=== pic_control_registers ===
### Logic cells by family, pic_control_registers

Scale: 6 px per µm.
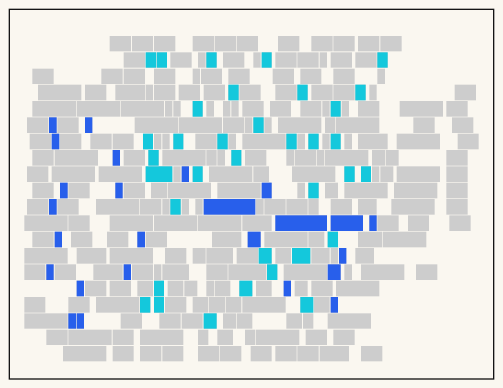

[config.mk]
export PLATFORM = sky130hd
export DESIGN_NAME = pic_control_registers
export DESIGN_NICKNAME = d
export VERILOG_FILES = /design/src/rtl/pic_control_registers_pkg.sv /design/src/rtl/pic_ocw2_decoder.sv /design/src/rtl/pic_control_registers.sv
export SDC_FILE = /design/constraint.sdc
export NUM_CORES = 1
export LEC_CHECK = 0
export CORE_ASPECT_RATIO = 0.75
export CORE_MARGIN = 2
export CORE_UTILIZATION = 45
export CTS_CLUSTER_DIAMETER = 200
export DETAILED_ROUTE_END_ITERATION = 10
export PLACE_DENSITY = 0.9
export SLEW_MARGIN = 20
export SYNTH_ARGS = -nofsm -noshare
export SYNTH_HDL_FRONTEND = slang
export SYNTH_SLANG_ARGS = --single-unit
[constraint.sdc]
create_clock -name clock -period 2.75 [get_ports clock]
set_input_delay 0.4125 -clock clock [delete_from_list [all_inputs] [get_ports clock]]
set_output_delay 0.4125 -clock clock [all_outputs]
set_load 0.01 [all_outputs]
[src/rtl/pic_control_registers_pkg.sv]
// Shared definitions for the 8259 control-register slice: FSM encoding,
// OCW2 command codes and the bit positions of fields inside ICW/OCW bytes.
package pic_defs;

    typedef enum logic [1:0] {
        ST_READY     = 2'd0,
        ST_WAIT_ICW2 = 2'd1,
        ST_WAIT_ICW3 = 2'd2,
        ST_WAIT_ICW4 = 2'd3
    } pic_state_e;

    localparam logic [2:0] ROT_AEOI_CLR = 3'b000;
    localparam logic [2:0] EOI_NONSPEC  = 3'b001;
    localparam logic [2:0] OCW2_NOP     = 3'b010;
    localparam logic [2:0] EOI_SPEC     = 3'b011;
    localparam logic [2:0] ROT_AEOI_SET = 3'b100;
    localparam logic [2:0] ROT_NONSPEC  = 3'b101;
    localparam logic [2:0] SET_PRIO     = 3'b110;
    localparam logic [2:0] ROT_SPEC     = 3'b111;

    localparam int ICW1_IC4  = 0;
    localparam int ICW1_SNGL = 1;
    localparam int ICW1_LTIM = 3;
    localparam int OCW3_RIS  = 0;
    localparam int OCW3_RR   = 1;
    localparam int OCW3_POLL = 2;
    localparam int OCW3_SMM  = 5;
    localparam int OCW3_ESMM = 6;

    // {R, SL, EOI} occupies the top three bits of OCW2.
    function automatic logic [2:0] ocw2_command(input logic [7:0] data);
        return data[7:5];
    endfunction

endpackage

[src/rtl/pic_ocw2_decoder.sv]
// Decodes an OCW2 write into one-cycle registered command pulses, holds the
// command level and the rotate-in-automatic-EOI flag.
module pic_ocw2_decoder
    import pic_defs::*;
(
    input  logic       clock,
    input  logic       reset,
    input  logic       clear,
    input  logic       strobe,
    input  logic [2:0] command,
    input  logic [2:0] level,
    output logic       end_of_interrupt,
    output logic       specific_eoi,
    output logic       rotate_on_eoi,
    output logic       set_priority,
    output logic [2:0] command_level,
    output logic       auto_rotate_mode
);

    logic eoi_s;
    logic seoi_s;
    logic rot_s;
    logic setp_s;
    logic aeoi_set_s;
    logic aeoi_clr_s;

    // Command decode of the current OCW2 byte.
    always_comb begin
        eoi_s      = 1'b0;
        seoi_s     = 1'b0;
        rot_s      = 1'b0;
        setp_s     = 1'b0;
        aeoi_set_s = 1'b0;
        aeoi_clr_s = 1'b0;
        if (strobe) begin
            case (command)
                EOI_NONSPEC:  eoi_s = 1'b1;
                EOI_SPEC:     seoi_s = 1'b1;
                ROT_NONSPEC:  begin eoi_s = 1'b1;  rot_s = 1'b1; end
                ROT_SPEC:     begin seoi_s = 1'b1; rot_s = 1'b1; end
                SET_PRIO:     setp_s = 1'b1;
                ROT_AEOI_SET: aeoi_set_s = 1'b1;
                ROT_AEOI_CLR: aeoi_clr_s = 1'b1;
                default:      eoi_s = 1'b0;
            endcase
        end else begin
            eoi_s = 1'b0;
        end
    end

    // Registered pulses, held level and rotate-in-AEOI flag.
    always_ff @(posedge clock) begin
        if (reset) begin
            end_of_interrupt <= 1'b0;
            specific_eoi     <= 1'b0;
            rotate_on_eoi    <= 1'b0;
            set_priority     <= 1'b0;
            command_level    <= 3'd0;
            auto_rotate_mode <= 1'b0;
        end else begin
            end_of_interrupt <= eoi_s;
            specific_eoi     <= seoi_s;
            rotate_on_eoi    <= rot_s;
            set_priority     <= setp_s;
            if (strobe) begin
                command_level <= level;
            end
            if (clear) begin
                auto_rotate_mode <= 1'b0;
            end else if (aeoi_set_s) begin
                auto_rotate_mode <= 1'b1;
            end else if (aeoi_clr_s) begin
                auto_rotate_mode <= 1'b0;
            end
        end
    end

endmodule

[src/rtl/pic_control_registers.sv]
// 8259 control registers: ICW initialization sequencer, mode/mask registers,
// OCW2/OCW3 command decode and the IRR/ISR/IMR read multiplexer.
module pic_control_registers
    import pic_defs::*;
#(
    parameter logic [7:0] MASK_RESET_VALUE = 8'h00
) (
    input  logic       clock,
    input  logic       reset,
    input  logic [7:0] internal_data_bus,
    input  logic       address_0,
    input  logic       write_initial_command_word_1,
    input  logic       write_initial_command_word_2_4,
    input  logic       write_operation_control_word_1,
    input  logic       write_operation_control_word_2,
    input  logic       write_operation_control_word_3,
    input  logic       read,
    input  logic [7:0] interrupt_request_register,
    input  logic [7:0] in_service_register,
    output logic [7:0] read_data_bus,
    output logic       init_done,
    output logic       level_or_edge_triggered,
    output logic       single_mode,
    output logic [4:0] interrupt_vector_address,
    output logic [7:0] cascade_device_config,
    output logic       u8086_mode,
    output logic       auto_eoi,
    output logic       buffered_master,
    output logic       buffered_mode,
    output logic       special_fully_nested,
    output logic [7:0] interrupt_mask,
    output logic       end_of_interrupt,
    output logic       specific_eoi,
    output logic       rotate_on_eoi,
    output logic       set_priority,
    output logic [2:0] command_level,
    output logic       auto_rotate_mode,
    output logic       special_mask_mode,
    output logic       poll_command,
    output logic       clear_priority
);

    pic_state_e state_r;
    pic_state_e state_next;
    logic       init_done_r;
    logic       ltim_r;
    logic       sngl_r;
    logic       ic4_r;
    logic [4:0] vector_r;
    logic [7:0] cascade_r;
    logic [4:0] icw4_r;
    logic [7:0] mask_r;
    logic       smm_r;
    logic       read_isr_r;
    logic       poll_r;
    logic       clear_priority_r;
    logic       ocw_enable_s;
    logic       unused_read_s;

    // The read/write block gates the bus, so the strobe itself is not needed.
    assign unused_read_s = read;
    assign ocw_enable_s  = (state_r == ST_READY) && !write_initial_command_word_1;

    // Initialization sequence next-state logic.
    always_comb begin
        state_next = state_r;
        if (write_initial_command_word_1) begin
            state_next = ST_WAIT_ICW2;
        end else if (write_initial_command_word_2_4) begin
            case (state_r)
                ST_WAIT_ICW2: begin
                    if (!sngl_r)    state_next = ST_WAIT_ICW3;
                    else if (ic4_r) state_next = ST_WAIT_ICW4;
                    else            state_next = ST_READY;
                end
                ST_WAIT_ICW3: state_next = ic4_r ? ST_WAIT_ICW4 : ST_READY;
                ST_WAIT_ICW4: state_next = ST_READY;
                default:      state_next = state_r;
            endcase
        end else begin
            state_next = state_r;
        end
    end

    // State register and registered init_done.
    always_ff @(posedge clock) begin
        if (reset) begin
            state_r     <= ST_WAIT_ICW2;
            init_done_r <= 1'b0;
        end else begin
            state_r     <= state_next;
            init_done_r <= (state_next == ST_READY);
        end
    end

    // Mode, mask and OCW3 registers; ICW1 overrides everything but reset.
    always_ff @(posedge clock) begin
        if (reset) begin
            ltim_r <= 1'b0; sngl_r <= 1'b0; ic4_r <= 1'b0;
            vector_r <= 5'd0; cascade_r <= 8'h00; icw4_r <= 5'd0;
            mask_r <= MASK_RESET_VALUE; smm_r <= 1'b0; read_isr_r <= 1'b0;
            poll_r <= 1'b0; clear_priority_r <= 1'b0;
        end else if (write_initial_command_word_1) begin
            ltim_r     <= internal_data_bus[ICW1_LTIM];
            sngl_r     <= internal_data_bus[ICW1_SNGL];
            ic4_r      <= internal_data_bus[ICW1_IC4];
            mask_r     <= MASK_RESET_VALUE;
            smm_r      <= 1'b0;
            read_isr_r <= 1'b0;
            poll_r     <= 1'b0;
            clear_priority_r <= 1'b1;
            if (!internal_data_bus[ICW1_IC4]) begin
                icw4_r <= 5'd0;
            end
        end else begin
            clear_priority_r <= 1'b0;
            poll_r <= ocw_enable_s && write_operation_control_word_3
                      && internal_data_bus[OCW3_POLL];
            if (write_initial_command_word_2_4 && state_r == ST_WAIT_ICW2) begin
                vector_r <= internal_data_bus[7:3];
            end
            if (write_initial_command_word_2_4 && state_r == ST_WAIT_ICW3) begin
                cascade_r <= internal_data_bus;
            end
            if (write_initial_command_word_2_4 && state_r == ST_WAIT_ICW4) begin
                icw4_r <= internal_data_bus[4:0];
            end
            if (ocw_enable_s && write_operation_control_word_1) begin
                mask_r <= internal_data_bus;
            end
            if (ocw_enable_s && write_operation_control_word_3) begin
                if (internal_data_bus[OCW3_ESMM]) smm_r <= internal_data_bus[OCW3_SMM];
                if (internal_data_bus[OCW3_RR])   read_isr_r <= internal_data_bus[OCW3_RIS];
            end
        end
    end

    pic_ocw2_decoder u_ocw2_decoder (
        .clock            (clock),
        .reset            (reset),
        .clear            (write_initial_command_word_1),
        .strobe           (ocw_enable_s && write_operation_control_word_2),
        .command          (ocw2_command(internal_data_bus)),
        .level            (internal_data_bus[2:0]),
        .end_of_interrupt (end_of_interrupt),
        .specific_eoi     (specific_eoi),
        .rotate_on_eoi    (rotate_on_eoi),
        .set_priority     (set_priority),
        .command_level    (command_level),
        .auto_rotate_mode (auto_rotate_mode)
    );

    assign read_data_bus = address_0  ? mask_r :
                           read_isr_r ? in_service_register : interrupt_request_register;

    assign init_done                = init_done_r;
    assign level_or_edge_triggered  = ltim_r;
    assign single_mode              = sngl_r;
    assign interrupt_vector_address = vector_r;
    assign cascade_device_config    = cascade_r;
    assign u8086_mode               = icw4_r[0];
    assign auto_eoi                 = icw4_r[1];
    assign buffered_master          = icw4_r[2];
    assign buffered_mode            = icw4_r[3];
    assign special_fully_nested     = icw4_r[4];
    assign interrupt_mask           = mask_r;
    assign special_mask_mode        = smm_r;
    assign poll_command             = poll_r;
    assign clear_priority           = clear_priority_r;

endmodule

=== spectrogram_readout_rx_flat ===
===== config.mk =====
export PLATFORM = sky130hd
export DESIGN_NAME = spectrogram_readout_rx_flat
export DESIGN_NICKNAME = d
export VERILOG_FILES = /design/src/rtl/specrx_pkg.sv /design/src/rtl/specrx_if.sv /design/src/rtl/specrx_fifo.sv /design/src/rtl/spectrogram_readout_rx.sv /design/src/flat_wrapper.sv
export SDC_FILE = /design/constraint.sdc
export NUM_CORES = 1
export LEC_CHECK = 0
export CAP_MARGIN = 30
export CORE_UTILIZATION = 30
export DETAILED_ROUTE_END_ITERATION = 10
export GPL_TIMING_DRIVEN = 0
export MAX_ROUTING_LAYER = met4
export SLEW_MARGIN = 20
export SYNTH_ARGS = -nofsm -noshare
export SYNTH_HDL_FRONTEND = slang
export SYNTH_SLANG_ARGS = --single-unit

===== constraint.sdc =====
create_clock -name input_serial_readout_clk -period 2.49 [get_ports input_serial_readout_clk]
set_clock_uncertainty 0.15 [all_clocks]
set_input_delay 0.249 -clock input_serial_readout_clk [delete_from_list [all_inputs] [get_ports input_serial_readout_clk]]
set_output_delay 0.249 -clock input_serial_readout_clk [all_outputs]
set_load 0.01 [all_outputs]

===== src/rtl/specrx_pkg.sv =====
//------------------------------------------------------------------------------
// Module  : specrx_pkg
// Brief   : Shared FSM state encoding and sizing helpers for the readout receiver.
// Rev     : 1.0  initial release
//------------------------------------------------------------------------------
`default_nettype none

package specrx_pkg;

    typedef enum logic [1:0] {
        IDLE   = 2'd0,
        SHIFT  = 2'd1,
        RESYNC = 2'd2
    } state_t;

    // Beats per word: two bits arrive per beat.
    function automatic int specrx_nb(input int word_w);
        return word_w / 2;
    endfunction

    function automatic int specrx_cnt_w(input int word_w);
        return $clog2(word_w / 2) + 1;
    endfunction

endpackage

`default_nettype wire


===== src/rtl/specrx_if.sv =====
//------------------------------------------------------------------------------
// Module  : specrx_if
// Brief   : Valid/ready word handshake between the receiver and host capture.
// Rev     : 1.0  initial release
//------------------------------------------------------------------------------
`default_nettype none

interface specrx_if #(
    parameter int WORD_W = 16
);
    logic [WORD_W-1:0] rx_data;
    logic              rx_is_time;
    logic              rx_valid;
    logic              rx_ready;

    modport master (output rx_data, output rx_is_time, output rx_valid, input  rx_ready);
    modport slave  (input  rx_data, input  rx_is_time, input  rx_valid, output rx_ready);
endinterface

`default_nettype wire


===== src/rtl/specrx_fifo.sv =====
//------------------------------------------------------------------------------
// Module  : specrx_fifo
// Brief   : Output buffer; FIFO_DEPTH-entry ring with SPECRX_FIFO_EN, else one register.
// Rev     : 1.0  initial release
//------------------------------------------------------------------------------
`default_nettype none

module specrx_fifo #(
    parameter int WORD_W     = 16,
    parameter int FIFO_DEPTH = 4
) (
    input  wire logic              clk,
    input  wire logic              rst,
    input  wire logic              push,
    input  wire logic              push_is_time,
    input  wire logic [WORD_W-1:0] push_data,
    input  wire logic              pop_ready,
    output logic [WORD_W-1:0]      head_data,
    output logic                   head_is_time,
    output logic                   head_valid,
    output logic                   overflow
);

    typedef struct packed {
        logic              is_time;
        logic [WORD_W-1:0] data;
    } entry_t;

    logic   w_full;
    logic   w_pop;
    logic   w_push_ok;
    entry_t w_in;
    logic   r_overflow;

    assign w_in      = '{is_time: push_is_time, data: push_data};
    assign w_push_ok = push & (~w_full | w_pop);
    assign overflow  = r_overflow;

`ifdef SPECRX_FIFO_EN
    localparam int PTR_W = $clog2(FIFO_DEPTH);
    localparam int CNT_W = $clog2(FIFO_DEPTH) + 1;

    entry_t           r_mem [FIFO_DEPTH];
    logic [PTR_W-1:0] r_wptr;
    logic [PTR_W-1:0] r_rptr;
    logic [CNT_W-1:0] r_count;

    assign head_valid   = (r_count != '0);
    assign w_full       = (r_count == CNT_W'(FIFO_DEPTH));
    assign w_pop        = head_valid & pop_ready;
    assign head_data    = r_mem[r_rptr].data;
    assign head_is_time = r_mem[r_rptr].is_time;

    always_ff @(posedge clk or posedge rst) begin
        if (rst) begin
            for (int i = 0; i < FIFO_DEPTH; i++) r_mem[i] <= '0;
            r_wptr     <= '0;
            r_rptr     <= '0;
            r_count    <= '0;
            r_overflow <= 1'b0;
        end else begin
            r_overflow <= push & ~w_push_ok;
            if (w_push_ok) begin
                r_mem[r_wptr] <= w_in;
                r_wptr        <= r_wptr + PTR_W'(1);
            end
            if (w_pop) r_rptr <= r_rptr + PTR_W'(1);
            case ({w_push_ok, w_pop})
                2'b10:   r_count <= r_count + CNT_W'(1);
                2'b01:   r_count <= r_count - CNT_W'(1);
                default: r_count <= r_count;
            endcase
        end
    end
`else
    entry_t r_entry;
    logic   r_valid;

    assign head_valid   = r_valid;
    assign w_full       = r_valid;
    assign w_pop        = r_valid & pop_ready;
    assign head_data    = r_entry.data;
    assign head_is_time = r_entry.is_time;

    always_ff @(posedge clk or posedge rst) begin
        if (rst) begin
            r_entry    <= '0;
            r_valid    <= 1'b0;
            r_overflow <= 1'b0;
        end else begin
            r_overflow <= push & ~w_push_ok;
            if (w_push_ok) begin
                r_entry <= w_in;
                r_valid <= 1'b1;
            end else if (w_pop) begin
                r_valid <= 1'b0;
            end
        end
    end
`endif

endmodule

`default_nettype wire


===== src/rtl/spectrogram_readout_rx.sv =====
//------------------------------------------------------------------------------
// Module  : spectrogram_readout_rx
// Brief   : Two-lane serial readout deserializer with buffered valid/ready output.
//           Define SPECRX_FIFO_EN for a FIFO_DEPTH-entry output FIFO.
// Rev     : 1.0  initial release
//------------------------------------------------------------------------------
`default_nettype none

module spectrogram_readout_rx
    import specrx_pkg::*;
#(
    parameter int WORD_W     = 16,
    parameter int FIFO_DEPTH = 4
) (
    input  wire logic       input_serial_readout_clk,
    input  wire logic       reset,
    input  wire logic       sending_data,
    input  wire logic [1:0] serial_in,
    input  wire logic       SL_time,
    input  wire logic       SL_ch,
    specrx_if.master        rx,
    output logic            err_framing,
    output logic            err_overflow,
    output logic            busy
);

    localparam int NB    = specrx_nb(WORD_W);
    localparam int CNT_W = specrx_cnt_w(WORD_W);

    state_t              r_state;
    logic [WORD_W-3:0]   r_shift;
    logic                r_kind;
    logic [CNT_W-1:0]    r_beat_cnt;
    logic                r_push;
    logic                r_push_is_time;
    logic [WORD_W-1:0]   r_push_data;
    logic                r_err_framing;
    logic                w_beat;

    assign w_beat      = sending_data & (SL_time ^ SL_ch);
    assign busy        = (r_state != IDLE);
    assign err_framing = r_err_framing;

    // r_shift keeps only the bits received so far; the final beat is merged on push.
    always_ff @(posedge input_serial_readout_clk or posedge reset) begin
        if (reset) begin
            r_state        <= IDLE;
            r_shift        <= '0;
            r_kind         <= 1'b0;
            r_beat_cnt     <= '0;
            r_push         <= 1'b0;
            r_push_is_time <= 1'b0;
            r_push_data    <= '0;
            r_err_framing  <= 1'b0;
        end else begin
            r_push        <= 1'b0;
            r_err_framing <= 1'b0;
            case (r_state)
                IDLE: begin
                    if (w_beat) begin
                        r_shift    <= (WORD_W-2)'(serial_in);
                        r_kind     <= SL_time;
                        r_beat_cnt <= CNT_W'(1);
                        r_state    <= SHIFT;
                    end
                end
                SHIFT: begin
                    if (w_beat && (SL_time == r_kind)) begin
                        r_shift    <= (WORD_W-2)'({r_shift, serial_in});
                        r_beat_cnt <= r_beat_cnt + CNT_W'(1);
                        if (r_beat_cnt == CNT_W'(NB - 1)) begin
                            r_push         <= 1'b1;
                            r_push_is_time <= r_kind;
                            r_push_data    <= {r_shift, serial_in};
                            r_beat_cnt     <= '0;
                            r_state        <= IDLE;
                        end
                    end else begin
                        r_err_framing <= 1'b1;
                        r_beat_cnt    <= '0;
                        r_state       <= RESYNC;
                    end
                end
                RESYNC: begin
                    if (!sending_data) r_state <= IDLE;
                end
                default: r_state <= IDLE;
            endcase
        end
    end

    specrx_fifo #(
        .WORD_W     (WORD_W),
        .FIFO_DEPTH (FIFO_DEPTH)
    ) u_fifo (
        .clk          (input_serial_readout_clk),
        .rst          (reset),
        .push         (r_push),
        .push_is_time (r_push_is_time),
        .push_data    (r_push_data),
        .pop_ready    (rx.rx_ready),
        .head_data    (rx.rx_data),
        .head_is_time (rx.rx_is_time),
        .head_valid   (rx.rx_valid),
        .overflow     (err_overflow)
    );

endmodule

`default_nettype wire


===== src/flat_wrapper.sv =====
// flat-port wrapper written by rule: the top's interface ports become plain ports
module spectrogram_readout_rx_flat import specrx_pkg::*;
#(
    parameter int WORD_W     = 16,
    parameter int FIFO_DEPTH = 4
)
  (input_serial_readout_clk, reset, sending_data, serial_in, SL_time, SL_ch, err_framing, err_overflow, busy, rx_rx_data, rx_rx_is_time, rx_rx_valid, rx_rx_ready);
  specrx_if #(.WORD_W(WORD_W)) rx_i ();
  input  wire logic input_serial_readout_clk;
  input  wire logic reset;
  input  wire logic sending_data;
  input  wire logic [1:0] serial_in;
  input  wire logic SL_time;
  input  wire logic SL_ch;
  output logic err_framing;
  output logic err_overflow;
  output logic busy;
  output wire logic [$bits(rx_i.rx_data)-1:0] rx_rx_data;
  output wire logic [$bits(rx_i.rx_is_time)-1:0] rx_rx_is_time;
  output wire logic [$bits(rx_i.rx_valid)-1:0] rx_rx_valid;
  input wire logic [$bits(rx_i.rx_ready)-1:0] rx_rx_ready;
  assign rx_rx_data = rx_i.rx_data;
  assign rx_rx_is_time = rx_i.rx_is_time;
  assign rx_rx_valid = rx_i.rx_valid;
  assign rx_i.rx_ready = rx_rx_ready;
  spectrogram_readout_rx #(.WORD_W(WORD_W), .FIFO_DEPTH(FIFO_DEPTH)) u_core (.input_serial_readout_clk(input_serial_readout_clk), .reset(reset), .sending_data(sending_data), .serial_in(serial_in), .SL_time(SL_time), .SL_ch(SL_ch), .rx(rx_i), .err_framing(err_framing), .err_overflow(err_overflow), .busy(busy));
endmodule

=== snoopy_tag_directory ===
==> config.mk <==
export PLATFORM = sky130hd
export DESIGN_NAME = snoopy_tag_directory
export DESIGN_NICKNAME = d
export VERILOG_FILES = /design/src/rtl/snoopy_tag_directory.sv
export SDC_FILE = /design/constraint.sdc
export NUM_CORES = 2
export LEC_CHECK = 0
export CORE_ASPECT_RATIO = 1.25
export CORE_MARGIN = 2
export CORE_UTILIZATION = 40
export CTS_CLUSTER_DIAMETER = 80
export DETAILED_ROUTE_END_ITERATION = 7
export GPL_TIMING_DRIVEN = 0
export PLACE_DENSITY_LB_ADDON = 0.15
export SLEW_MARGIN = 10
export SYNTH_ARGS = -nofsm -noshare
export SYNTH_HDL_FRONTEND = slang
export SYNTH_SLANG_ARGS = --single-unit
==> constraint.sdc <==
create_clock -name clock -period 4.4 [get_ports clock]
set_clock_uncertainty 0.15 [all_clocks]
set_input_delay 0.88 -clock clock [delete_from_list [all_inputs] [get_ports clock]]
set_output_delay 0.88 -clock clock [all_outputs]
set_load 0.05 [all_outputs]
==> src/rtl/snoopy_tag_directory.sv <==
// Tag/state directory for a set-associative snoopy cache: CPU and snoop lookups, update/touch and
// invalidate ports, tree PLRU victims, post-reset sweep. Macro TAG_DIRECTORY_FORWARDING_EN.
module snoopy_tag_directory #(
  parameter int unsigned            TAG_WIDTH      = 6,
  parameter int unsigned            INDEX_WIDTH    = 6,
  parameter int unsigned            NUMBER_OF_WAYS = 4,
  parameter int unsigned            STATE_WIDTH    = 2,
  parameter logic [STATE_WIDTH-1:0] INVALID_STATE  = '0,
  localparam int unsigned           WAY_WIDTH      = $clog2(NUMBER_OF_WAYS)
) (
  input  logic                   clock,
  input  logic                   reset,
  output logic                   ready,
  input  logic                   cpuValid,
  input  logic [INDEX_WIDTH-1:0] cpuIndex,
  input  logic [TAG_WIDTH-1:0]   cpuTag,
  output logic                   cpuResponseValid,
  output logic                   cpuHit,
  output logic [WAY_WIDTH-1:0]   cpuWay,
  output logic [STATE_WIDTH-1:0] cpuState,
  output logic [WAY_WIDTH-1:0]   victimWay,
  input  logic                   snoopValid,
  input  logic [INDEX_WIDTH-1:0] snoopIndex,
  input  logic [TAG_WIDTH-1:0]   snoopTag,
  output logic                   snoopResponseValid,
  output logic                   snoopHit,
  output logic [WAY_WIDTH-1:0]   snoopWay,
  output logic [STATE_WIDTH-1:0] snoopState,
  input  logic                   updateEnable,
  input  logic                   touchEnable,
  input  logic [INDEX_WIDTH-1:0] updateIndex,
  input  logic [WAY_WIDTH-1:0]   updateWay,
  input  logic [TAG_WIDTH-1:0]   updateTag,
  input  logic [STATE_WIDTH-1:0] updateState,
  input  logic                   invalidateEnable,
  input  logic [INDEX_WIDTH-1:0] invalidateIndex,
  input  logic [WAY_WIDTH-1:0]   invalidateWay
);

  localparam int unsigned NumSets = 1 << INDEX_WIDTH;

  typedef logic [NUMBER_OF_WAYS-1:0][TAG_WIDTH-1:0]   tagRowT;
  typedef logic [NUMBER_OF_WAYS-1:0][STATE_WIDTH-1:0] stateRowT;
  typedef logic [NUMBER_OF_WAYS-2:0]                  plruRowT;

  typedef struct packed {
    logic                   multi;
    logic                   hit;
    logic [WAY_WIDTH-1:0]   way;
    logic [STATE_WIDTH-1:0] state;
  } lookupT;

  typedef enum logic [0:0] {StInit, StReady} fsmStateT;

  fsmStateT               fsmQ, fsmD;
  logic [INDEX_WIDTH-1:0] sweepQ, sweepD;

  tagRowT   tagMem   [NumSets];
  stateRowT stateMem [NumSets];
  plruRowT  plruMem  [NumSets];

  tagRowT         cpuTags, snoopTags;
  stateRowT       cpuStates, snoopStates;
  plruRowT        cpuPlru;
  lookupT         cpuLook, snoopLook;
  logic [WAY_WIDTH-1:0] cpuVictim;

  // Tree nodes are heap-ordered: node n has children 2n+1 (lower half) and 2n+2 (upper half).
  function automatic int unsigned nodeOf(input int unsigned way, input int unsigned level);
    return ((32'd1 << level) - 32'd1) + (way >> (WAY_WIDTH - level));
  endfunction

  function automatic logic wayDir(input int unsigned way, input int unsigned level);
    return ((way >> (WAY_WIDTH - 1 - level)) & 32'd1) != 32'd0;
  endfunction

  function automatic logic [WAY_WIDTH-1:0] plruVictim(input plruRowT bits);
    logic [WAY_WIDTH-1:0] victim;
    logic                 onPath;
    victim = '0;
    for (int unsigned w = 0; w < NUMBER_OF_WAYS; w++) begin
      onPath = 1'b1;
      for (int unsigned l = 0; l < WAY_WIDTH; l++) begin
        if (bits[nodeOf(w, l)] != wayDir(w, l)) begin
          onPath = 1'b0;
        end
      end
      if (onPath) begin
        victim = WAY_WIDTH'(w);
      end
    end
    return victim;
  endfunction

  function automatic plruRowT plruTouch(input plruRowT bits, input logic [WAY_WIDTH-1:0] way);
    plruRowT next;
    next = bits;
    for (int unsigned w = 0; w < NUMBER_OF_WAYS; w++) begin
      if (way == WAY_WIDTH'(w)) begin
        for (int unsigned l = 0; l < WAY_WIDTH; l++) begin
          next[nodeOf(w, l)] = !wayDir(w, l);
        end
      end
    end
    return next;
  endfunction

  function automatic logic [WAY_WIDTH-1:0] victimSelect(input stateRowT states,
                                                        input plruRowT bits);
    logic [WAY_WIDTH-1:0] victim;
    victim = plruVictim(bits);
    // Descending scan so the lowest-numbered invalid way is the one left standing.
    for (int w = NUMBER_OF_WAYS - 1; w >= 0; w--) begin
      if (states[w] == INVALID_STATE) begin
        victim = WAY_WIDTH'(w);
      end
    end
    return victim;
  endfunction

  function automatic lookupT lookupRow(input tagRowT tags, input stateRowT states,
                                       input logic [TAG_WIDTH-1:0] tag);
    lookupT res;
    res       = '0;
    res.state = INVALID_STATE;
    for (int unsigned w = 0; w < NUMBER_OF_WAYS; w++) begin
      if (tags[w] == tag && states[w] != INVALID_STATE) begin
        res.multi = res.multi | res.hit;
        res.hit   = 1'b1;
        res.way   = WAY_WIDTH'(w);
        res.state = states[w];
      end
    end
    return res;
  endfunction

  assign ready = (fsmQ == StReady);

  always_ff @(posedge clock) begin
    if (!reset) begin
      fsmQ   <= StInit;
      sweepQ <= '0;
    end else begin
      fsmQ   <= fsmD;
      sweepQ <= sweepD;
    end
  end

  always_comb begin
    fsmD   = fsmQ;
    sweepD = sweepQ;
    unique case (fsmQ)
      StInit: begin
        sweepD = sweepQ + 1'b1;
        if (sweepQ == {INDEX_WIDTH{1'b1}}) begin
          fsmD = StReady;
        end
      end
      StReady: fsmD = StReady;
      default: fsmD = StInit;
    endcase
  end

  // Arrays have no reset of their own; the sweep establishes a clean directory.
  always_ff @(posedge clock) begin
    if (reset) begin
      if (fsmQ == StInit) begin
        stateMem[sweepQ] <= {NUMBER_OF_WAYS{INVALID_STATE}};
        plruMem[sweepQ]  <= '0;
      end else begin
        if (updateEnable) begin
          tagMem[updateIndex][updateWay]   <= updateTag;
          stateMem[updateIndex][updateWay] <= updateState;
        end
        if (updateEnable || touchEnable) begin
          plruMem[updateIndex] <= plruTouch(plruMem[updateIndex], updateWay);
        end
        // Placed after the update so a collision on the same way leaves it invalid.
        if (invalidateEnable) begin
          stateMem[invalidateIndex][invalidateWay] <= INVALID_STATE;
        end
      end
    end
  end

  always_comb begin
    cpuTags     = tagMem[cpuIndex];
    cpuStates   = stateMem[cpuIndex];
    cpuPlru     = plruMem[cpuIndex];
    snoopTags   = tagMem[snoopIndex];
    snoopStates = stateMem[snoopIndex];
`ifdef TAG_DIRECTORY_FORWARDING_EN
    if (updateEnable && updateIndex == cpuIndex) begin
      cpuTags[updateWay]   = updateTag;
      cpuStates[updateWay] = updateState;
    end
    if ((updateEnable || touchEnable) && updateIndex == cpuIndex) begin
      cpuPlru = plruTouch(cpuPlru, updateWay);
    end
    if (invalidateEnable && invalidateIndex == cpuIndex) begin
      cpuStates[invalidateWay] = INVALID_STATE;
    end
    if (updateEnable && updateIndex == snoopIndex) begin
      snoopTags[updateWay]   = updateTag;
      snoopStates[updateWay] = updateState;
    end
    if (invalidateEnable && invalidateIndex == snoopIndex) begin
      snoopStates[invalidateWay] = INVALID_STATE;
    end
`endif
  end

  assign cpuLook   = lookupRow(cpuTags, cpuStates, cpuTag);
  assign snoopLook = lookupRow(snoopTags, snoopStates, snoopTag);
  assign cpuVictim = victimSelect(cpuStates, cpuPlru);

  always_ff @(posedge clock) begin
    if (!reset) begin
      cpuResponseValid   <= 1'b0;
      cpuHit             <= 1'b0;
      cpuWay             <= '0;
      cpuState           <= '0;
      victimWay          <= '0;
      snoopResponseValid <= 1'b0;
      snoopHit           <= 1'b0;
      snoopWay           <= '0;
      snoopState         <= '0;
    end else begin
      cpuResponseValid   <= ready && cpuValid;
      snoopResponseValid <= ready && snoopValid;
      if (ready && cpuValid) begin
        assert (!cpuLook.multi);
        cpuHit    <= cpuLook.hit;
        cpuWay    <= cpuLook.way;
        cpuState  <= cpuLook.state;
        victimWay <= cpuVictim;
      end
      if (ready && snoopValid) begin
        assert (!snoopLook.multi);
        snoopHit   <= snoopLook.hit;
        snoopWay   <= snoopLook.way;
        snoopState <= snoopLook.state;
      end
    end
  end

endmodule
### Port wiring, pic_control_registers

Scale: 4 px per µm.
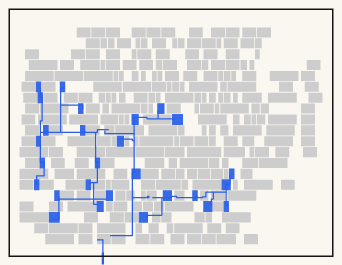
reset -> blue  # direction input, edge bottom, end cells 28, buffers 3, wire 221 µm
tally of buffers added on design ports: 79
I/O pins: 81

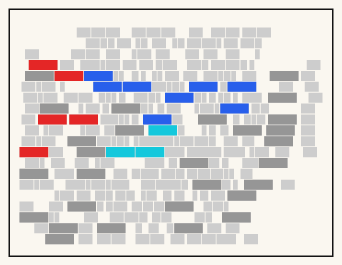
*Sequential cells colored by netlist name, pic_control_registers*
Scale: 4 px per µm. Other sequential cells in the stronger gray, the rest of the logic in the fainter gray.
interrupt_vector_address -> red  # placed flops 5, where middle left
u_ocw2_decoder.command_level -> cyan  # placed flops 3
interrupt_mask -> blue  # placed flops 8
not colored = 28
sequential cell area: 881 µm²
flop share of the area: 30.7%
Seq power: 0.000664 W

Notes on 'Logic cells by family' of pic_control_registers above:
NOR gates -> blue  # cells 25
inverting AOI/OAI gates -> cyan  # cells 35
fin cells: 345
Top cell excl fill/tap: clkdlybuf4s50_1
multi-input gate share of the layout cell area: 34.5%

==> results.toml, pic_control_registers <==
# physical design summary
[floorplan]
core_area_um2 = 4130
fp-row-count = 20
fp.dieH_um = 61.4

[sta]
holdWs_ns = 0.464
setup_viol = 0
slew_headroom_pct = 51.4

[layout]
clock_area_share_pct = 3.27
antenna-diode-count = 0
flops = 44
logic_area_um2 = 988

[cts]
cts_buffer_depth = 2
insertion_delay_ns = 0.30

[worst_setup_path]
cp-endpoint = "read_data_bus[7]"
cp-start-kind = "input port"
cp_max_fo = 16
r2r_end = "state_r[0]$_SDFF_PP1_"

[drt]
drtAntennaViolNets = 0
wl_per_cell_um = 15.0

[min_path]
min_path_type = "flip-flop to flip-flop"

[place]
gp_congestion = 0.780

[outcome]
status = "complete, no violations"

[logic_synthesis]
topCellsByArea = "dfxtp_1 45%, mux2i_1 12%, nand2_1 5.9%"
fp_nets = 249

[power]
powerDensity_nw_per_um2 = 439

[global_routing]
met2_usage_pct = 34.9
grt_pass1_wl_mm = 8.12
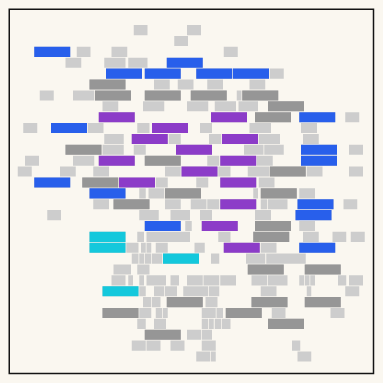
*Sequential cells colored by netlist name, spectrogram_readout_rx_flat*
Scale: 4 px per µm. Other sequential cells in the stronger gray, the rest of the logic in the fainter gray.
u_core.u_fifo.head_data -> blue  # placed flops 16
u_core.r_shift -> purple  # placed flops 14, where center
u_core.r_beat_cnt -> cyan  # placed flops 4
not colored = 25
sequential cell area: 1480 µm²
Seq power: 0.00104 W

==> results.toml, spectrogram_readout_rx_flat <==
# physical design summary
[logic_synthesis]
ys.flops = 59
topCellsByArea = "dfrtp_1 63%, mux2_2 12%, mux2_4 6.4%"
synth_area_um2 = 2360
edf_count = 0

[cts]
root_buffer = "clkbuf_8"
cts_buffers = 9

[floorplan]
die-width_um = 90.7
fp-row-count = 31

[outcome]
status = "complete, no violations"

[worst_setup_path]
crit_buf_inv = 2
r2r_end = "u_core.r_beat_cnt[0]$_DFFE_PP0P_"
critPathCaptureType = "flip-flop"

[power]
peakVddDrop_uv = 295

[global_routing]
grt_usage_pct = 11.2
antenna_found_initial = 0

[sta]
fin_tns_setup_ns = 0

[place]
place_area_um2 = 2800

[layout]
syn_to_final_growth_pct = 26.6
clock_area_share_pct = 6.49
area_dominant_class = "flip-flops and latches"

[drt]
drt-total-wl_mm = 3.87
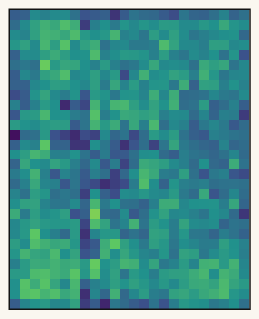
*Placement density heat map, snoopy_tag_directory*
Scale: 0.5 px per µm. The die is cut into 24 by 30 equal tiles; dark purple is low, yellow is high, 0 to 100% covered.
mean over tiles = 46%
tiles over 75% full = 0.40%
fullest tile = 80%
Initial Util: 40.3%
Core Region: 280000 µm²

==> results.toml, snoopy_tag_directory <==
# physical design summary
[outcome]
status = "finished, violations left"
violations = "design-rule violations, negative hold slack, max-capacitance violations, max-slew violations, negative setup slack"

[global_routing]
met2_usage_pct = 74.4

[sta]
holdWs_ns = -0.00818
setup_ws_ns = -0.621
hold_viol = 8
setup_viol = 1170
drv_slew = 20

[logic_synthesis]
synth_area_um2 = 113000
post-synth-top-count-cell = "edfxtp_1"

[drt]
drc_errors = 7
wl_per_cell_um = 62.4

[worst_setup_path]
cp.required_ns = 4.87
r2r_end = "tagMem[27][9]$_DFFE_PP_"

[layout]
clockBufferCount = 296
stdcell_count = 12600
buf_share_pct = 9.22

[place]
placed_cells = 11700

[job]
cap_violations = 7

[cts]
ctsHoldBuffers = 0

=== mem_arbiter_flat ===
### Port wiring, mem_arbiter_flat

Scale: 2 px per µm.
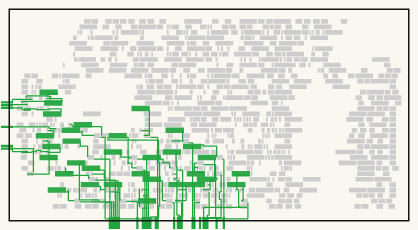

<file path="src/rtl/mem_arbiter_pkg.sv">
// mem_arbiter_pkg: state and grant encodings shared by the unified-memory
// arbiter, its winner-select sub-module and the interface.
// Optional feature macro: MEM_ARB_RR_EN (round-robin conflict resolution).
package mem_arbiter_pkg;

   // Arbiter FSM states, 2-bit encoding.
   typedef enum logic [1:0] {
      ARB_IDLE = 2'b00,
      ARB_BUSY = 2'b01,
      ARB_RESP = 2'b10
   } arb_state_t;

   // Owner of the current (or most recent) memory access.
   typedef enum logic {
      ARB_GNT_I = 1'b0,
      ARB_GNT_D = 1'b1
   } arb_gnt_t;

   // Data and address width of every bus in the block.
   localparam int unsigned ARB_DW = 32;

   // Default number of BUSY cycles allowed before an access is aborted.
   localparam int unsigned ARB_TIMEOUT_DEFAULT = 255;

endpackage

</file>
<file path="src/rtl/mem_arbiter_if.sv">
// mem_arbiter_if: fetch, data and memory-side signals of the arbiter.
// The slave modport is the arbiter's view; master is the surrounding
// core/memory environment.
interface mem_arbiter_if;
   import mem_arbiter_pkg::*;

   // Instruction-fetch requester
   logic              i_req;
   logic [ARB_DW-1:0] i_addr;
   logic              i_ack;
   logic [ARB_DW-1:0] i_rdata;

   // Data (load/store) requester
   logic              d_req;
   logic              d_write;
   logic [ARB_DW-1:0] d_addr;
   logic [ARB_DW-1:0] d_wdata;
   logic              d_ack;
   logic [ARB_DW-1:0] d_rdata;

   // Timeout flag, qualified by i_ack or d_ack
   logic              err;

   // Downstream memory port
   logic              m_req;
   logic              m_write;
   logic [ARB_DW-1:0] m_addr;
   logic [ARB_DW-1:0] m_wdata;
   logic              m_ack;
   logic [ARB_DW-1:0] m_rdata;

   modport slave (
      input  i_req, i_addr, d_req, d_write, d_addr, d_wdata, m_ack, m_rdata,
      output i_ack, i_rdata, d_ack, d_rdata, err,
             m_req, m_write, m_addr, m_wdata
   );

   modport master (
      output i_req, i_addr, d_req, d_write, d_addr, d_wdata, m_ack, m_rdata,
      input  i_ack, i_rdata, d_ack, d_rdata, err,
             m_req, m_write, m_addr, m_wdata
   );

endinterface

</file>
<file path="src/rtl/mem_arbiter_arb_pick.sv">
// arb_pick: combinational winner select between the fetch and data
// requesters. With MEM_ARB_RR_EN defined a conflict goes to the side not
// granted last; otherwise the data side always wins a conflict.
module arb_pick
   import mem_arbiter_pkg::*;
(
   input  logic     i_req,
   input  logic     d_req,
   input  arb_gnt_t last_gnt,
   output logic     valid,
   output arb_gnt_t gnt
);

`ifndef MEM_ARB_RR_EN
   // Fixed priority never looks at the previous owner.
   logic unused_last_gnt;
   assign unused_last_gnt = last_gnt;
`endif

   // Select the winner; a lone requester always wins.
   // NOTE: every output gets a default before the branches, so no path
   // leaves a value unassigned and no latch is inferred.
   always_comb begin
      valid = i_req | d_req;
      gnt   = ARB_GNT_I;
      if (i_req && d_req) begin
`ifdef MEM_ARB_RR_EN
         gnt = (last_gnt == ARB_GNT_D) ? ARB_GNT_I : ARB_GNT_D;
`else
         gnt = ARB_GNT_D;
`endif
      end else if (d_req) begin
         gnt = ARB_GNT_D;
      end
   end

endmodule

</file>
<file path="src/rtl/mem_arbiter.sv">
// mem_arbiter: shares one memory port between instruction fetch and data
// accesses. IDLE grants a requester, BUSY forwards the access until the
// memory acks or TIMEOUT BUSY cycles pass, RESP pulses the owner's ack.
// Optional feature macro: MEM_ARB_RR_EN (round-robin, inside arb_pick).
module mem_arbiter
   import mem_arbiter_pkg::*;
#(
   parameter int unsigned TIMEOUT = ARB_TIMEOUT_DEFAULT  // legal 2..65535
) (
   input logic          clk,
   input logic          reset,
   mem_arbiter_if.slave bus
);

   localparam int unsigned      CNT_W    = $clog2(TIMEOUT);
   localparam logic [CNT_W-1:0] CNT_LAST = CNT_W'(TIMEOUT - 1);

   arb_state_t        state_q, state_d;
   arb_gnt_t          gnt_q, gnt_d;
   logic [CNT_W-1:0]  cnt_q, cnt_d;

   logic              pick_valid;
   arb_gnt_t          pick_gnt;

   // Next values for the registered outputs
   logic              m_write_d;
   logic [ARB_DW-1:0] m_addr_d, m_wdata_d;
   logic              i_ack_d, d_ack_d;
   logic [ARB_DW-1:0] resp_rdata;
   logic              resp_err;

   // Registered outputs
   logic              m_req_q, m_write_q;
   logic [ARB_DW-1:0] m_addr_q, m_wdata_q;
   logic              i_ack_q, d_ack_q, err_q;
   logic [ARB_DW-1:0] i_rdata_q, d_rdata_q;

   arb_pick u_pick (
      .i_req    (bus.i_req),
      .d_req    (bus.d_req),
      .last_gnt (gnt_q),
      .valid    (pick_valid),
      .gnt      (pick_gnt)
   );

   // FSM state register.
   // NOTE: clocked state uses non-blocking assignments so every register
   // samples the pre-edge values regardless of statement order.
   always_ff @(posedge clk or posedge reset) begin
      if (reset) state_q <= ARB_IDLE;
      else       state_q <= state_d;
   end

   // Next-state, grant, timeout counter and response capture.
   always_comb begin
      state_d    = state_q;
      gnt_d      = gnt_q;
      cnt_d      = cnt_q;
      m_write_d  = m_write_q;
      m_addr_d   = m_addr_q;
      m_wdata_d  = m_wdata_q;
      resp_rdata = '0;
      resp_err   = 1'b0;

      case (state_q)
         ARB_IDLE: begin
            if (pick_valid) begin
               state_d = ARB_BUSY;
               gnt_d   = pick_gnt;
               cnt_d   = '0;
               if (pick_gnt == ARB_GNT_D) begin
                  m_write_d = bus.d_write;
                  m_addr_d  = bus.d_addr;
                  m_wdata_d = bus.d_wdata;
               end else begin
                  m_write_d = 1'b0;
                  m_addr_d  = bus.i_addr;
                  m_wdata_d = '0;
               end
            end
         end
         ARB_BUSY: begin
            if (bus.m_ack) begin
               // A store returns no data to the core.
               resp_rdata = m_write_q ? '0 : bus.m_rdata;
               state_d    = ARB_RESP;
            end else if (cnt_q == CNT_LAST) begin
               resp_err = 1'b1;
               state_d  = ARB_RESP;
            end else begin
               // BUSY is left at CNT_LAST, so the counter stops there.
               cnt_d = cnt_q + CNT_W'(1);
            end
         end
         ARB_RESP: state_d = ARB_IDLE;
         default:  state_d = ARB_IDLE;
      endcase

      i_ack_d = (state_d == ARB_RESP) && (gnt_d == ARB_GNT_I);
      d_ack_d = (state_d == ARB_RESP) && (gnt_d == ARB_GNT_D);
   end

   // Grant, counter and output registers; reset clears them asynchronously
   // so an in-flight access is dropped without an ack.
   always_ff @(posedge clk or posedge reset) begin
      if (reset) begin
         gnt_q     <= ARB_GNT_I;
         cnt_q     <= '0;
         m_req_q   <= 1'b0;
         m_write_q <= 1'b0;
         m_addr_q  <= '0;
         m_wdata_q <= '0;
         i_ack_q   <= 1'b0;
         d_ack_q   <= 1'b0;
         i_rdata_q <= '0;
         d_rdata_q <= '0;
         err_q     <= 1'b0;
      end else begin
         gnt_q     <= gnt_d;
         cnt_q     <= cnt_d;
         m_req_q   <= (state_d == ARB_BUSY);
         m_write_q <= m_write_d;
         m_addr_q  <= m_addr_d;
         m_wdata_q <= m_wdata_d;
         i_ack_q   <= i_ack_d;
         d_ack_q   <= d_ack_d;
         i_rdata_q <= i_ack_d ? resp_rdata : '0;
         d_rdata_q <= d_ack_d ? resp_rdata : '0;
         err_q     <= (state_d == ARB_RESP) ? resp_err : 1'b0;
      end
   end

   assign bus.m_req   = m_req_q;
   assign bus.m_write = m_write_q;
   assign bus.m_addr  = m_addr_q;
   assign bus.m_wdata = m_wdata_q;
   assign bus.i_ack   = i_ack_q;
   assign bus.i_rdata = i_rdata_q;
   assign bus.d_ack   = d_ack_q;
   assign bus.d_rdata = d_rdata_q;
   assign bus.err     = err_q;

endmodule

</file>
<file path="src/flat_wrapper.sv">
// flat-port wrapper written by rule: the top's interface ports become plain ports
module mem_arbiter_flat import mem_arbiter_pkg::*;
#(
   parameter int unsigned TIMEOUT = ARB_TIMEOUT_DEFAULT                   
)
  (clk, reset, bus_i_req, bus_i_addr, bus_d_req, bus_d_write, bus_d_addr, bus_d_wdata, bus_m_ack, bus_m_rdata, bus_i_ack, bus_i_rdata, bus_d_ack, bus_d_rdata, bus_err, bus_m_req, bus_m_write, bus_m_addr, bus_m_wdata);
  mem_arbiter_if bus_i ();
  input logic clk;
  input logic reset;
  input wire logic [$bits(bus_i.i_req)-1:0] bus_i_req;
  input wire logic [$bits(bus_i.i_addr)-1:0] bus_i_addr;
  input wire logic [$bits(bus_i.d_req)-1:0] bus_d_req;
  input wire logic [$bits(bus_i.d_write)-1:0] bus_d_write;
  input wire logic [$bits(bus_i.d_addr)-1:0] bus_d_addr;
  input wire logic [$bits(bus_i.d_wdata)-1:0] bus_d_wdata;
  input wire logic [$bits(bus_i.m_ack)-1:0] bus_m_ack;
  input wire logic [$bits(bus_i.m_rdata)-1:0] bus_m_rdata;
  output wire logic [$bits(bus_i.i_ack)-1:0] bus_i_ack;
  output wire logic [$bits(bus_i.i_rdata)-1:0] bus_i_rdata;
  output wire logic [$bits(bus_i.d_ack)-1:0] bus_d_ack;
  output wire logic [$bits(bus_i.d_rdata)-1:0] bus_d_rdata;
  output wire logic [$bits(bus_i.err)-1:0] bus_err;
  output wire logic [$bits(bus_i.m_req)-1:0] bus_m_req;
  output wire logic [$bits(bus_i.m_write)-1:0] bus_m_write;
  output wire logic [$bits(bus_i.m_addr)-1:0] bus_m_addr;
  output wire logic [$bits(bus_i.m_wdata)-1:0] bus_m_wdata;
  assign bus_i.i_req = bus_i_req;
  assign bus_i.i_addr = bus_i_addr;
  assign bus_i.d_req = bus_d_req;
  assign bus_i.d_write = bus_d_write;
  assign bus_i.d_addr = bus_d_addr;
  assign bus_i.d_wdata = bus_d_wdata;
  assign bus_i.m_ack = bus_m_ack;
  assign bus_i.m_rdata = bus_m_rdata;
  assign bus_i_ack = bus_i.i_ack;
  assign bus_i_rdata = bus_i.i_rdata;
  assign bus_d_ack = bus_i.d_ack;
  assign bus_d_rdata = bus_i.d_rdata;
  assign bus_err = bus_i.err;
  assign bus_m_req = bus_i.m_req;
  assign bus_m_write = bus_i.m_write;
  assign bus_m_addr = bus_i.m_addr;
  assign bus_m_wdata = bus_i.m_wdata;
  mem_arbiter #(.TIMEOUT(TIMEOUT)) u_core (.clk(clk), .reset(reset), .bus(bus_i));
endmodule
</file>
<file path="config.mk">
export PLATFORM = sky130hd
export DESIGN_NAME = mem_arbiter_flat
export DESIGN_NICKNAME = d
export VERILOG_FILES = /design/src/rtl/mem_arbiter_pkg.sv /design/src/rtl/mem_arbiter_if.sv /design/src/rtl/mem_arbiter_arb_pick.sv /design/src/rtl/mem_arbiter.sv /design/src/flat_wrapper.sv
export SDC_FILE = /design/constraint.sdc
export NUM_CORES = 1
export LEC_CHECK = 0
export ABC_AREA = 1
export CELL_PAD_IN_SITES_DETAIL_PLACEMENT = 0
export CELL_PAD_IN_SITES_GLOBAL_PLACEMENT = 1
export CORE_AREA = 3 3 196 102
export DETAILED_ROUTE_END_ITERATION = 6
export DIE_AREA = 0 0 199 105
export GPL_ROUTABILITY_DRIVEN = 0
export GPL_TIMING_DRIVEN = 0
export PLACE_DENSITY = 0.81
export SYNTH_ARGS = -nofsm -noshare
export SYNTH_HDL_FRONTEND = slang
export SYNTH_SLANG_ARGS = --single-unit
</file>
<file path="constraint.sdc">
create_clock -name clk -period 6.2 [get_ports clk]
set_clock_uncertainty 0.2 [all_clocks]
set_input_delay 0.93 -clock clk [delete_from_list [all_inputs] [get_ports clk]]
set_output_delay 0.93 -clock clk [all_outputs]
set_load 0.05 [all_outputs]
</file>
=== fetch_pc_gen_flat ===
`config.mk`:
```
export PLATFORM = sky130hd
export DESIGN_NAME = fetch_pc_gen_flat
export DESIGN_NICKNAME = d
export VERILOG_FILES = /design/src/rtl/fetch_pc_gen_if.sv /design/src/rtl/fetch_pc_gen.sv /design/src/flat_wrapper.sv
export SDC_FILE = /design/constraint.sdc
export NUM_CORES = 1
export LEC_CHECK = 0
export CAP_MARGIN = 30
export CORE_MARGIN = 4
export CORE_UTILIZATION = 45
export DETAILED_ROUTE_END_ITERATION = 12
export PLACE_DENSITY = 0.87
export REMOVE_ABC_BUFFERS = 1
export SYNTH_ARGS = -nofsm -noshare
export SYNTH_HDL_FRONTEND = slang
export SYNTH_SLANG_ARGS = --single-unit
export TNS_END_PERCENT = 5
```
`constraint.sdc`:
```
create_clock -name clk -period 8.28 [get_ports clk]
set_input_delay 0.828 -clock clk [delete_from_list [all_inputs] [get_ports clk]]
set_output_delay 0.828 -clock clk [all_outputs]
set_load 0.02 [all_outputs]
```
`src/rtl/fetch_pc_gen_if.sv`:
```
// rtl/fetch_pc_gen_if.sv - fetch request/response handshake bundle between PC generator and I-side
//
// Purpose: carries one fetch request (valid/ready with address and epoch tag)
// and the matching response (valid, returned epoch, compressed flag).
//
// Signals:
//   req_valid       request valid (PC generator -> I-side)
//   req_ready       I-side accepts the request (I-side -> PC generator)
//   req_pc          fetch address, XLEN bits
//   req_epoch       epoch tag of the request, EPOCH_W bits
//   rsp_valid       fetch response valid (I-side -> PC generator)
//   rsp_epoch       epoch tag returned with the response
//   rsp_compressed  response holds a 16-bit instruction
//
// Modports:
//   master  the PC generator side (drives the request, consumes the response)
//   slave   the I-side (consumes the request, drives the response)

interface fetch_pc_gen_if #(
  parameter int XLEN    = 64,
  parameter int EPOCH_W = 2
);

  logic               req_valid;
  logic               req_ready;
  logic [XLEN-1:0]    req_pc;
  logic [EPOCH_W-1:0] req_epoch;
  logic               rsp_valid;
  logic [EPOCH_W-1:0] rsp_epoch;
  logic               rsp_compressed;

  modport master (
    output req_valid,
    output req_pc,
    output req_epoch,
    input  req_ready,
    input  rsp_valid,
    input  rsp_epoch,
    input  rsp_compressed
  );

  modport slave (
    input  req_valid,
    input  req_pc,
    input  req_epoch,
    output req_ready,
    output rsp_valid,
    output rsp_epoch,
    output rsp_compressed
  );

endinterface

```
`src/rtl/fetch_pc_gen.sv`:
```
// rtl/fetch_pc_gen.sv - fetch PC generator with epoch-tagged single-outstanding requests
//
// Purpose: holds the architectural fetch PC, issues one fetch request at a time
// to the I-side and advances the PC by 2 or 4 when the matching response
// returns. Trap and branch/jump redirects reload the PC and bump the epoch so
// that responses belonging to the old instruction stream are dropped.
//
// Parameters:
//   XLEN      PC width in bits
//   RESET_PC  PC value loaded on reset
//   EPOCH_W   epoch tag width (2 or more)
//   C_EXT     1: 16-bit instructions allowed (step 2 or 4); 0: step is always 4
//
// Ports:
//   clk           clock
//   rst_n         asynchronous active-low reset
//   trap_en       trap redirect request (wins over bj_en)
//   trap_pc       trap target
//   bj_en         branch/jump redirect request
//   bj_pc         branch/jump target
//   stall         downstream stall, freezes PC advance
//   fif           fetch request/response bundle (master side)
//   pc            current fetch PC
//   misalign_err  one-cycle pulse after a redirect to a misaligned target

module fetch_pc_gen #(
  parameter int              XLEN     = 64,
  parameter logic [XLEN-1:0] RESET_PC = '0,
  parameter int              EPOCH_W  = 2,
  parameter int              C_EXT    = 1
) (
  input  logic                clk,
  input  logic                rst_n,
  input  logic                trap_en,
  input  logic [XLEN-1:0]     trap_pc,
  input  logic                bj_en,
  input  logic [XLEN-1:0]     bj_pc,
  input  logic                stall,
  fetch_pc_gen_if.master      fif,
  output logic [XLEN-1:0]     pc,
  output logic                misalign_err
);

  localparam bit C_ON = (C_EXT != 0);

  typedef enum logic [2:0] {
    IDLE  = 3'd0,
    RUN   = 3'd1,
    WAIT  = 3'd2,
    HOLD  = 3'd3,
    FAULT = 3'd4
  } state_t;

  state_t             state_q;
  logic [XLEN-1:0]    pc_q;
  logic [EPOCH_W-1:0] epoch_q;
  logic               req_valid_q;
  logic               misalign_q;
  // Step latched while a stalled response waits in HOLD: 1 means +2, 0 means +4.
  logic               step2_q;

  logic               redirect;
  logic [XLEN-1:0]    target;
  logic               target_misaligned;
  logic               rsp_hit;
  logic               step2_now;
  logic [EPOCH_W-1:0] epoch_inc;

  assign redirect          = trap_en | bj_en;
  assign target            = trap_en ? trap_pc : bj_pc;
  // Without compressed support every instruction is 4-byte aligned.
  assign target_misaligned = target[0] | (~C_ON & target[1]);
  assign rsp_hit           = fif.rsp_valid && (fif.rsp_epoch == epoch_q);
  assign step2_now         = C_ON & fif.rsp_compressed;
  assign epoch_inc         = epoch_q + EPOCH_W'(1);

  always_ff @(posedge clk or negedge rst_n) begin
    if (!rst_n) begin
      state_q     <= IDLE;
      pc_q        <= RESET_PC;
      epoch_q     <= '0;
      req_valid_q <= 1'b0;
      misalign_q  <= 1'b0;
      step2_q     <= 1'b0;
    end else begin
      misalign_q <= 1'b0;
      if (redirect) begin
        // A redirect overrides any handshake or response in the same cycle;
        // the epoch bump makes any in-flight response stale.
        pc_q    <= target;
        epoch_q <= epoch_inc;
        if (target_misaligned) begin
          state_q     <= FAULT;
          req_valid_q <= 1'b0;
          misalign_q  <= 1'b1;
        end else begin
          state_q     <= RUN;
          req_valid_q <= 1'b1;
        end
      end else begin
        case (state_q)
          IDLE: begin
            state_q     <= RUN;
            req_valid_q <= 1'b1;
          end
          RUN: begin
            if (req_valid_q && fif.req_ready) begin
              state_q     <= WAIT;
              req_valid_q <= 1'b0;
            end
          end
          WAIT: begin
            if (rsp_hit) begin
              if (!stall) begin
                pc_q        <= pc_q + (step2_now ? XLEN'(2) : XLEN'(4));
                state_q     <= RUN;
                req_valid_q <= 1'b1;
              end else begin
                step2_q <= step2_now;
                state_q <= HOLD;
              end
            end
          end
          HOLD: begin
            if (!stall) begin
              pc_q        <= pc_q + (step2_q ? XLEN'(2) : XLEN'(4));
              state_q     <= RUN;
              req_valid_q <= 1'b1;
            end
          end
          FAULT: begin
            req_valid_q <= 1'b0;
          end
          default: begin
            state_q     <= IDLE;
            req_valid_q <= 1'b0;
          end
        endcase
      end
    end
  end

  assign fif.req_valid = req_valid_q;
  assign fif.req_pc    = pc_q;
  assign fif.req_epoch = epoch_q;
  assign pc            = pc_q;
  assign misalign_err  = misalign_q;

endmodule

```
`src/flat_wrapper.sv`:
```
// flat-port wrapper written by rule: the top's interface ports become plain ports
module fetch_pc_gen_flat 
#(
  parameter int              XLEN     = 64,
  parameter logic [XLEN-1:0] RESET_PC = '0,
  parameter int              EPOCH_W  = 2,
  parameter int              C_EXT    = 1
)
  (clk, rst_n, trap_en, trap_pc, bj_en, bj_pc, stall, pc, misalign_err, fif_req_valid, fif_req_pc, fif_req_epoch, fif_req_ready, fif_rsp_valid, fif_rsp_epoch, fif_rsp_compressed);
  fetch_pc_gen_if #(.XLEN(XLEN), .EPOCH_W(EPOCH_W)) fif_i ();
  input  logic clk;
  input  logic rst_n;
  input  logic trap_en;
  input  logic [XLEN-1:0] trap_pc;
  input  logic bj_en;
  input  logic [XLEN-1:0] bj_pc;
  input  logic stall;
  output logic [XLEN-1:0] pc;
  output logic misalign_err;
  output wire logic [$bits(fif_i.req_valid)-1:0] fif_req_valid;
  output wire logic [$bits(fif_i.req_pc)-1:0] fif_req_pc;
  output wire logic [$bits(fif_i.req_epoch)-1:0] fif_req_epoch;
  input wire logic [$bits(fif_i.req_ready)-1:0] fif_req_ready;
  input wire logic [$bits(fif_i.rsp_valid)-1:0] fif_rsp_valid;
  input wire logic [$bits(fif_i.rsp_epoch)-1:0] fif_rsp_epoch;
  input wire logic [$bits(fif_i.rsp_compressed)-1:0] fif_rsp_compressed;
  assign fif_req_valid = fif_i.req_valid;
  assign fif_req_pc = fif_i.req_pc;
  assign fif_req_epoch = fif_i.req_epoch;
  assign fif_i.req_ready = fif_req_ready;
  assign fif_i.rsp_valid = fif_rsp_valid;
  assign fif_i.rsp_epoch = fif_rsp_epoch;
  assign fif_i.rsp_compressed = fif_rsp_compressed;
  fetch_pc_gen #(.XLEN(XLEN), .RESET_PC(RESET_PC), .EPOCH_W(EPOCH_W), .C_EXT(C_EXT)) u_core (.clk(clk), .rst_n(rst_n), .trap_en(trap_en), .trap_pc(trap_pc), .bj_en(bj_en), .bj_pc(bj_pc), .stall(stall), .fif(fif_i), .pc(pc), .misalign_err(misalign_err));
endmodule
```
=== enc16_4_queue_flat ===
## src/rtl/enc16_pkg.sv

```systemverilog
// Shared constants, FSM state type and popcount helper for the 16-to-4 request encoder.
// ENC_ROUND_ROBIN_EN (top-level build macro) does not change anything in this package.
package enc16_pkg;
    localparam int CODE_W = 4;
    localparam int N_REQ  = 16;

    typedef enum logic {IDLE, SHOW} state_e;

    function automatic logic [4:0] popcount16(input logic [0:N_REQ-1] v);
        logic [4:0] c;
        c = 5'd0;
        for (int i = 0; i < N_REQ; i++) begin
            c = c + {4'd0, v[i]};
        end
        return c;
    endfunction
endpackage

```

## src/rtl/enc16_4_queue_if.sv

```systemverilog
// Request/code handshake bundle between event sources, the encoder and the code consumer.
// Y[i] requests code i; W/Valid/Ready is a standard valid-ready transfer.
interface enc16_4_queue_if;
    import enc16_pkg::*;

    logic                Enable;
    logic [0:N_REQ-1]    Y;
    logic [CODE_W-1:0]   W;
    logic                Valid;
    logic                Ready;
    logic [CODE_W:0]     Pending;

    modport slave  (input Enable, Y, Ready, output W, Valid, Pending);
    modport master (output Enable, Y, Ready, input W, Valid, Pending);
endinterface

```

## src/rtl/prio_pick16.sv

```systemverilog
// Combinational 16-way priority picker: first set req bit at or above base, wrapping 15->0.
// Zero latency, no backpressure; any=0 when req is empty (code is then 0).
module prio_pick16 (
    input  logic [0:15] req,
    input  logic [3:0]  base,
    output logic [3:0]  code,
    output logic        any
);
    logic [3:0] idx;

    // Scan farthest offset first so the nearest hit to base is the one left standing.
    always_comb begin
        code = 4'd0;
        any  = 1'b0;
        idx  = 4'd0;
        for (int k = 15; k >= 0; k--) begin
            idx = base + 4'(k);
            if (req[idx]) begin
                code = idx;
                any  = 1'b1;
            end
        end
    end
endmodule

```

## src/rtl/enc16_4_queue.sv

```systemverilog
// Sticky 16-request set emitting one 4-bit code per request; request-to-Valid is 2 edges, back-to-back 1 code/cycle.
// W is held while Valid && !Ready; ENC_ROUND_ROBIN_EN rotates priority past the last transferred code.
module enc16_4_queue #(
    parameter int CODE_W = 4
) (
    input  logic              Clock,
    input  logic              Resetn,
    enc16_4_queue_if.slave    bus
);
    import enc16_pkg::*;

    state_e              state_q, state_d;
    logic [0:N_REQ-1]    pend_q, pend_d, clr, avail;
    logic [CODE_W-1:0]   w_q, w_d, rr_base, pick;
    logic [CODE_W:0]     cnt_q;
    logic                pick_any, xfer;

    assign xfer = (state_q == SHOW) && bus.Ready;

    always_comb begin
        clr = '0;
        if (xfer) clr[w_q] = 1'b1;
    end

    // Selection sees only the registered set, so a same-cycle request never jumps the queue.
    assign avail  = pend_q & ~clr;
    assign pend_d = avail | (bus.Enable ? bus.Y : '0);

`ifdef ENC_ROUND_ROBIN_EN
    logic [CODE_W-1:0] rr_ptr_q;

    always_ff @(posedge Clock or negedge Resetn) begin
        if (!Resetn)   rr_ptr_q <= '0;
        else if (xfer) rr_ptr_q <= w_q + 4'd1;
    end

    assign rr_base = rr_ptr_q;
`else
    assign rr_base = '0;
`endif

    prio_pick16 u_pick (
        .req  (avail),
        .base (rr_base),
        .code (pick),
        .any  (pick_any)
    );

    always_comb begin
        state_d = state_q;
        w_d     = w_q;
        case (state_q)
            IDLE: begin
                if (pick_any) begin
                    w_d     = pick;
                    state_d = SHOW;
                end
            end
            SHOW: begin
                if (xfer) begin
                    if (pick_any) w_d     = pick;
                    else          state_d = IDLE;
                end
            end
            default: state_d = IDLE;
        endcase
    end

    always_ff @(posedge Clock or negedge Resetn) begin
        if (!Resetn) begin
            state_q <= IDLE;
            w_q     <= '0;
            pend_q  <= '0;
            cnt_q   <= '0;
        end else begin
            state_q <= state_d;
            w_q     <= w_d;
            pend_q  <= pend_d;
            cnt_q   <= popcount16(pend_d);
        end
    end

    assign bus.W       = w_q;
    assign bus.Valid   = (state_q == SHOW);
    assign bus.Pending = cnt_q;
endmodule

```

## src/flat_wrapper.sv

```systemverilog
// flat-port wrapper written by rule: the top's interface ports become plain ports
module enc16_4_queue_flat import enc16_pkg::*;
#(
    parameter int CODE_W = 4
)
  (Clock, Resetn, bus_Enable, bus_Y, bus_Ready, bus_W, bus_Valid, bus_Pending);
  enc16_4_queue_if bus_i ();
  input  logic Clock;
  input  logic Resetn;
  input wire logic [$bits(bus_i.Enable)-1:0] bus_Enable;
  input wire logic [$bits(bus_i.Y)-1:0] bus_Y;
  input wire logic [$bits(bus_i.Ready)-1:0] bus_Ready;
  output wire logic [$bits(bus_i.W)-1:0] bus_W;
  output wire logic [$bits(bus_i.Valid)-1:0] bus_Valid;
  output wire logic [$bits(bus_i.Pending)-1:0] bus_Pending;
  assign bus_i.Enable = bus_Enable;
  assign bus_i.Y = bus_Y;
  assign bus_i.Ready = bus_Ready;
  assign bus_W = bus_i.W;
  assign bus_Valid = bus_i.Valid;
  assign bus_Pending = bus_i.Pending;
  enc16_4_queue #(.CODE_W(CODE_W)) u_core (.Clock(Clock), .Resetn(Resetn), .bus(bus_i));
endmodule
```

## config.mk

```make
export PLATFORM = sky130hd
export DESIGN_NAME = enc16_4_queue_flat
export DESIGN_NICKNAME = d
export VERILOG_FILES = /design/src/rtl/enc16_pkg.sv /design/src/rtl/enc16_4_queue_if.sv /design/src/rtl/prio_pick16.sv /design/src/rtl/enc16_4_queue.sv /design/src/flat_wrapper.sv
export SDC_FILE = /design/constraint.sdc
export NUM_CORES = 1
export LEC_CHECK = 0
export ABC_AREA = 0
export ABC_CLOCK_PERIOD_IN_PS = 7700
export CAP_MARGIN = 10
export CORE_UTILIZATION = 65
export DETAILED_ROUTE_END_ITERATION = 10
export HOLD_SLACK_MARGIN = 0.06
export PLACE_DENSITY = 0.85
export SETUP_SLACK_MARGIN = 0.2
export SYNTH_ARGS = -nofsm -noshare
export SYNTH_HDL_FRONTEND = slang
export SYNTH_HIERARCHICAL = 1
export SYNTH_SLANG_ARGS = --single-unit
```

## constraint.sdc

```tcl
create_clock -name Clock -period 7.7 [get_ports Clock]
set_clock_uncertainty 0.1 [all_clocks]
set_input_delay 2.31 -clock Clock [delete_from_list [all_inputs] [get_ports Clock]]
set_output_delay 2.31 -clock Clock [all_outputs]
set_load 0.005 [all_outputs]
```

=== tmr_fanout_injector ===
File: src/rtl/tmr_pkg.sv
// tmr_pkg: lane select and injector state encodings for the TMR fanout injector
package tmr_pkg;
  typedef enum logic [1:0] {LANE_A = 2'd0, LANE_B = 2'd1, LANE_C = 2'd2, LANE_ALL = 2'd3} lane_e;
  typedef enum logic [1:0] {IDLE = 2'd0, WAIT = 2'd1, ACTIVE = 2'd2} inj_state_e;
endpackage

File: src/rtl/tmr_inj_fsm.sv
// tmr_inj_fsm: injection handshake (req in, one-cycle ack out), delay/length counting, captures lane select and mask
module tmr_inj_fsm
  import tmr_pkg::*;
#(
  parameter int WIDTH = 1,
  parameter int DLY_W = 8
) (
  input  logic             clk,
  input  logic             rst_n,
  input  logic             req,
  input  logic [1:0]       lane,
  input  logic [WIDTH-1:0] mask,
  input  logic [DLY_W-1:0] delay,
  input  logic [DLY_W-1:0] len,
  output logic             active,
  output lane_e            sel,
  output logic [WIDTH-1:0] mask_q,
  output logic             ack,
  output logic             busy
);
  inj_state_e       state, nstate;
  logic [DLY_W-1:0] cnt, ncnt, len_q;
  logic [DLY_W-1:0] len_eff;
  logic             accept;
  assign len_eff = (len == '0) ? DLY_W'(1) : len;
  assign accept  = (state == IDLE) && req;
  assign active  = (state == ACTIVE);
  assign busy    = (state != IDLE);
  always_comb begin
    nstate = state;
    ncnt   = cnt - DLY_W'(1);
    if (state == IDLE) begin
      nstate = !req ? IDLE : ((delay == '0) ? ACTIVE : WAIT);
      ncnt   = (delay == '0) ? len_eff : delay;
    end else if (cnt == DLY_W'(1)) begin
      nstate = (state == WAIT) ? ACTIVE : IDLE;
      ncnt   = len_q;
    end
  end
  always_ff @(posedge clk or negedge rst_n) begin
    if (!rst_n) begin
      state  <= IDLE;
      cnt    <= '0;
      len_q  <= '0;
      sel    <= LANE_A;
      mask_q <= '0;
      ack    <= 1'b0;
    end else begin
      state <= nstate;
      cnt   <= ncnt;
      ack   <= accept;
      if (accept) begin
        sel    <= lane_e'(lane);
        mask_q <= mask;
        len_q  <= len_eff;
      end
    end
  end
endmodule

File: src/rtl/tmr_fanout_injector.sv
// tmr_fanout_injector: golden register fanned to lanes a/b/c with XOR fault injection, plus voter-result mismatch monitor (cnt, sticky)
module tmr_fanout_injector
  import tmr_pkg::*;
#(
  parameter int WIDTH     = 1,
  parameter int DLY_W     = 8,
  parameter int CNT_W     = 16,
  parameter int VOTER_LAT = 1
) (
  input  logic             clk,
  input  logic             rst_n,
  input  logic [WIDTH-1:0] d_in,
  input  logic             d_valid,
  output logic [WIDTH-1:0] lane_a,
  output logic [WIDTH-1:0] lane_b,
  output logic [WIDTH-1:0] lane_c,
  input  logic             inj_req,
  input  logic [1:0]       inj_lane,
  input  logic [WIDTH-1:0] inj_mask,
  input  logic [DLY_W-1:0] inj_delay,
  input  logic [DLY_W-1:0] inj_len,
  output logic             inj_ack,
  output logic             inj_busy,
  output logic             inj_active,
  input  logic [WIDTH-1:0] voted_in,
  input  logic             mon_en,
  input  logic             clr,
  output logic [CNT_W-1:0] mismatch_cnt,
  output logic             mismatch_sticky
);
  logic [WIDTH-1:0]                golden, mask_q;
  logic [VOTER_LAT-1:0][WIDTH-1:0] pipe;
  lane_e                           sel;
  tmr_inj_fsm #(.WIDTH(WIDTH), .DLY_W(DLY_W)) u_fsm (
    .clk    (clk),
    .rst_n  (rst_n),
    .req    (inj_req),
    .lane   (inj_lane),
    .mask   (inj_mask),
    .delay  (inj_delay),
    .len    (inj_len),
    .active (inj_active),
    .sel    (sel),
    .mask_q (mask_q),
    .ack    (inj_ack),
    .busy   (inj_busy)
  );
  assign lane_a = golden ^ ((inj_active && (sel == LANE_A || sel == LANE_ALL)) ? mask_q : '0);
  assign lane_b = golden ^ ((inj_active && (sel == LANE_B || sel == LANE_ALL)) ? mask_q : '0);
  assign lane_c = golden ^ ((inj_active && (sel == LANE_C || sel == LANE_ALL)) ? mask_q : '0);
  always_ff @(posedge clk or negedge rst_n) begin
    if (!rst_n) begin
      golden          <= '0;
      pipe            <= '0;
      mismatch_cnt    <= '0;
      mismatch_sticky <= 1'b0;
    end else begin
      if (d_valid) golden <= d_in;
      pipe[0] <= golden;
      for (int i = 1; i < VOTER_LAT; i++) pipe[i] <= pipe[i-1];
      if (clr) begin
        mismatch_cnt    <= '0;
        mismatch_sticky <= 1'b0;
      end else if (mon_en && voted_in != pipe[VOTER_LAT-1]) begin
        mismatch_cnt    <= (mismatch_cnt == '1) ? mismatch_cnt : mismatch_cnt + CNT_W'(1);
        mismatch_sticky <= 1'b1;
      end
    end
  end
endmodule
File: config.mk
export PLATFORM = sky130hd
export DESIGN_NAME = tmr_fanout_injector
export DESIGN_NICKNAME = d
export VERILOG_FILES = /design/src/rtl/tmr_pkg.sv /design/src/rtl/tmr_inj_fsm.sv /design/src/rtl/tmr_fanout_injector.sv
export SDC_FILE = /design/constraint.sdc
export NUM_CORES = 1
export LEC_CHECK = 0
export CELL_PAD_IN_SITES_DETAIL_PLACEMENT = 1
export CELL_PAD_IN_SITES_GLOBAL_PLACEMENT = 1
export CORE_UTILIZATION = 38
export DETAILED_ROUTE_END_ITERATION = 16
export PLACE_DENSITY_LB_ADDON = 0.2
export SLEW_MARGIN = 20
export SYNTH_ARGS = -nofsm -noshare
export SYNTH_HDL_FRONTEND = slang
export SYNTH_SLANG_ARGS = --single-unit
export TNS_END_PERCENT = 5
File: constraint.sdc
create_clock -name clk -period 2.3 [get_ports clk]
set_input_delay 0.23 -clock clk [delete_from_list [all_inputs] [get_ports clk]]
set_output_delay 0.23 -clock clk [all_outputs]
set_load 0.03 [all_outputs]
### Placement density heat map, tmr_fanout_injector

Scale: 4 px per µm. The die is cut into 8 by 8 equal tiles; dark purple is low, yellow is high, 0 to 100% covered.
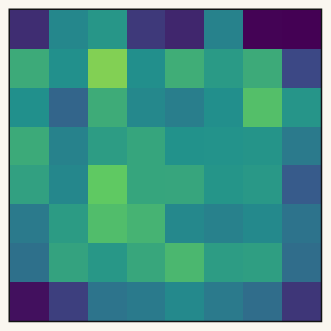
nearly empty tiles = 3.1%
tiles over 75% full = 3.1%
fullest tile = 81%
mean over tiles = 46%
Core Region: 5510 µm²
Post-Route Utilization: 52.0%
Initial Util: 39.5%

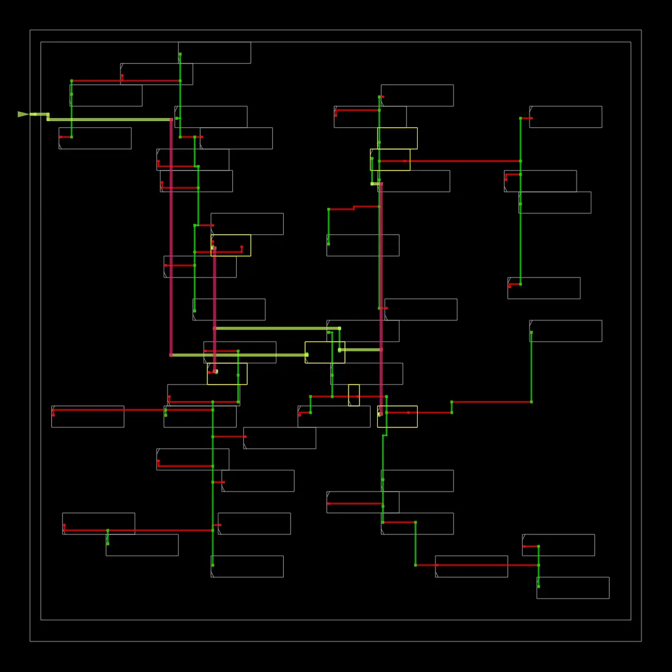
*Clock routing, tmr_fanout_injector*
skew final: 0.00534 ns
Seq cells: 41
clk pwr: 0.000475 W

==> results.toml, tmr_fanout_injector <==
# physical design summary
[outcome]
status = "complete, no violations"

[layout]
stdcell_count = 346
fin_area_um2 = 2860
nNonClkInverters = 6

[drt]
wl_met1_mm = 2.33
drc_errors = 0
viasPerCell = 5.35

[power]
comb_power_share_pct = 32.9
peakVddDrop_uv = 386
swShare_pct = 33.5

[place]
place_area_um2 = 2770
dp_hpwl_mm = 3.90

[cts]
cts_buffer_depth = 2

[global_routing]
antenna_found_initial = 0

[logic_synthesis]
fp_nets = 251
synth.distinct_cells = 39

[worst_setup_path]
critPathCaptureType = "flip-flop"
r2r_end = "mismatch_cnt[11]$_DFFE_PN0P_"
worst-endpoint-arrival_ns = 2.27

[sta]
drv_slew = 0

[floorplan]
nWellTaps = 72
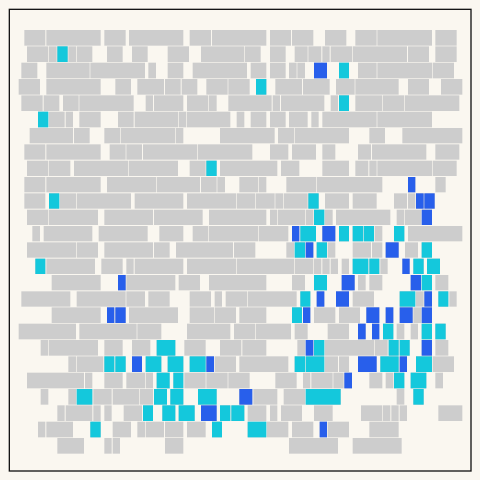
*Logic cells by family, enc16_4_queue_flat*
Scale: 6 px per µm.
NOR gates -> blue  # cells 35
inverting AOI/OAI gates -> cyan  # cells 62
Top cell excl fill/tap: clkdlybuf4s50_1
fin cells: 463
multi-input gate share of the layout cell area: 69.7%

==> results.toml, enc16_4_queue_flat <==
# physical design summary
[min_path]
whs_path_depth = 1

[worst_setup_path]
worstReg2RegStart = "u_core/bus.W[0]$_DFFE_PN0P_"
regToRegSetupSlack_ns = 2.93
crit_path_frequent_cell = "fa_1"
reg2reg_depth = 15
slowest_stage = "clkdlybuf4s50_1"

[logic_synthesis]
yosysTopAreaCellShare_pct = 17.9
ys.flop_type = "dfrtp_1"
ys_seq_share_pct = 17.9
topCellsByArea = "dfrtp_1 18%, mux4_2 16%, mux2i_1 7.7%"
netlist_top_cells_count = "28 x mux2i_1, 27 x inv_1, 26 x dfrtp_1, 26 x mux4_2, 23 x a21oi_1"

[layout]
clockBufferCount = 3
syn_to_final_growth_pct = 12.3
fin_nets = 436
regMostFlops = "u_core/pend_q"

[power]
powerSeq_w = 0.000229
p_leak_nw = 1.56
switching_power_w = 0.000733
seq_power_share_pct = 15.1

[floorplan]
nWellTaps = 70
fp-row-count = 26
fp-utilization_pct = 69.3

[outcome]
status = "complete, no violations"

[drt]
drtAntennaViolNets = 0
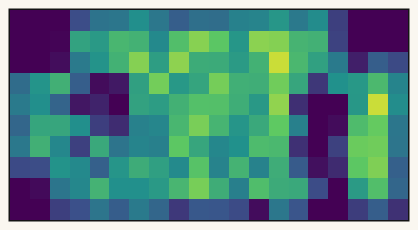
*Placement density heat map, mem_arbiter_flat*
Scale: 2 px per µm. The die is cut into 20 by 10 equal tiles; dark purple is low, yellow is high, 0 to 100% covered.
nearly empty tiles = 13%
fullest tile = 92%
emptiest ninth of the die = upper left
mean over tiles = 42%
tiles over 75% full = 9.0%
Post-Route Utilization: 49.3%
Core Region: 18300 µm²
Initial Util: 29.8%

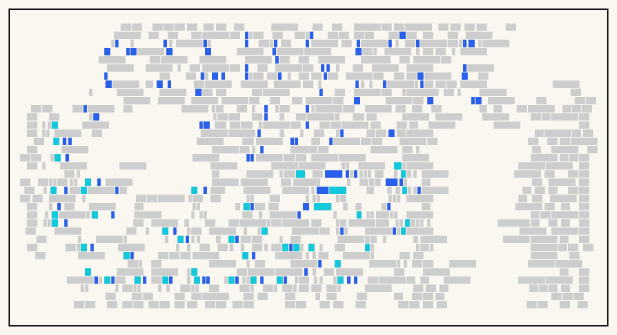
*Logic cells by family, mem_arbiter_flat*
Scale: 3 px per µm.
inverting AOI/OAI gates -> cyan  # cells 42
NOR gates -> blue  # cells 107
Top cell excl fill/tap: clkdlybuf4s50_1
fin cells: 1051
multi-input gate share of the layout cell area: 18.2%

## Picture notes: 'Port wiring' of mem_arbiter_flat
bus_m_addr -> green  # direction output, edge 26 bottom, 6 left, end cells 32, buffers 32, wire 1310 µm
I/O pins: 267
tally of buffers added on design ports: 265

==> results.toml, mem_arbiter_flat <==
# physical design summary
[cts]
ctsHoldBuffers = 0
cts_tree = "built"

[layout]
final_cell_mix = "265 x clkdlybuf4s50_1, 144 x dfrtp_1, 123 x nand2_1"
register_area_um2 = 3600
nNonClkInverters = 15
final_layout_size_suffix_gt1_share_pct = 10.4
antenna-diode-count = 0

[power]
switching_power_w = 0.00184
power_w = 0.00428
swShare_pct = 42.9
peakVddDrop_uv = 216

[outcome]
status = "complete, no violations"

[place]
placed_cells = 1019

[worst_setup_path]
cp.required_ns = 5.07

[sta]
fin_tns_setup_ns = 0

[logic_synthesis]
synth_area_leader_cell = "dfrtp_1"
synth_area_um2 = 5480
synth-compound-area-share_pct = 10.4
logic_family = "simple AND/OR/NAND/NOR gates"

[floorplan]
chipArea_um2 = 20900
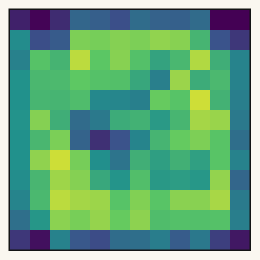
*Placement density heat map, fetch_pc_gen_flat*
Scale: 2 px per µm. The die is cut into 12 by 12 equal tiles; dark purple is low, yellow is high, 0 to 100% covered.
nearly empty tiles = 2.1%
tiles over 75% full = 25%
mean over tiles = 56%
Core Region: 12100 µm²
Initial Util: 46.4%

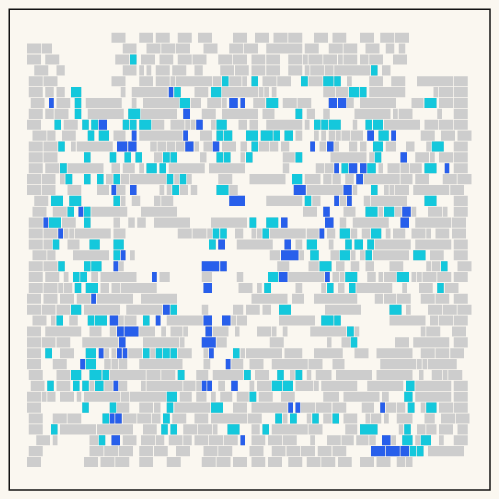
*Logic cells by family, fetch_pc_gen_flat*
Scale: 4 px per µm.
inverting AOI/OAI gates -> cyan  # cells 179, where widely spread
NOR gates -> blue  # cells 84
Top cell excl fill/tap: clkdlybuf4s50_1
fin cells: 1080

==> results.toml, fetch_pc_gen_flat <==
# physical design summary
[outcome]
status = "complete, no violations"

[drt]
wl_met1_mm = 8.31
wl_per_cell_um = 19.1
drt_pass1_iterations = 5

[layout]
clockBufferCount = 9
antenna-diode-count = 0
register_area_um2 = 1800
logic_area_um2 = 3160
syn_to_final_growth_pct = 47.8

[logic_synthesis]
edf_count = 0
logic_family = "simple AND/OR/NAND/NOR gates"
adder_share_pct = 0.801
ys_seq_share_pct = 32.0

[place]
place_area_um2 = 7960

[worst_setup_path]
cp_max_fo = 10
worst-endpoint-arrival_ns = 4.12
critPathCaptureType = "flip-flop"

[job]
warnings = 25

[global_routing]
antenna_found_initial = 0
met1_usage_pct = 35.0
grt_usage_pct = 28.1

[sta]
fin_crit_ns = 3.92
drv_slew = 0
fin_tns_setup_ns = 0
rsz0062_at_grt = "no"

[min_path]
min_path_type = "input port to asynchronous set/reset pin"

[cts]
path_clk_slew_ns = 0.06

==> gallery <==
Sequential cells colored by netlist name.
panel A
Scale: 2 px per µm. Other sequential cells in the stronger gray, the rest of the logic in the fainter gray.
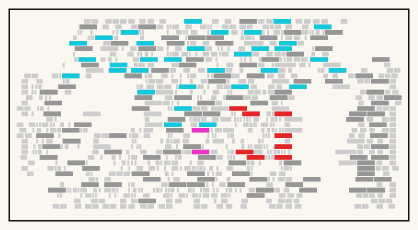
panel B
Scale: 4 px per µm. Other sequential cells in the stronger gray, the rest of the logic in the fainter gray.
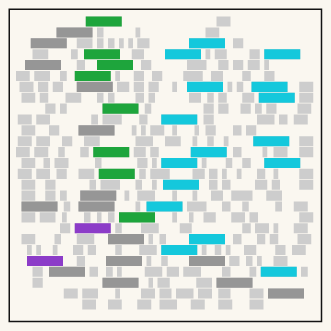
panel C
Scale: 3 px per µm. Other sequential cells in the stronger gray, the rest of the logic in the fainter gray.
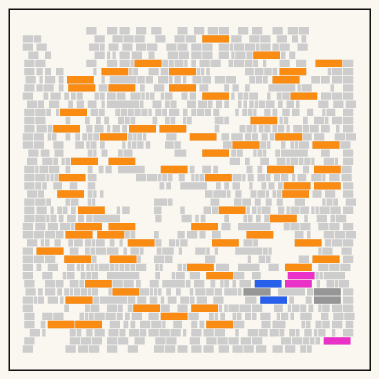
panel D
Scale: 4 px per µm. Other sequential cells in the stronger gray, the rest of the logic in the fainter gray.
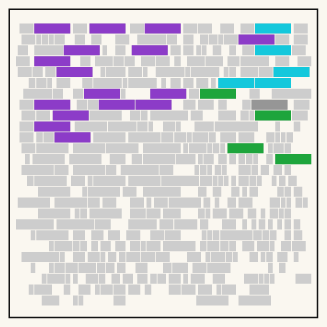
Panel B is tmr_fanout_injector.
Panel D is enc16_4_queue_flat.
Panel A is mem_arbiter_flat.
Panel C is fetch_pc_gen_flat.
Of these, fewest sequential cells: panel D
Of these, largest die: panel A

Key to panel D:
u_core/pend_q -> purple  # placed flops 16
u_core/bus.W -> green  # placed flops 4, where middle right
u_core/bus.Pending -> cyan  # placed flops 5, where upper right
not colored = 1



==> gallery <==
Clock routing.
shot_01.png
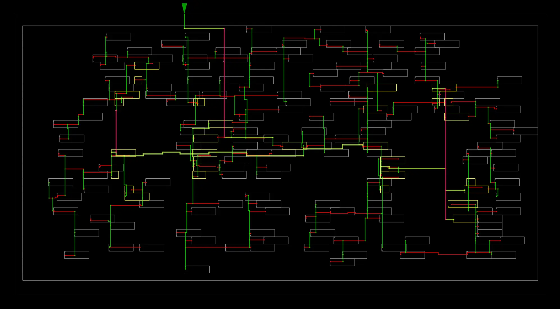
shot_02.png
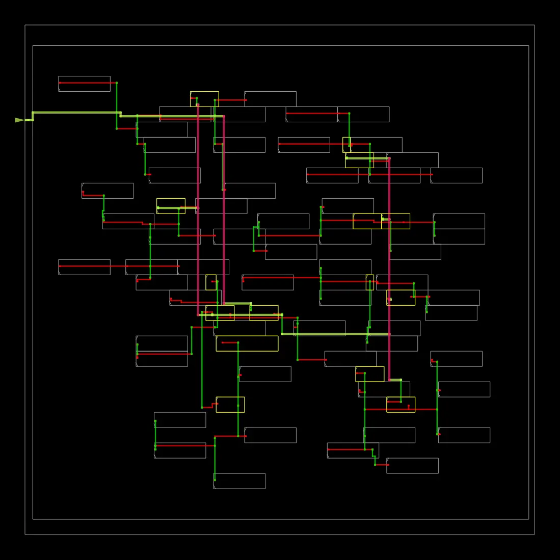
shot_03.png
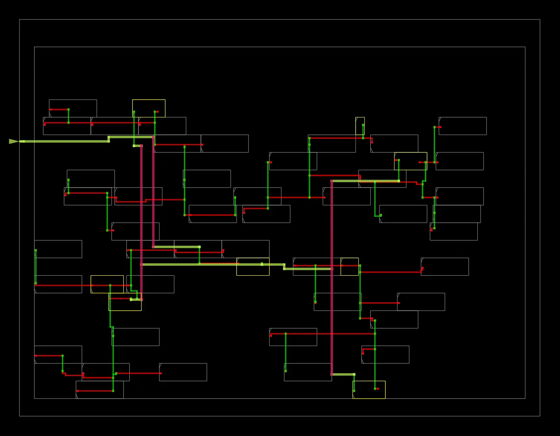
shot_04.png
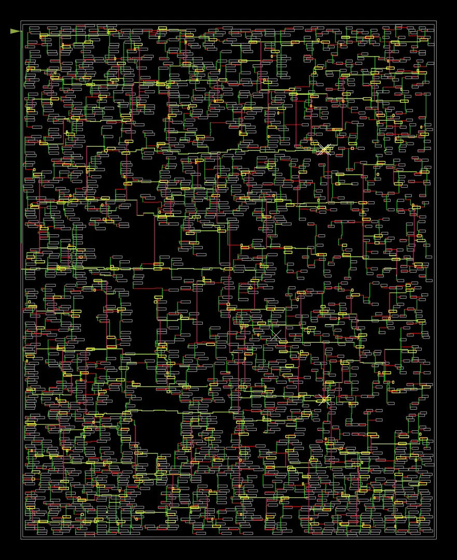
shot_05.png
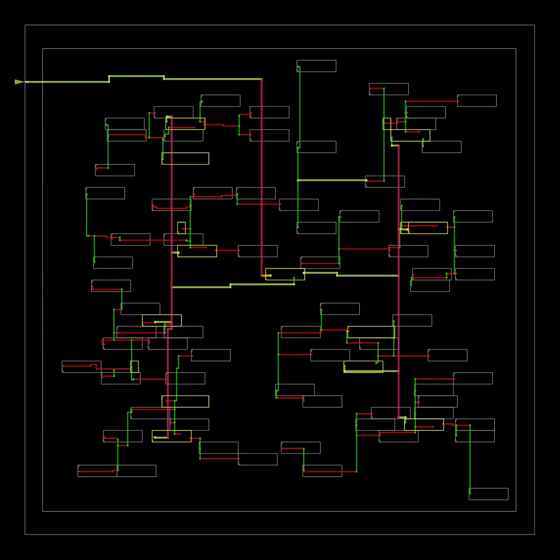
shot_06.png
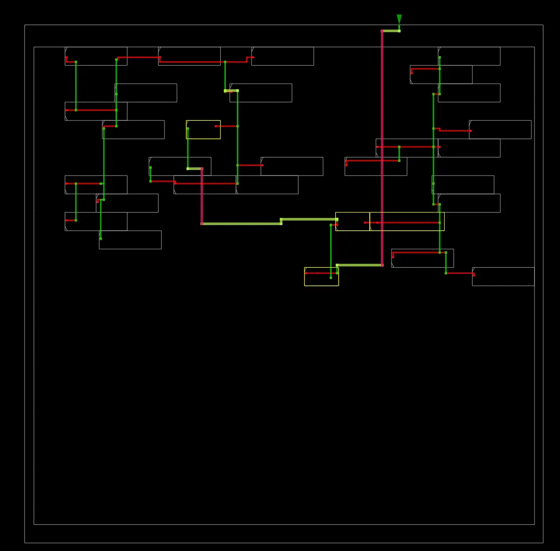
shot_05.png is fetch_pc_gen_flat.
shot_02.png is spectrogram_readout_rx_flat.
shot_04.png is snoopy_tag_directory.
shot_06.png is enc16_4_queue_flat.
shot_03.png is pic_control_registers.
shot_01.png is mem_arbiter_flat.
- most clock buffers: shot_04.png
- fewest sequential cells: shot_06.png


## Gallery

Placement density heat map.
Plate I
Scale: 3 px per µm. The die is cut into 9 by 9 equal tiles; dark purple is low, yellow is high, 0 to 100% covered.
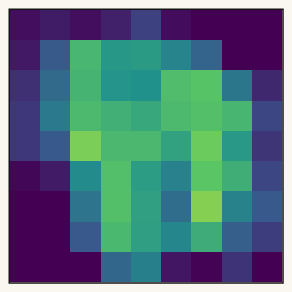
Plate II
Scale: 4 px per µm. The die is cut into 8 by 8 equal tiles; dark purple is low, yellow is high, 0 to 100% covered.
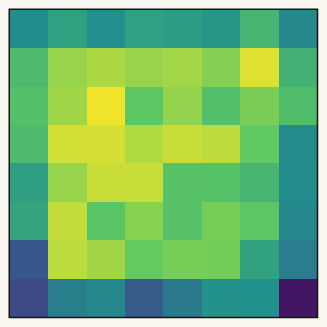
Plate III
Scale: 3 px per µm. The die is cut into 8 by 6 equal tiles; dark purple is low, yellow is high, 0 to 100% covered.
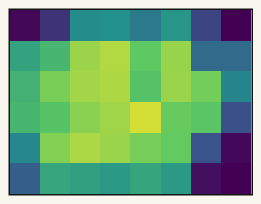
spectrogram_readout_rx_flat is Plate I.
pic_control_registers is Plate III.
enc16_4_queue_flat is Plate II.
Of these, smallest die: Plate III

Power and IR drop assume default switching activity.
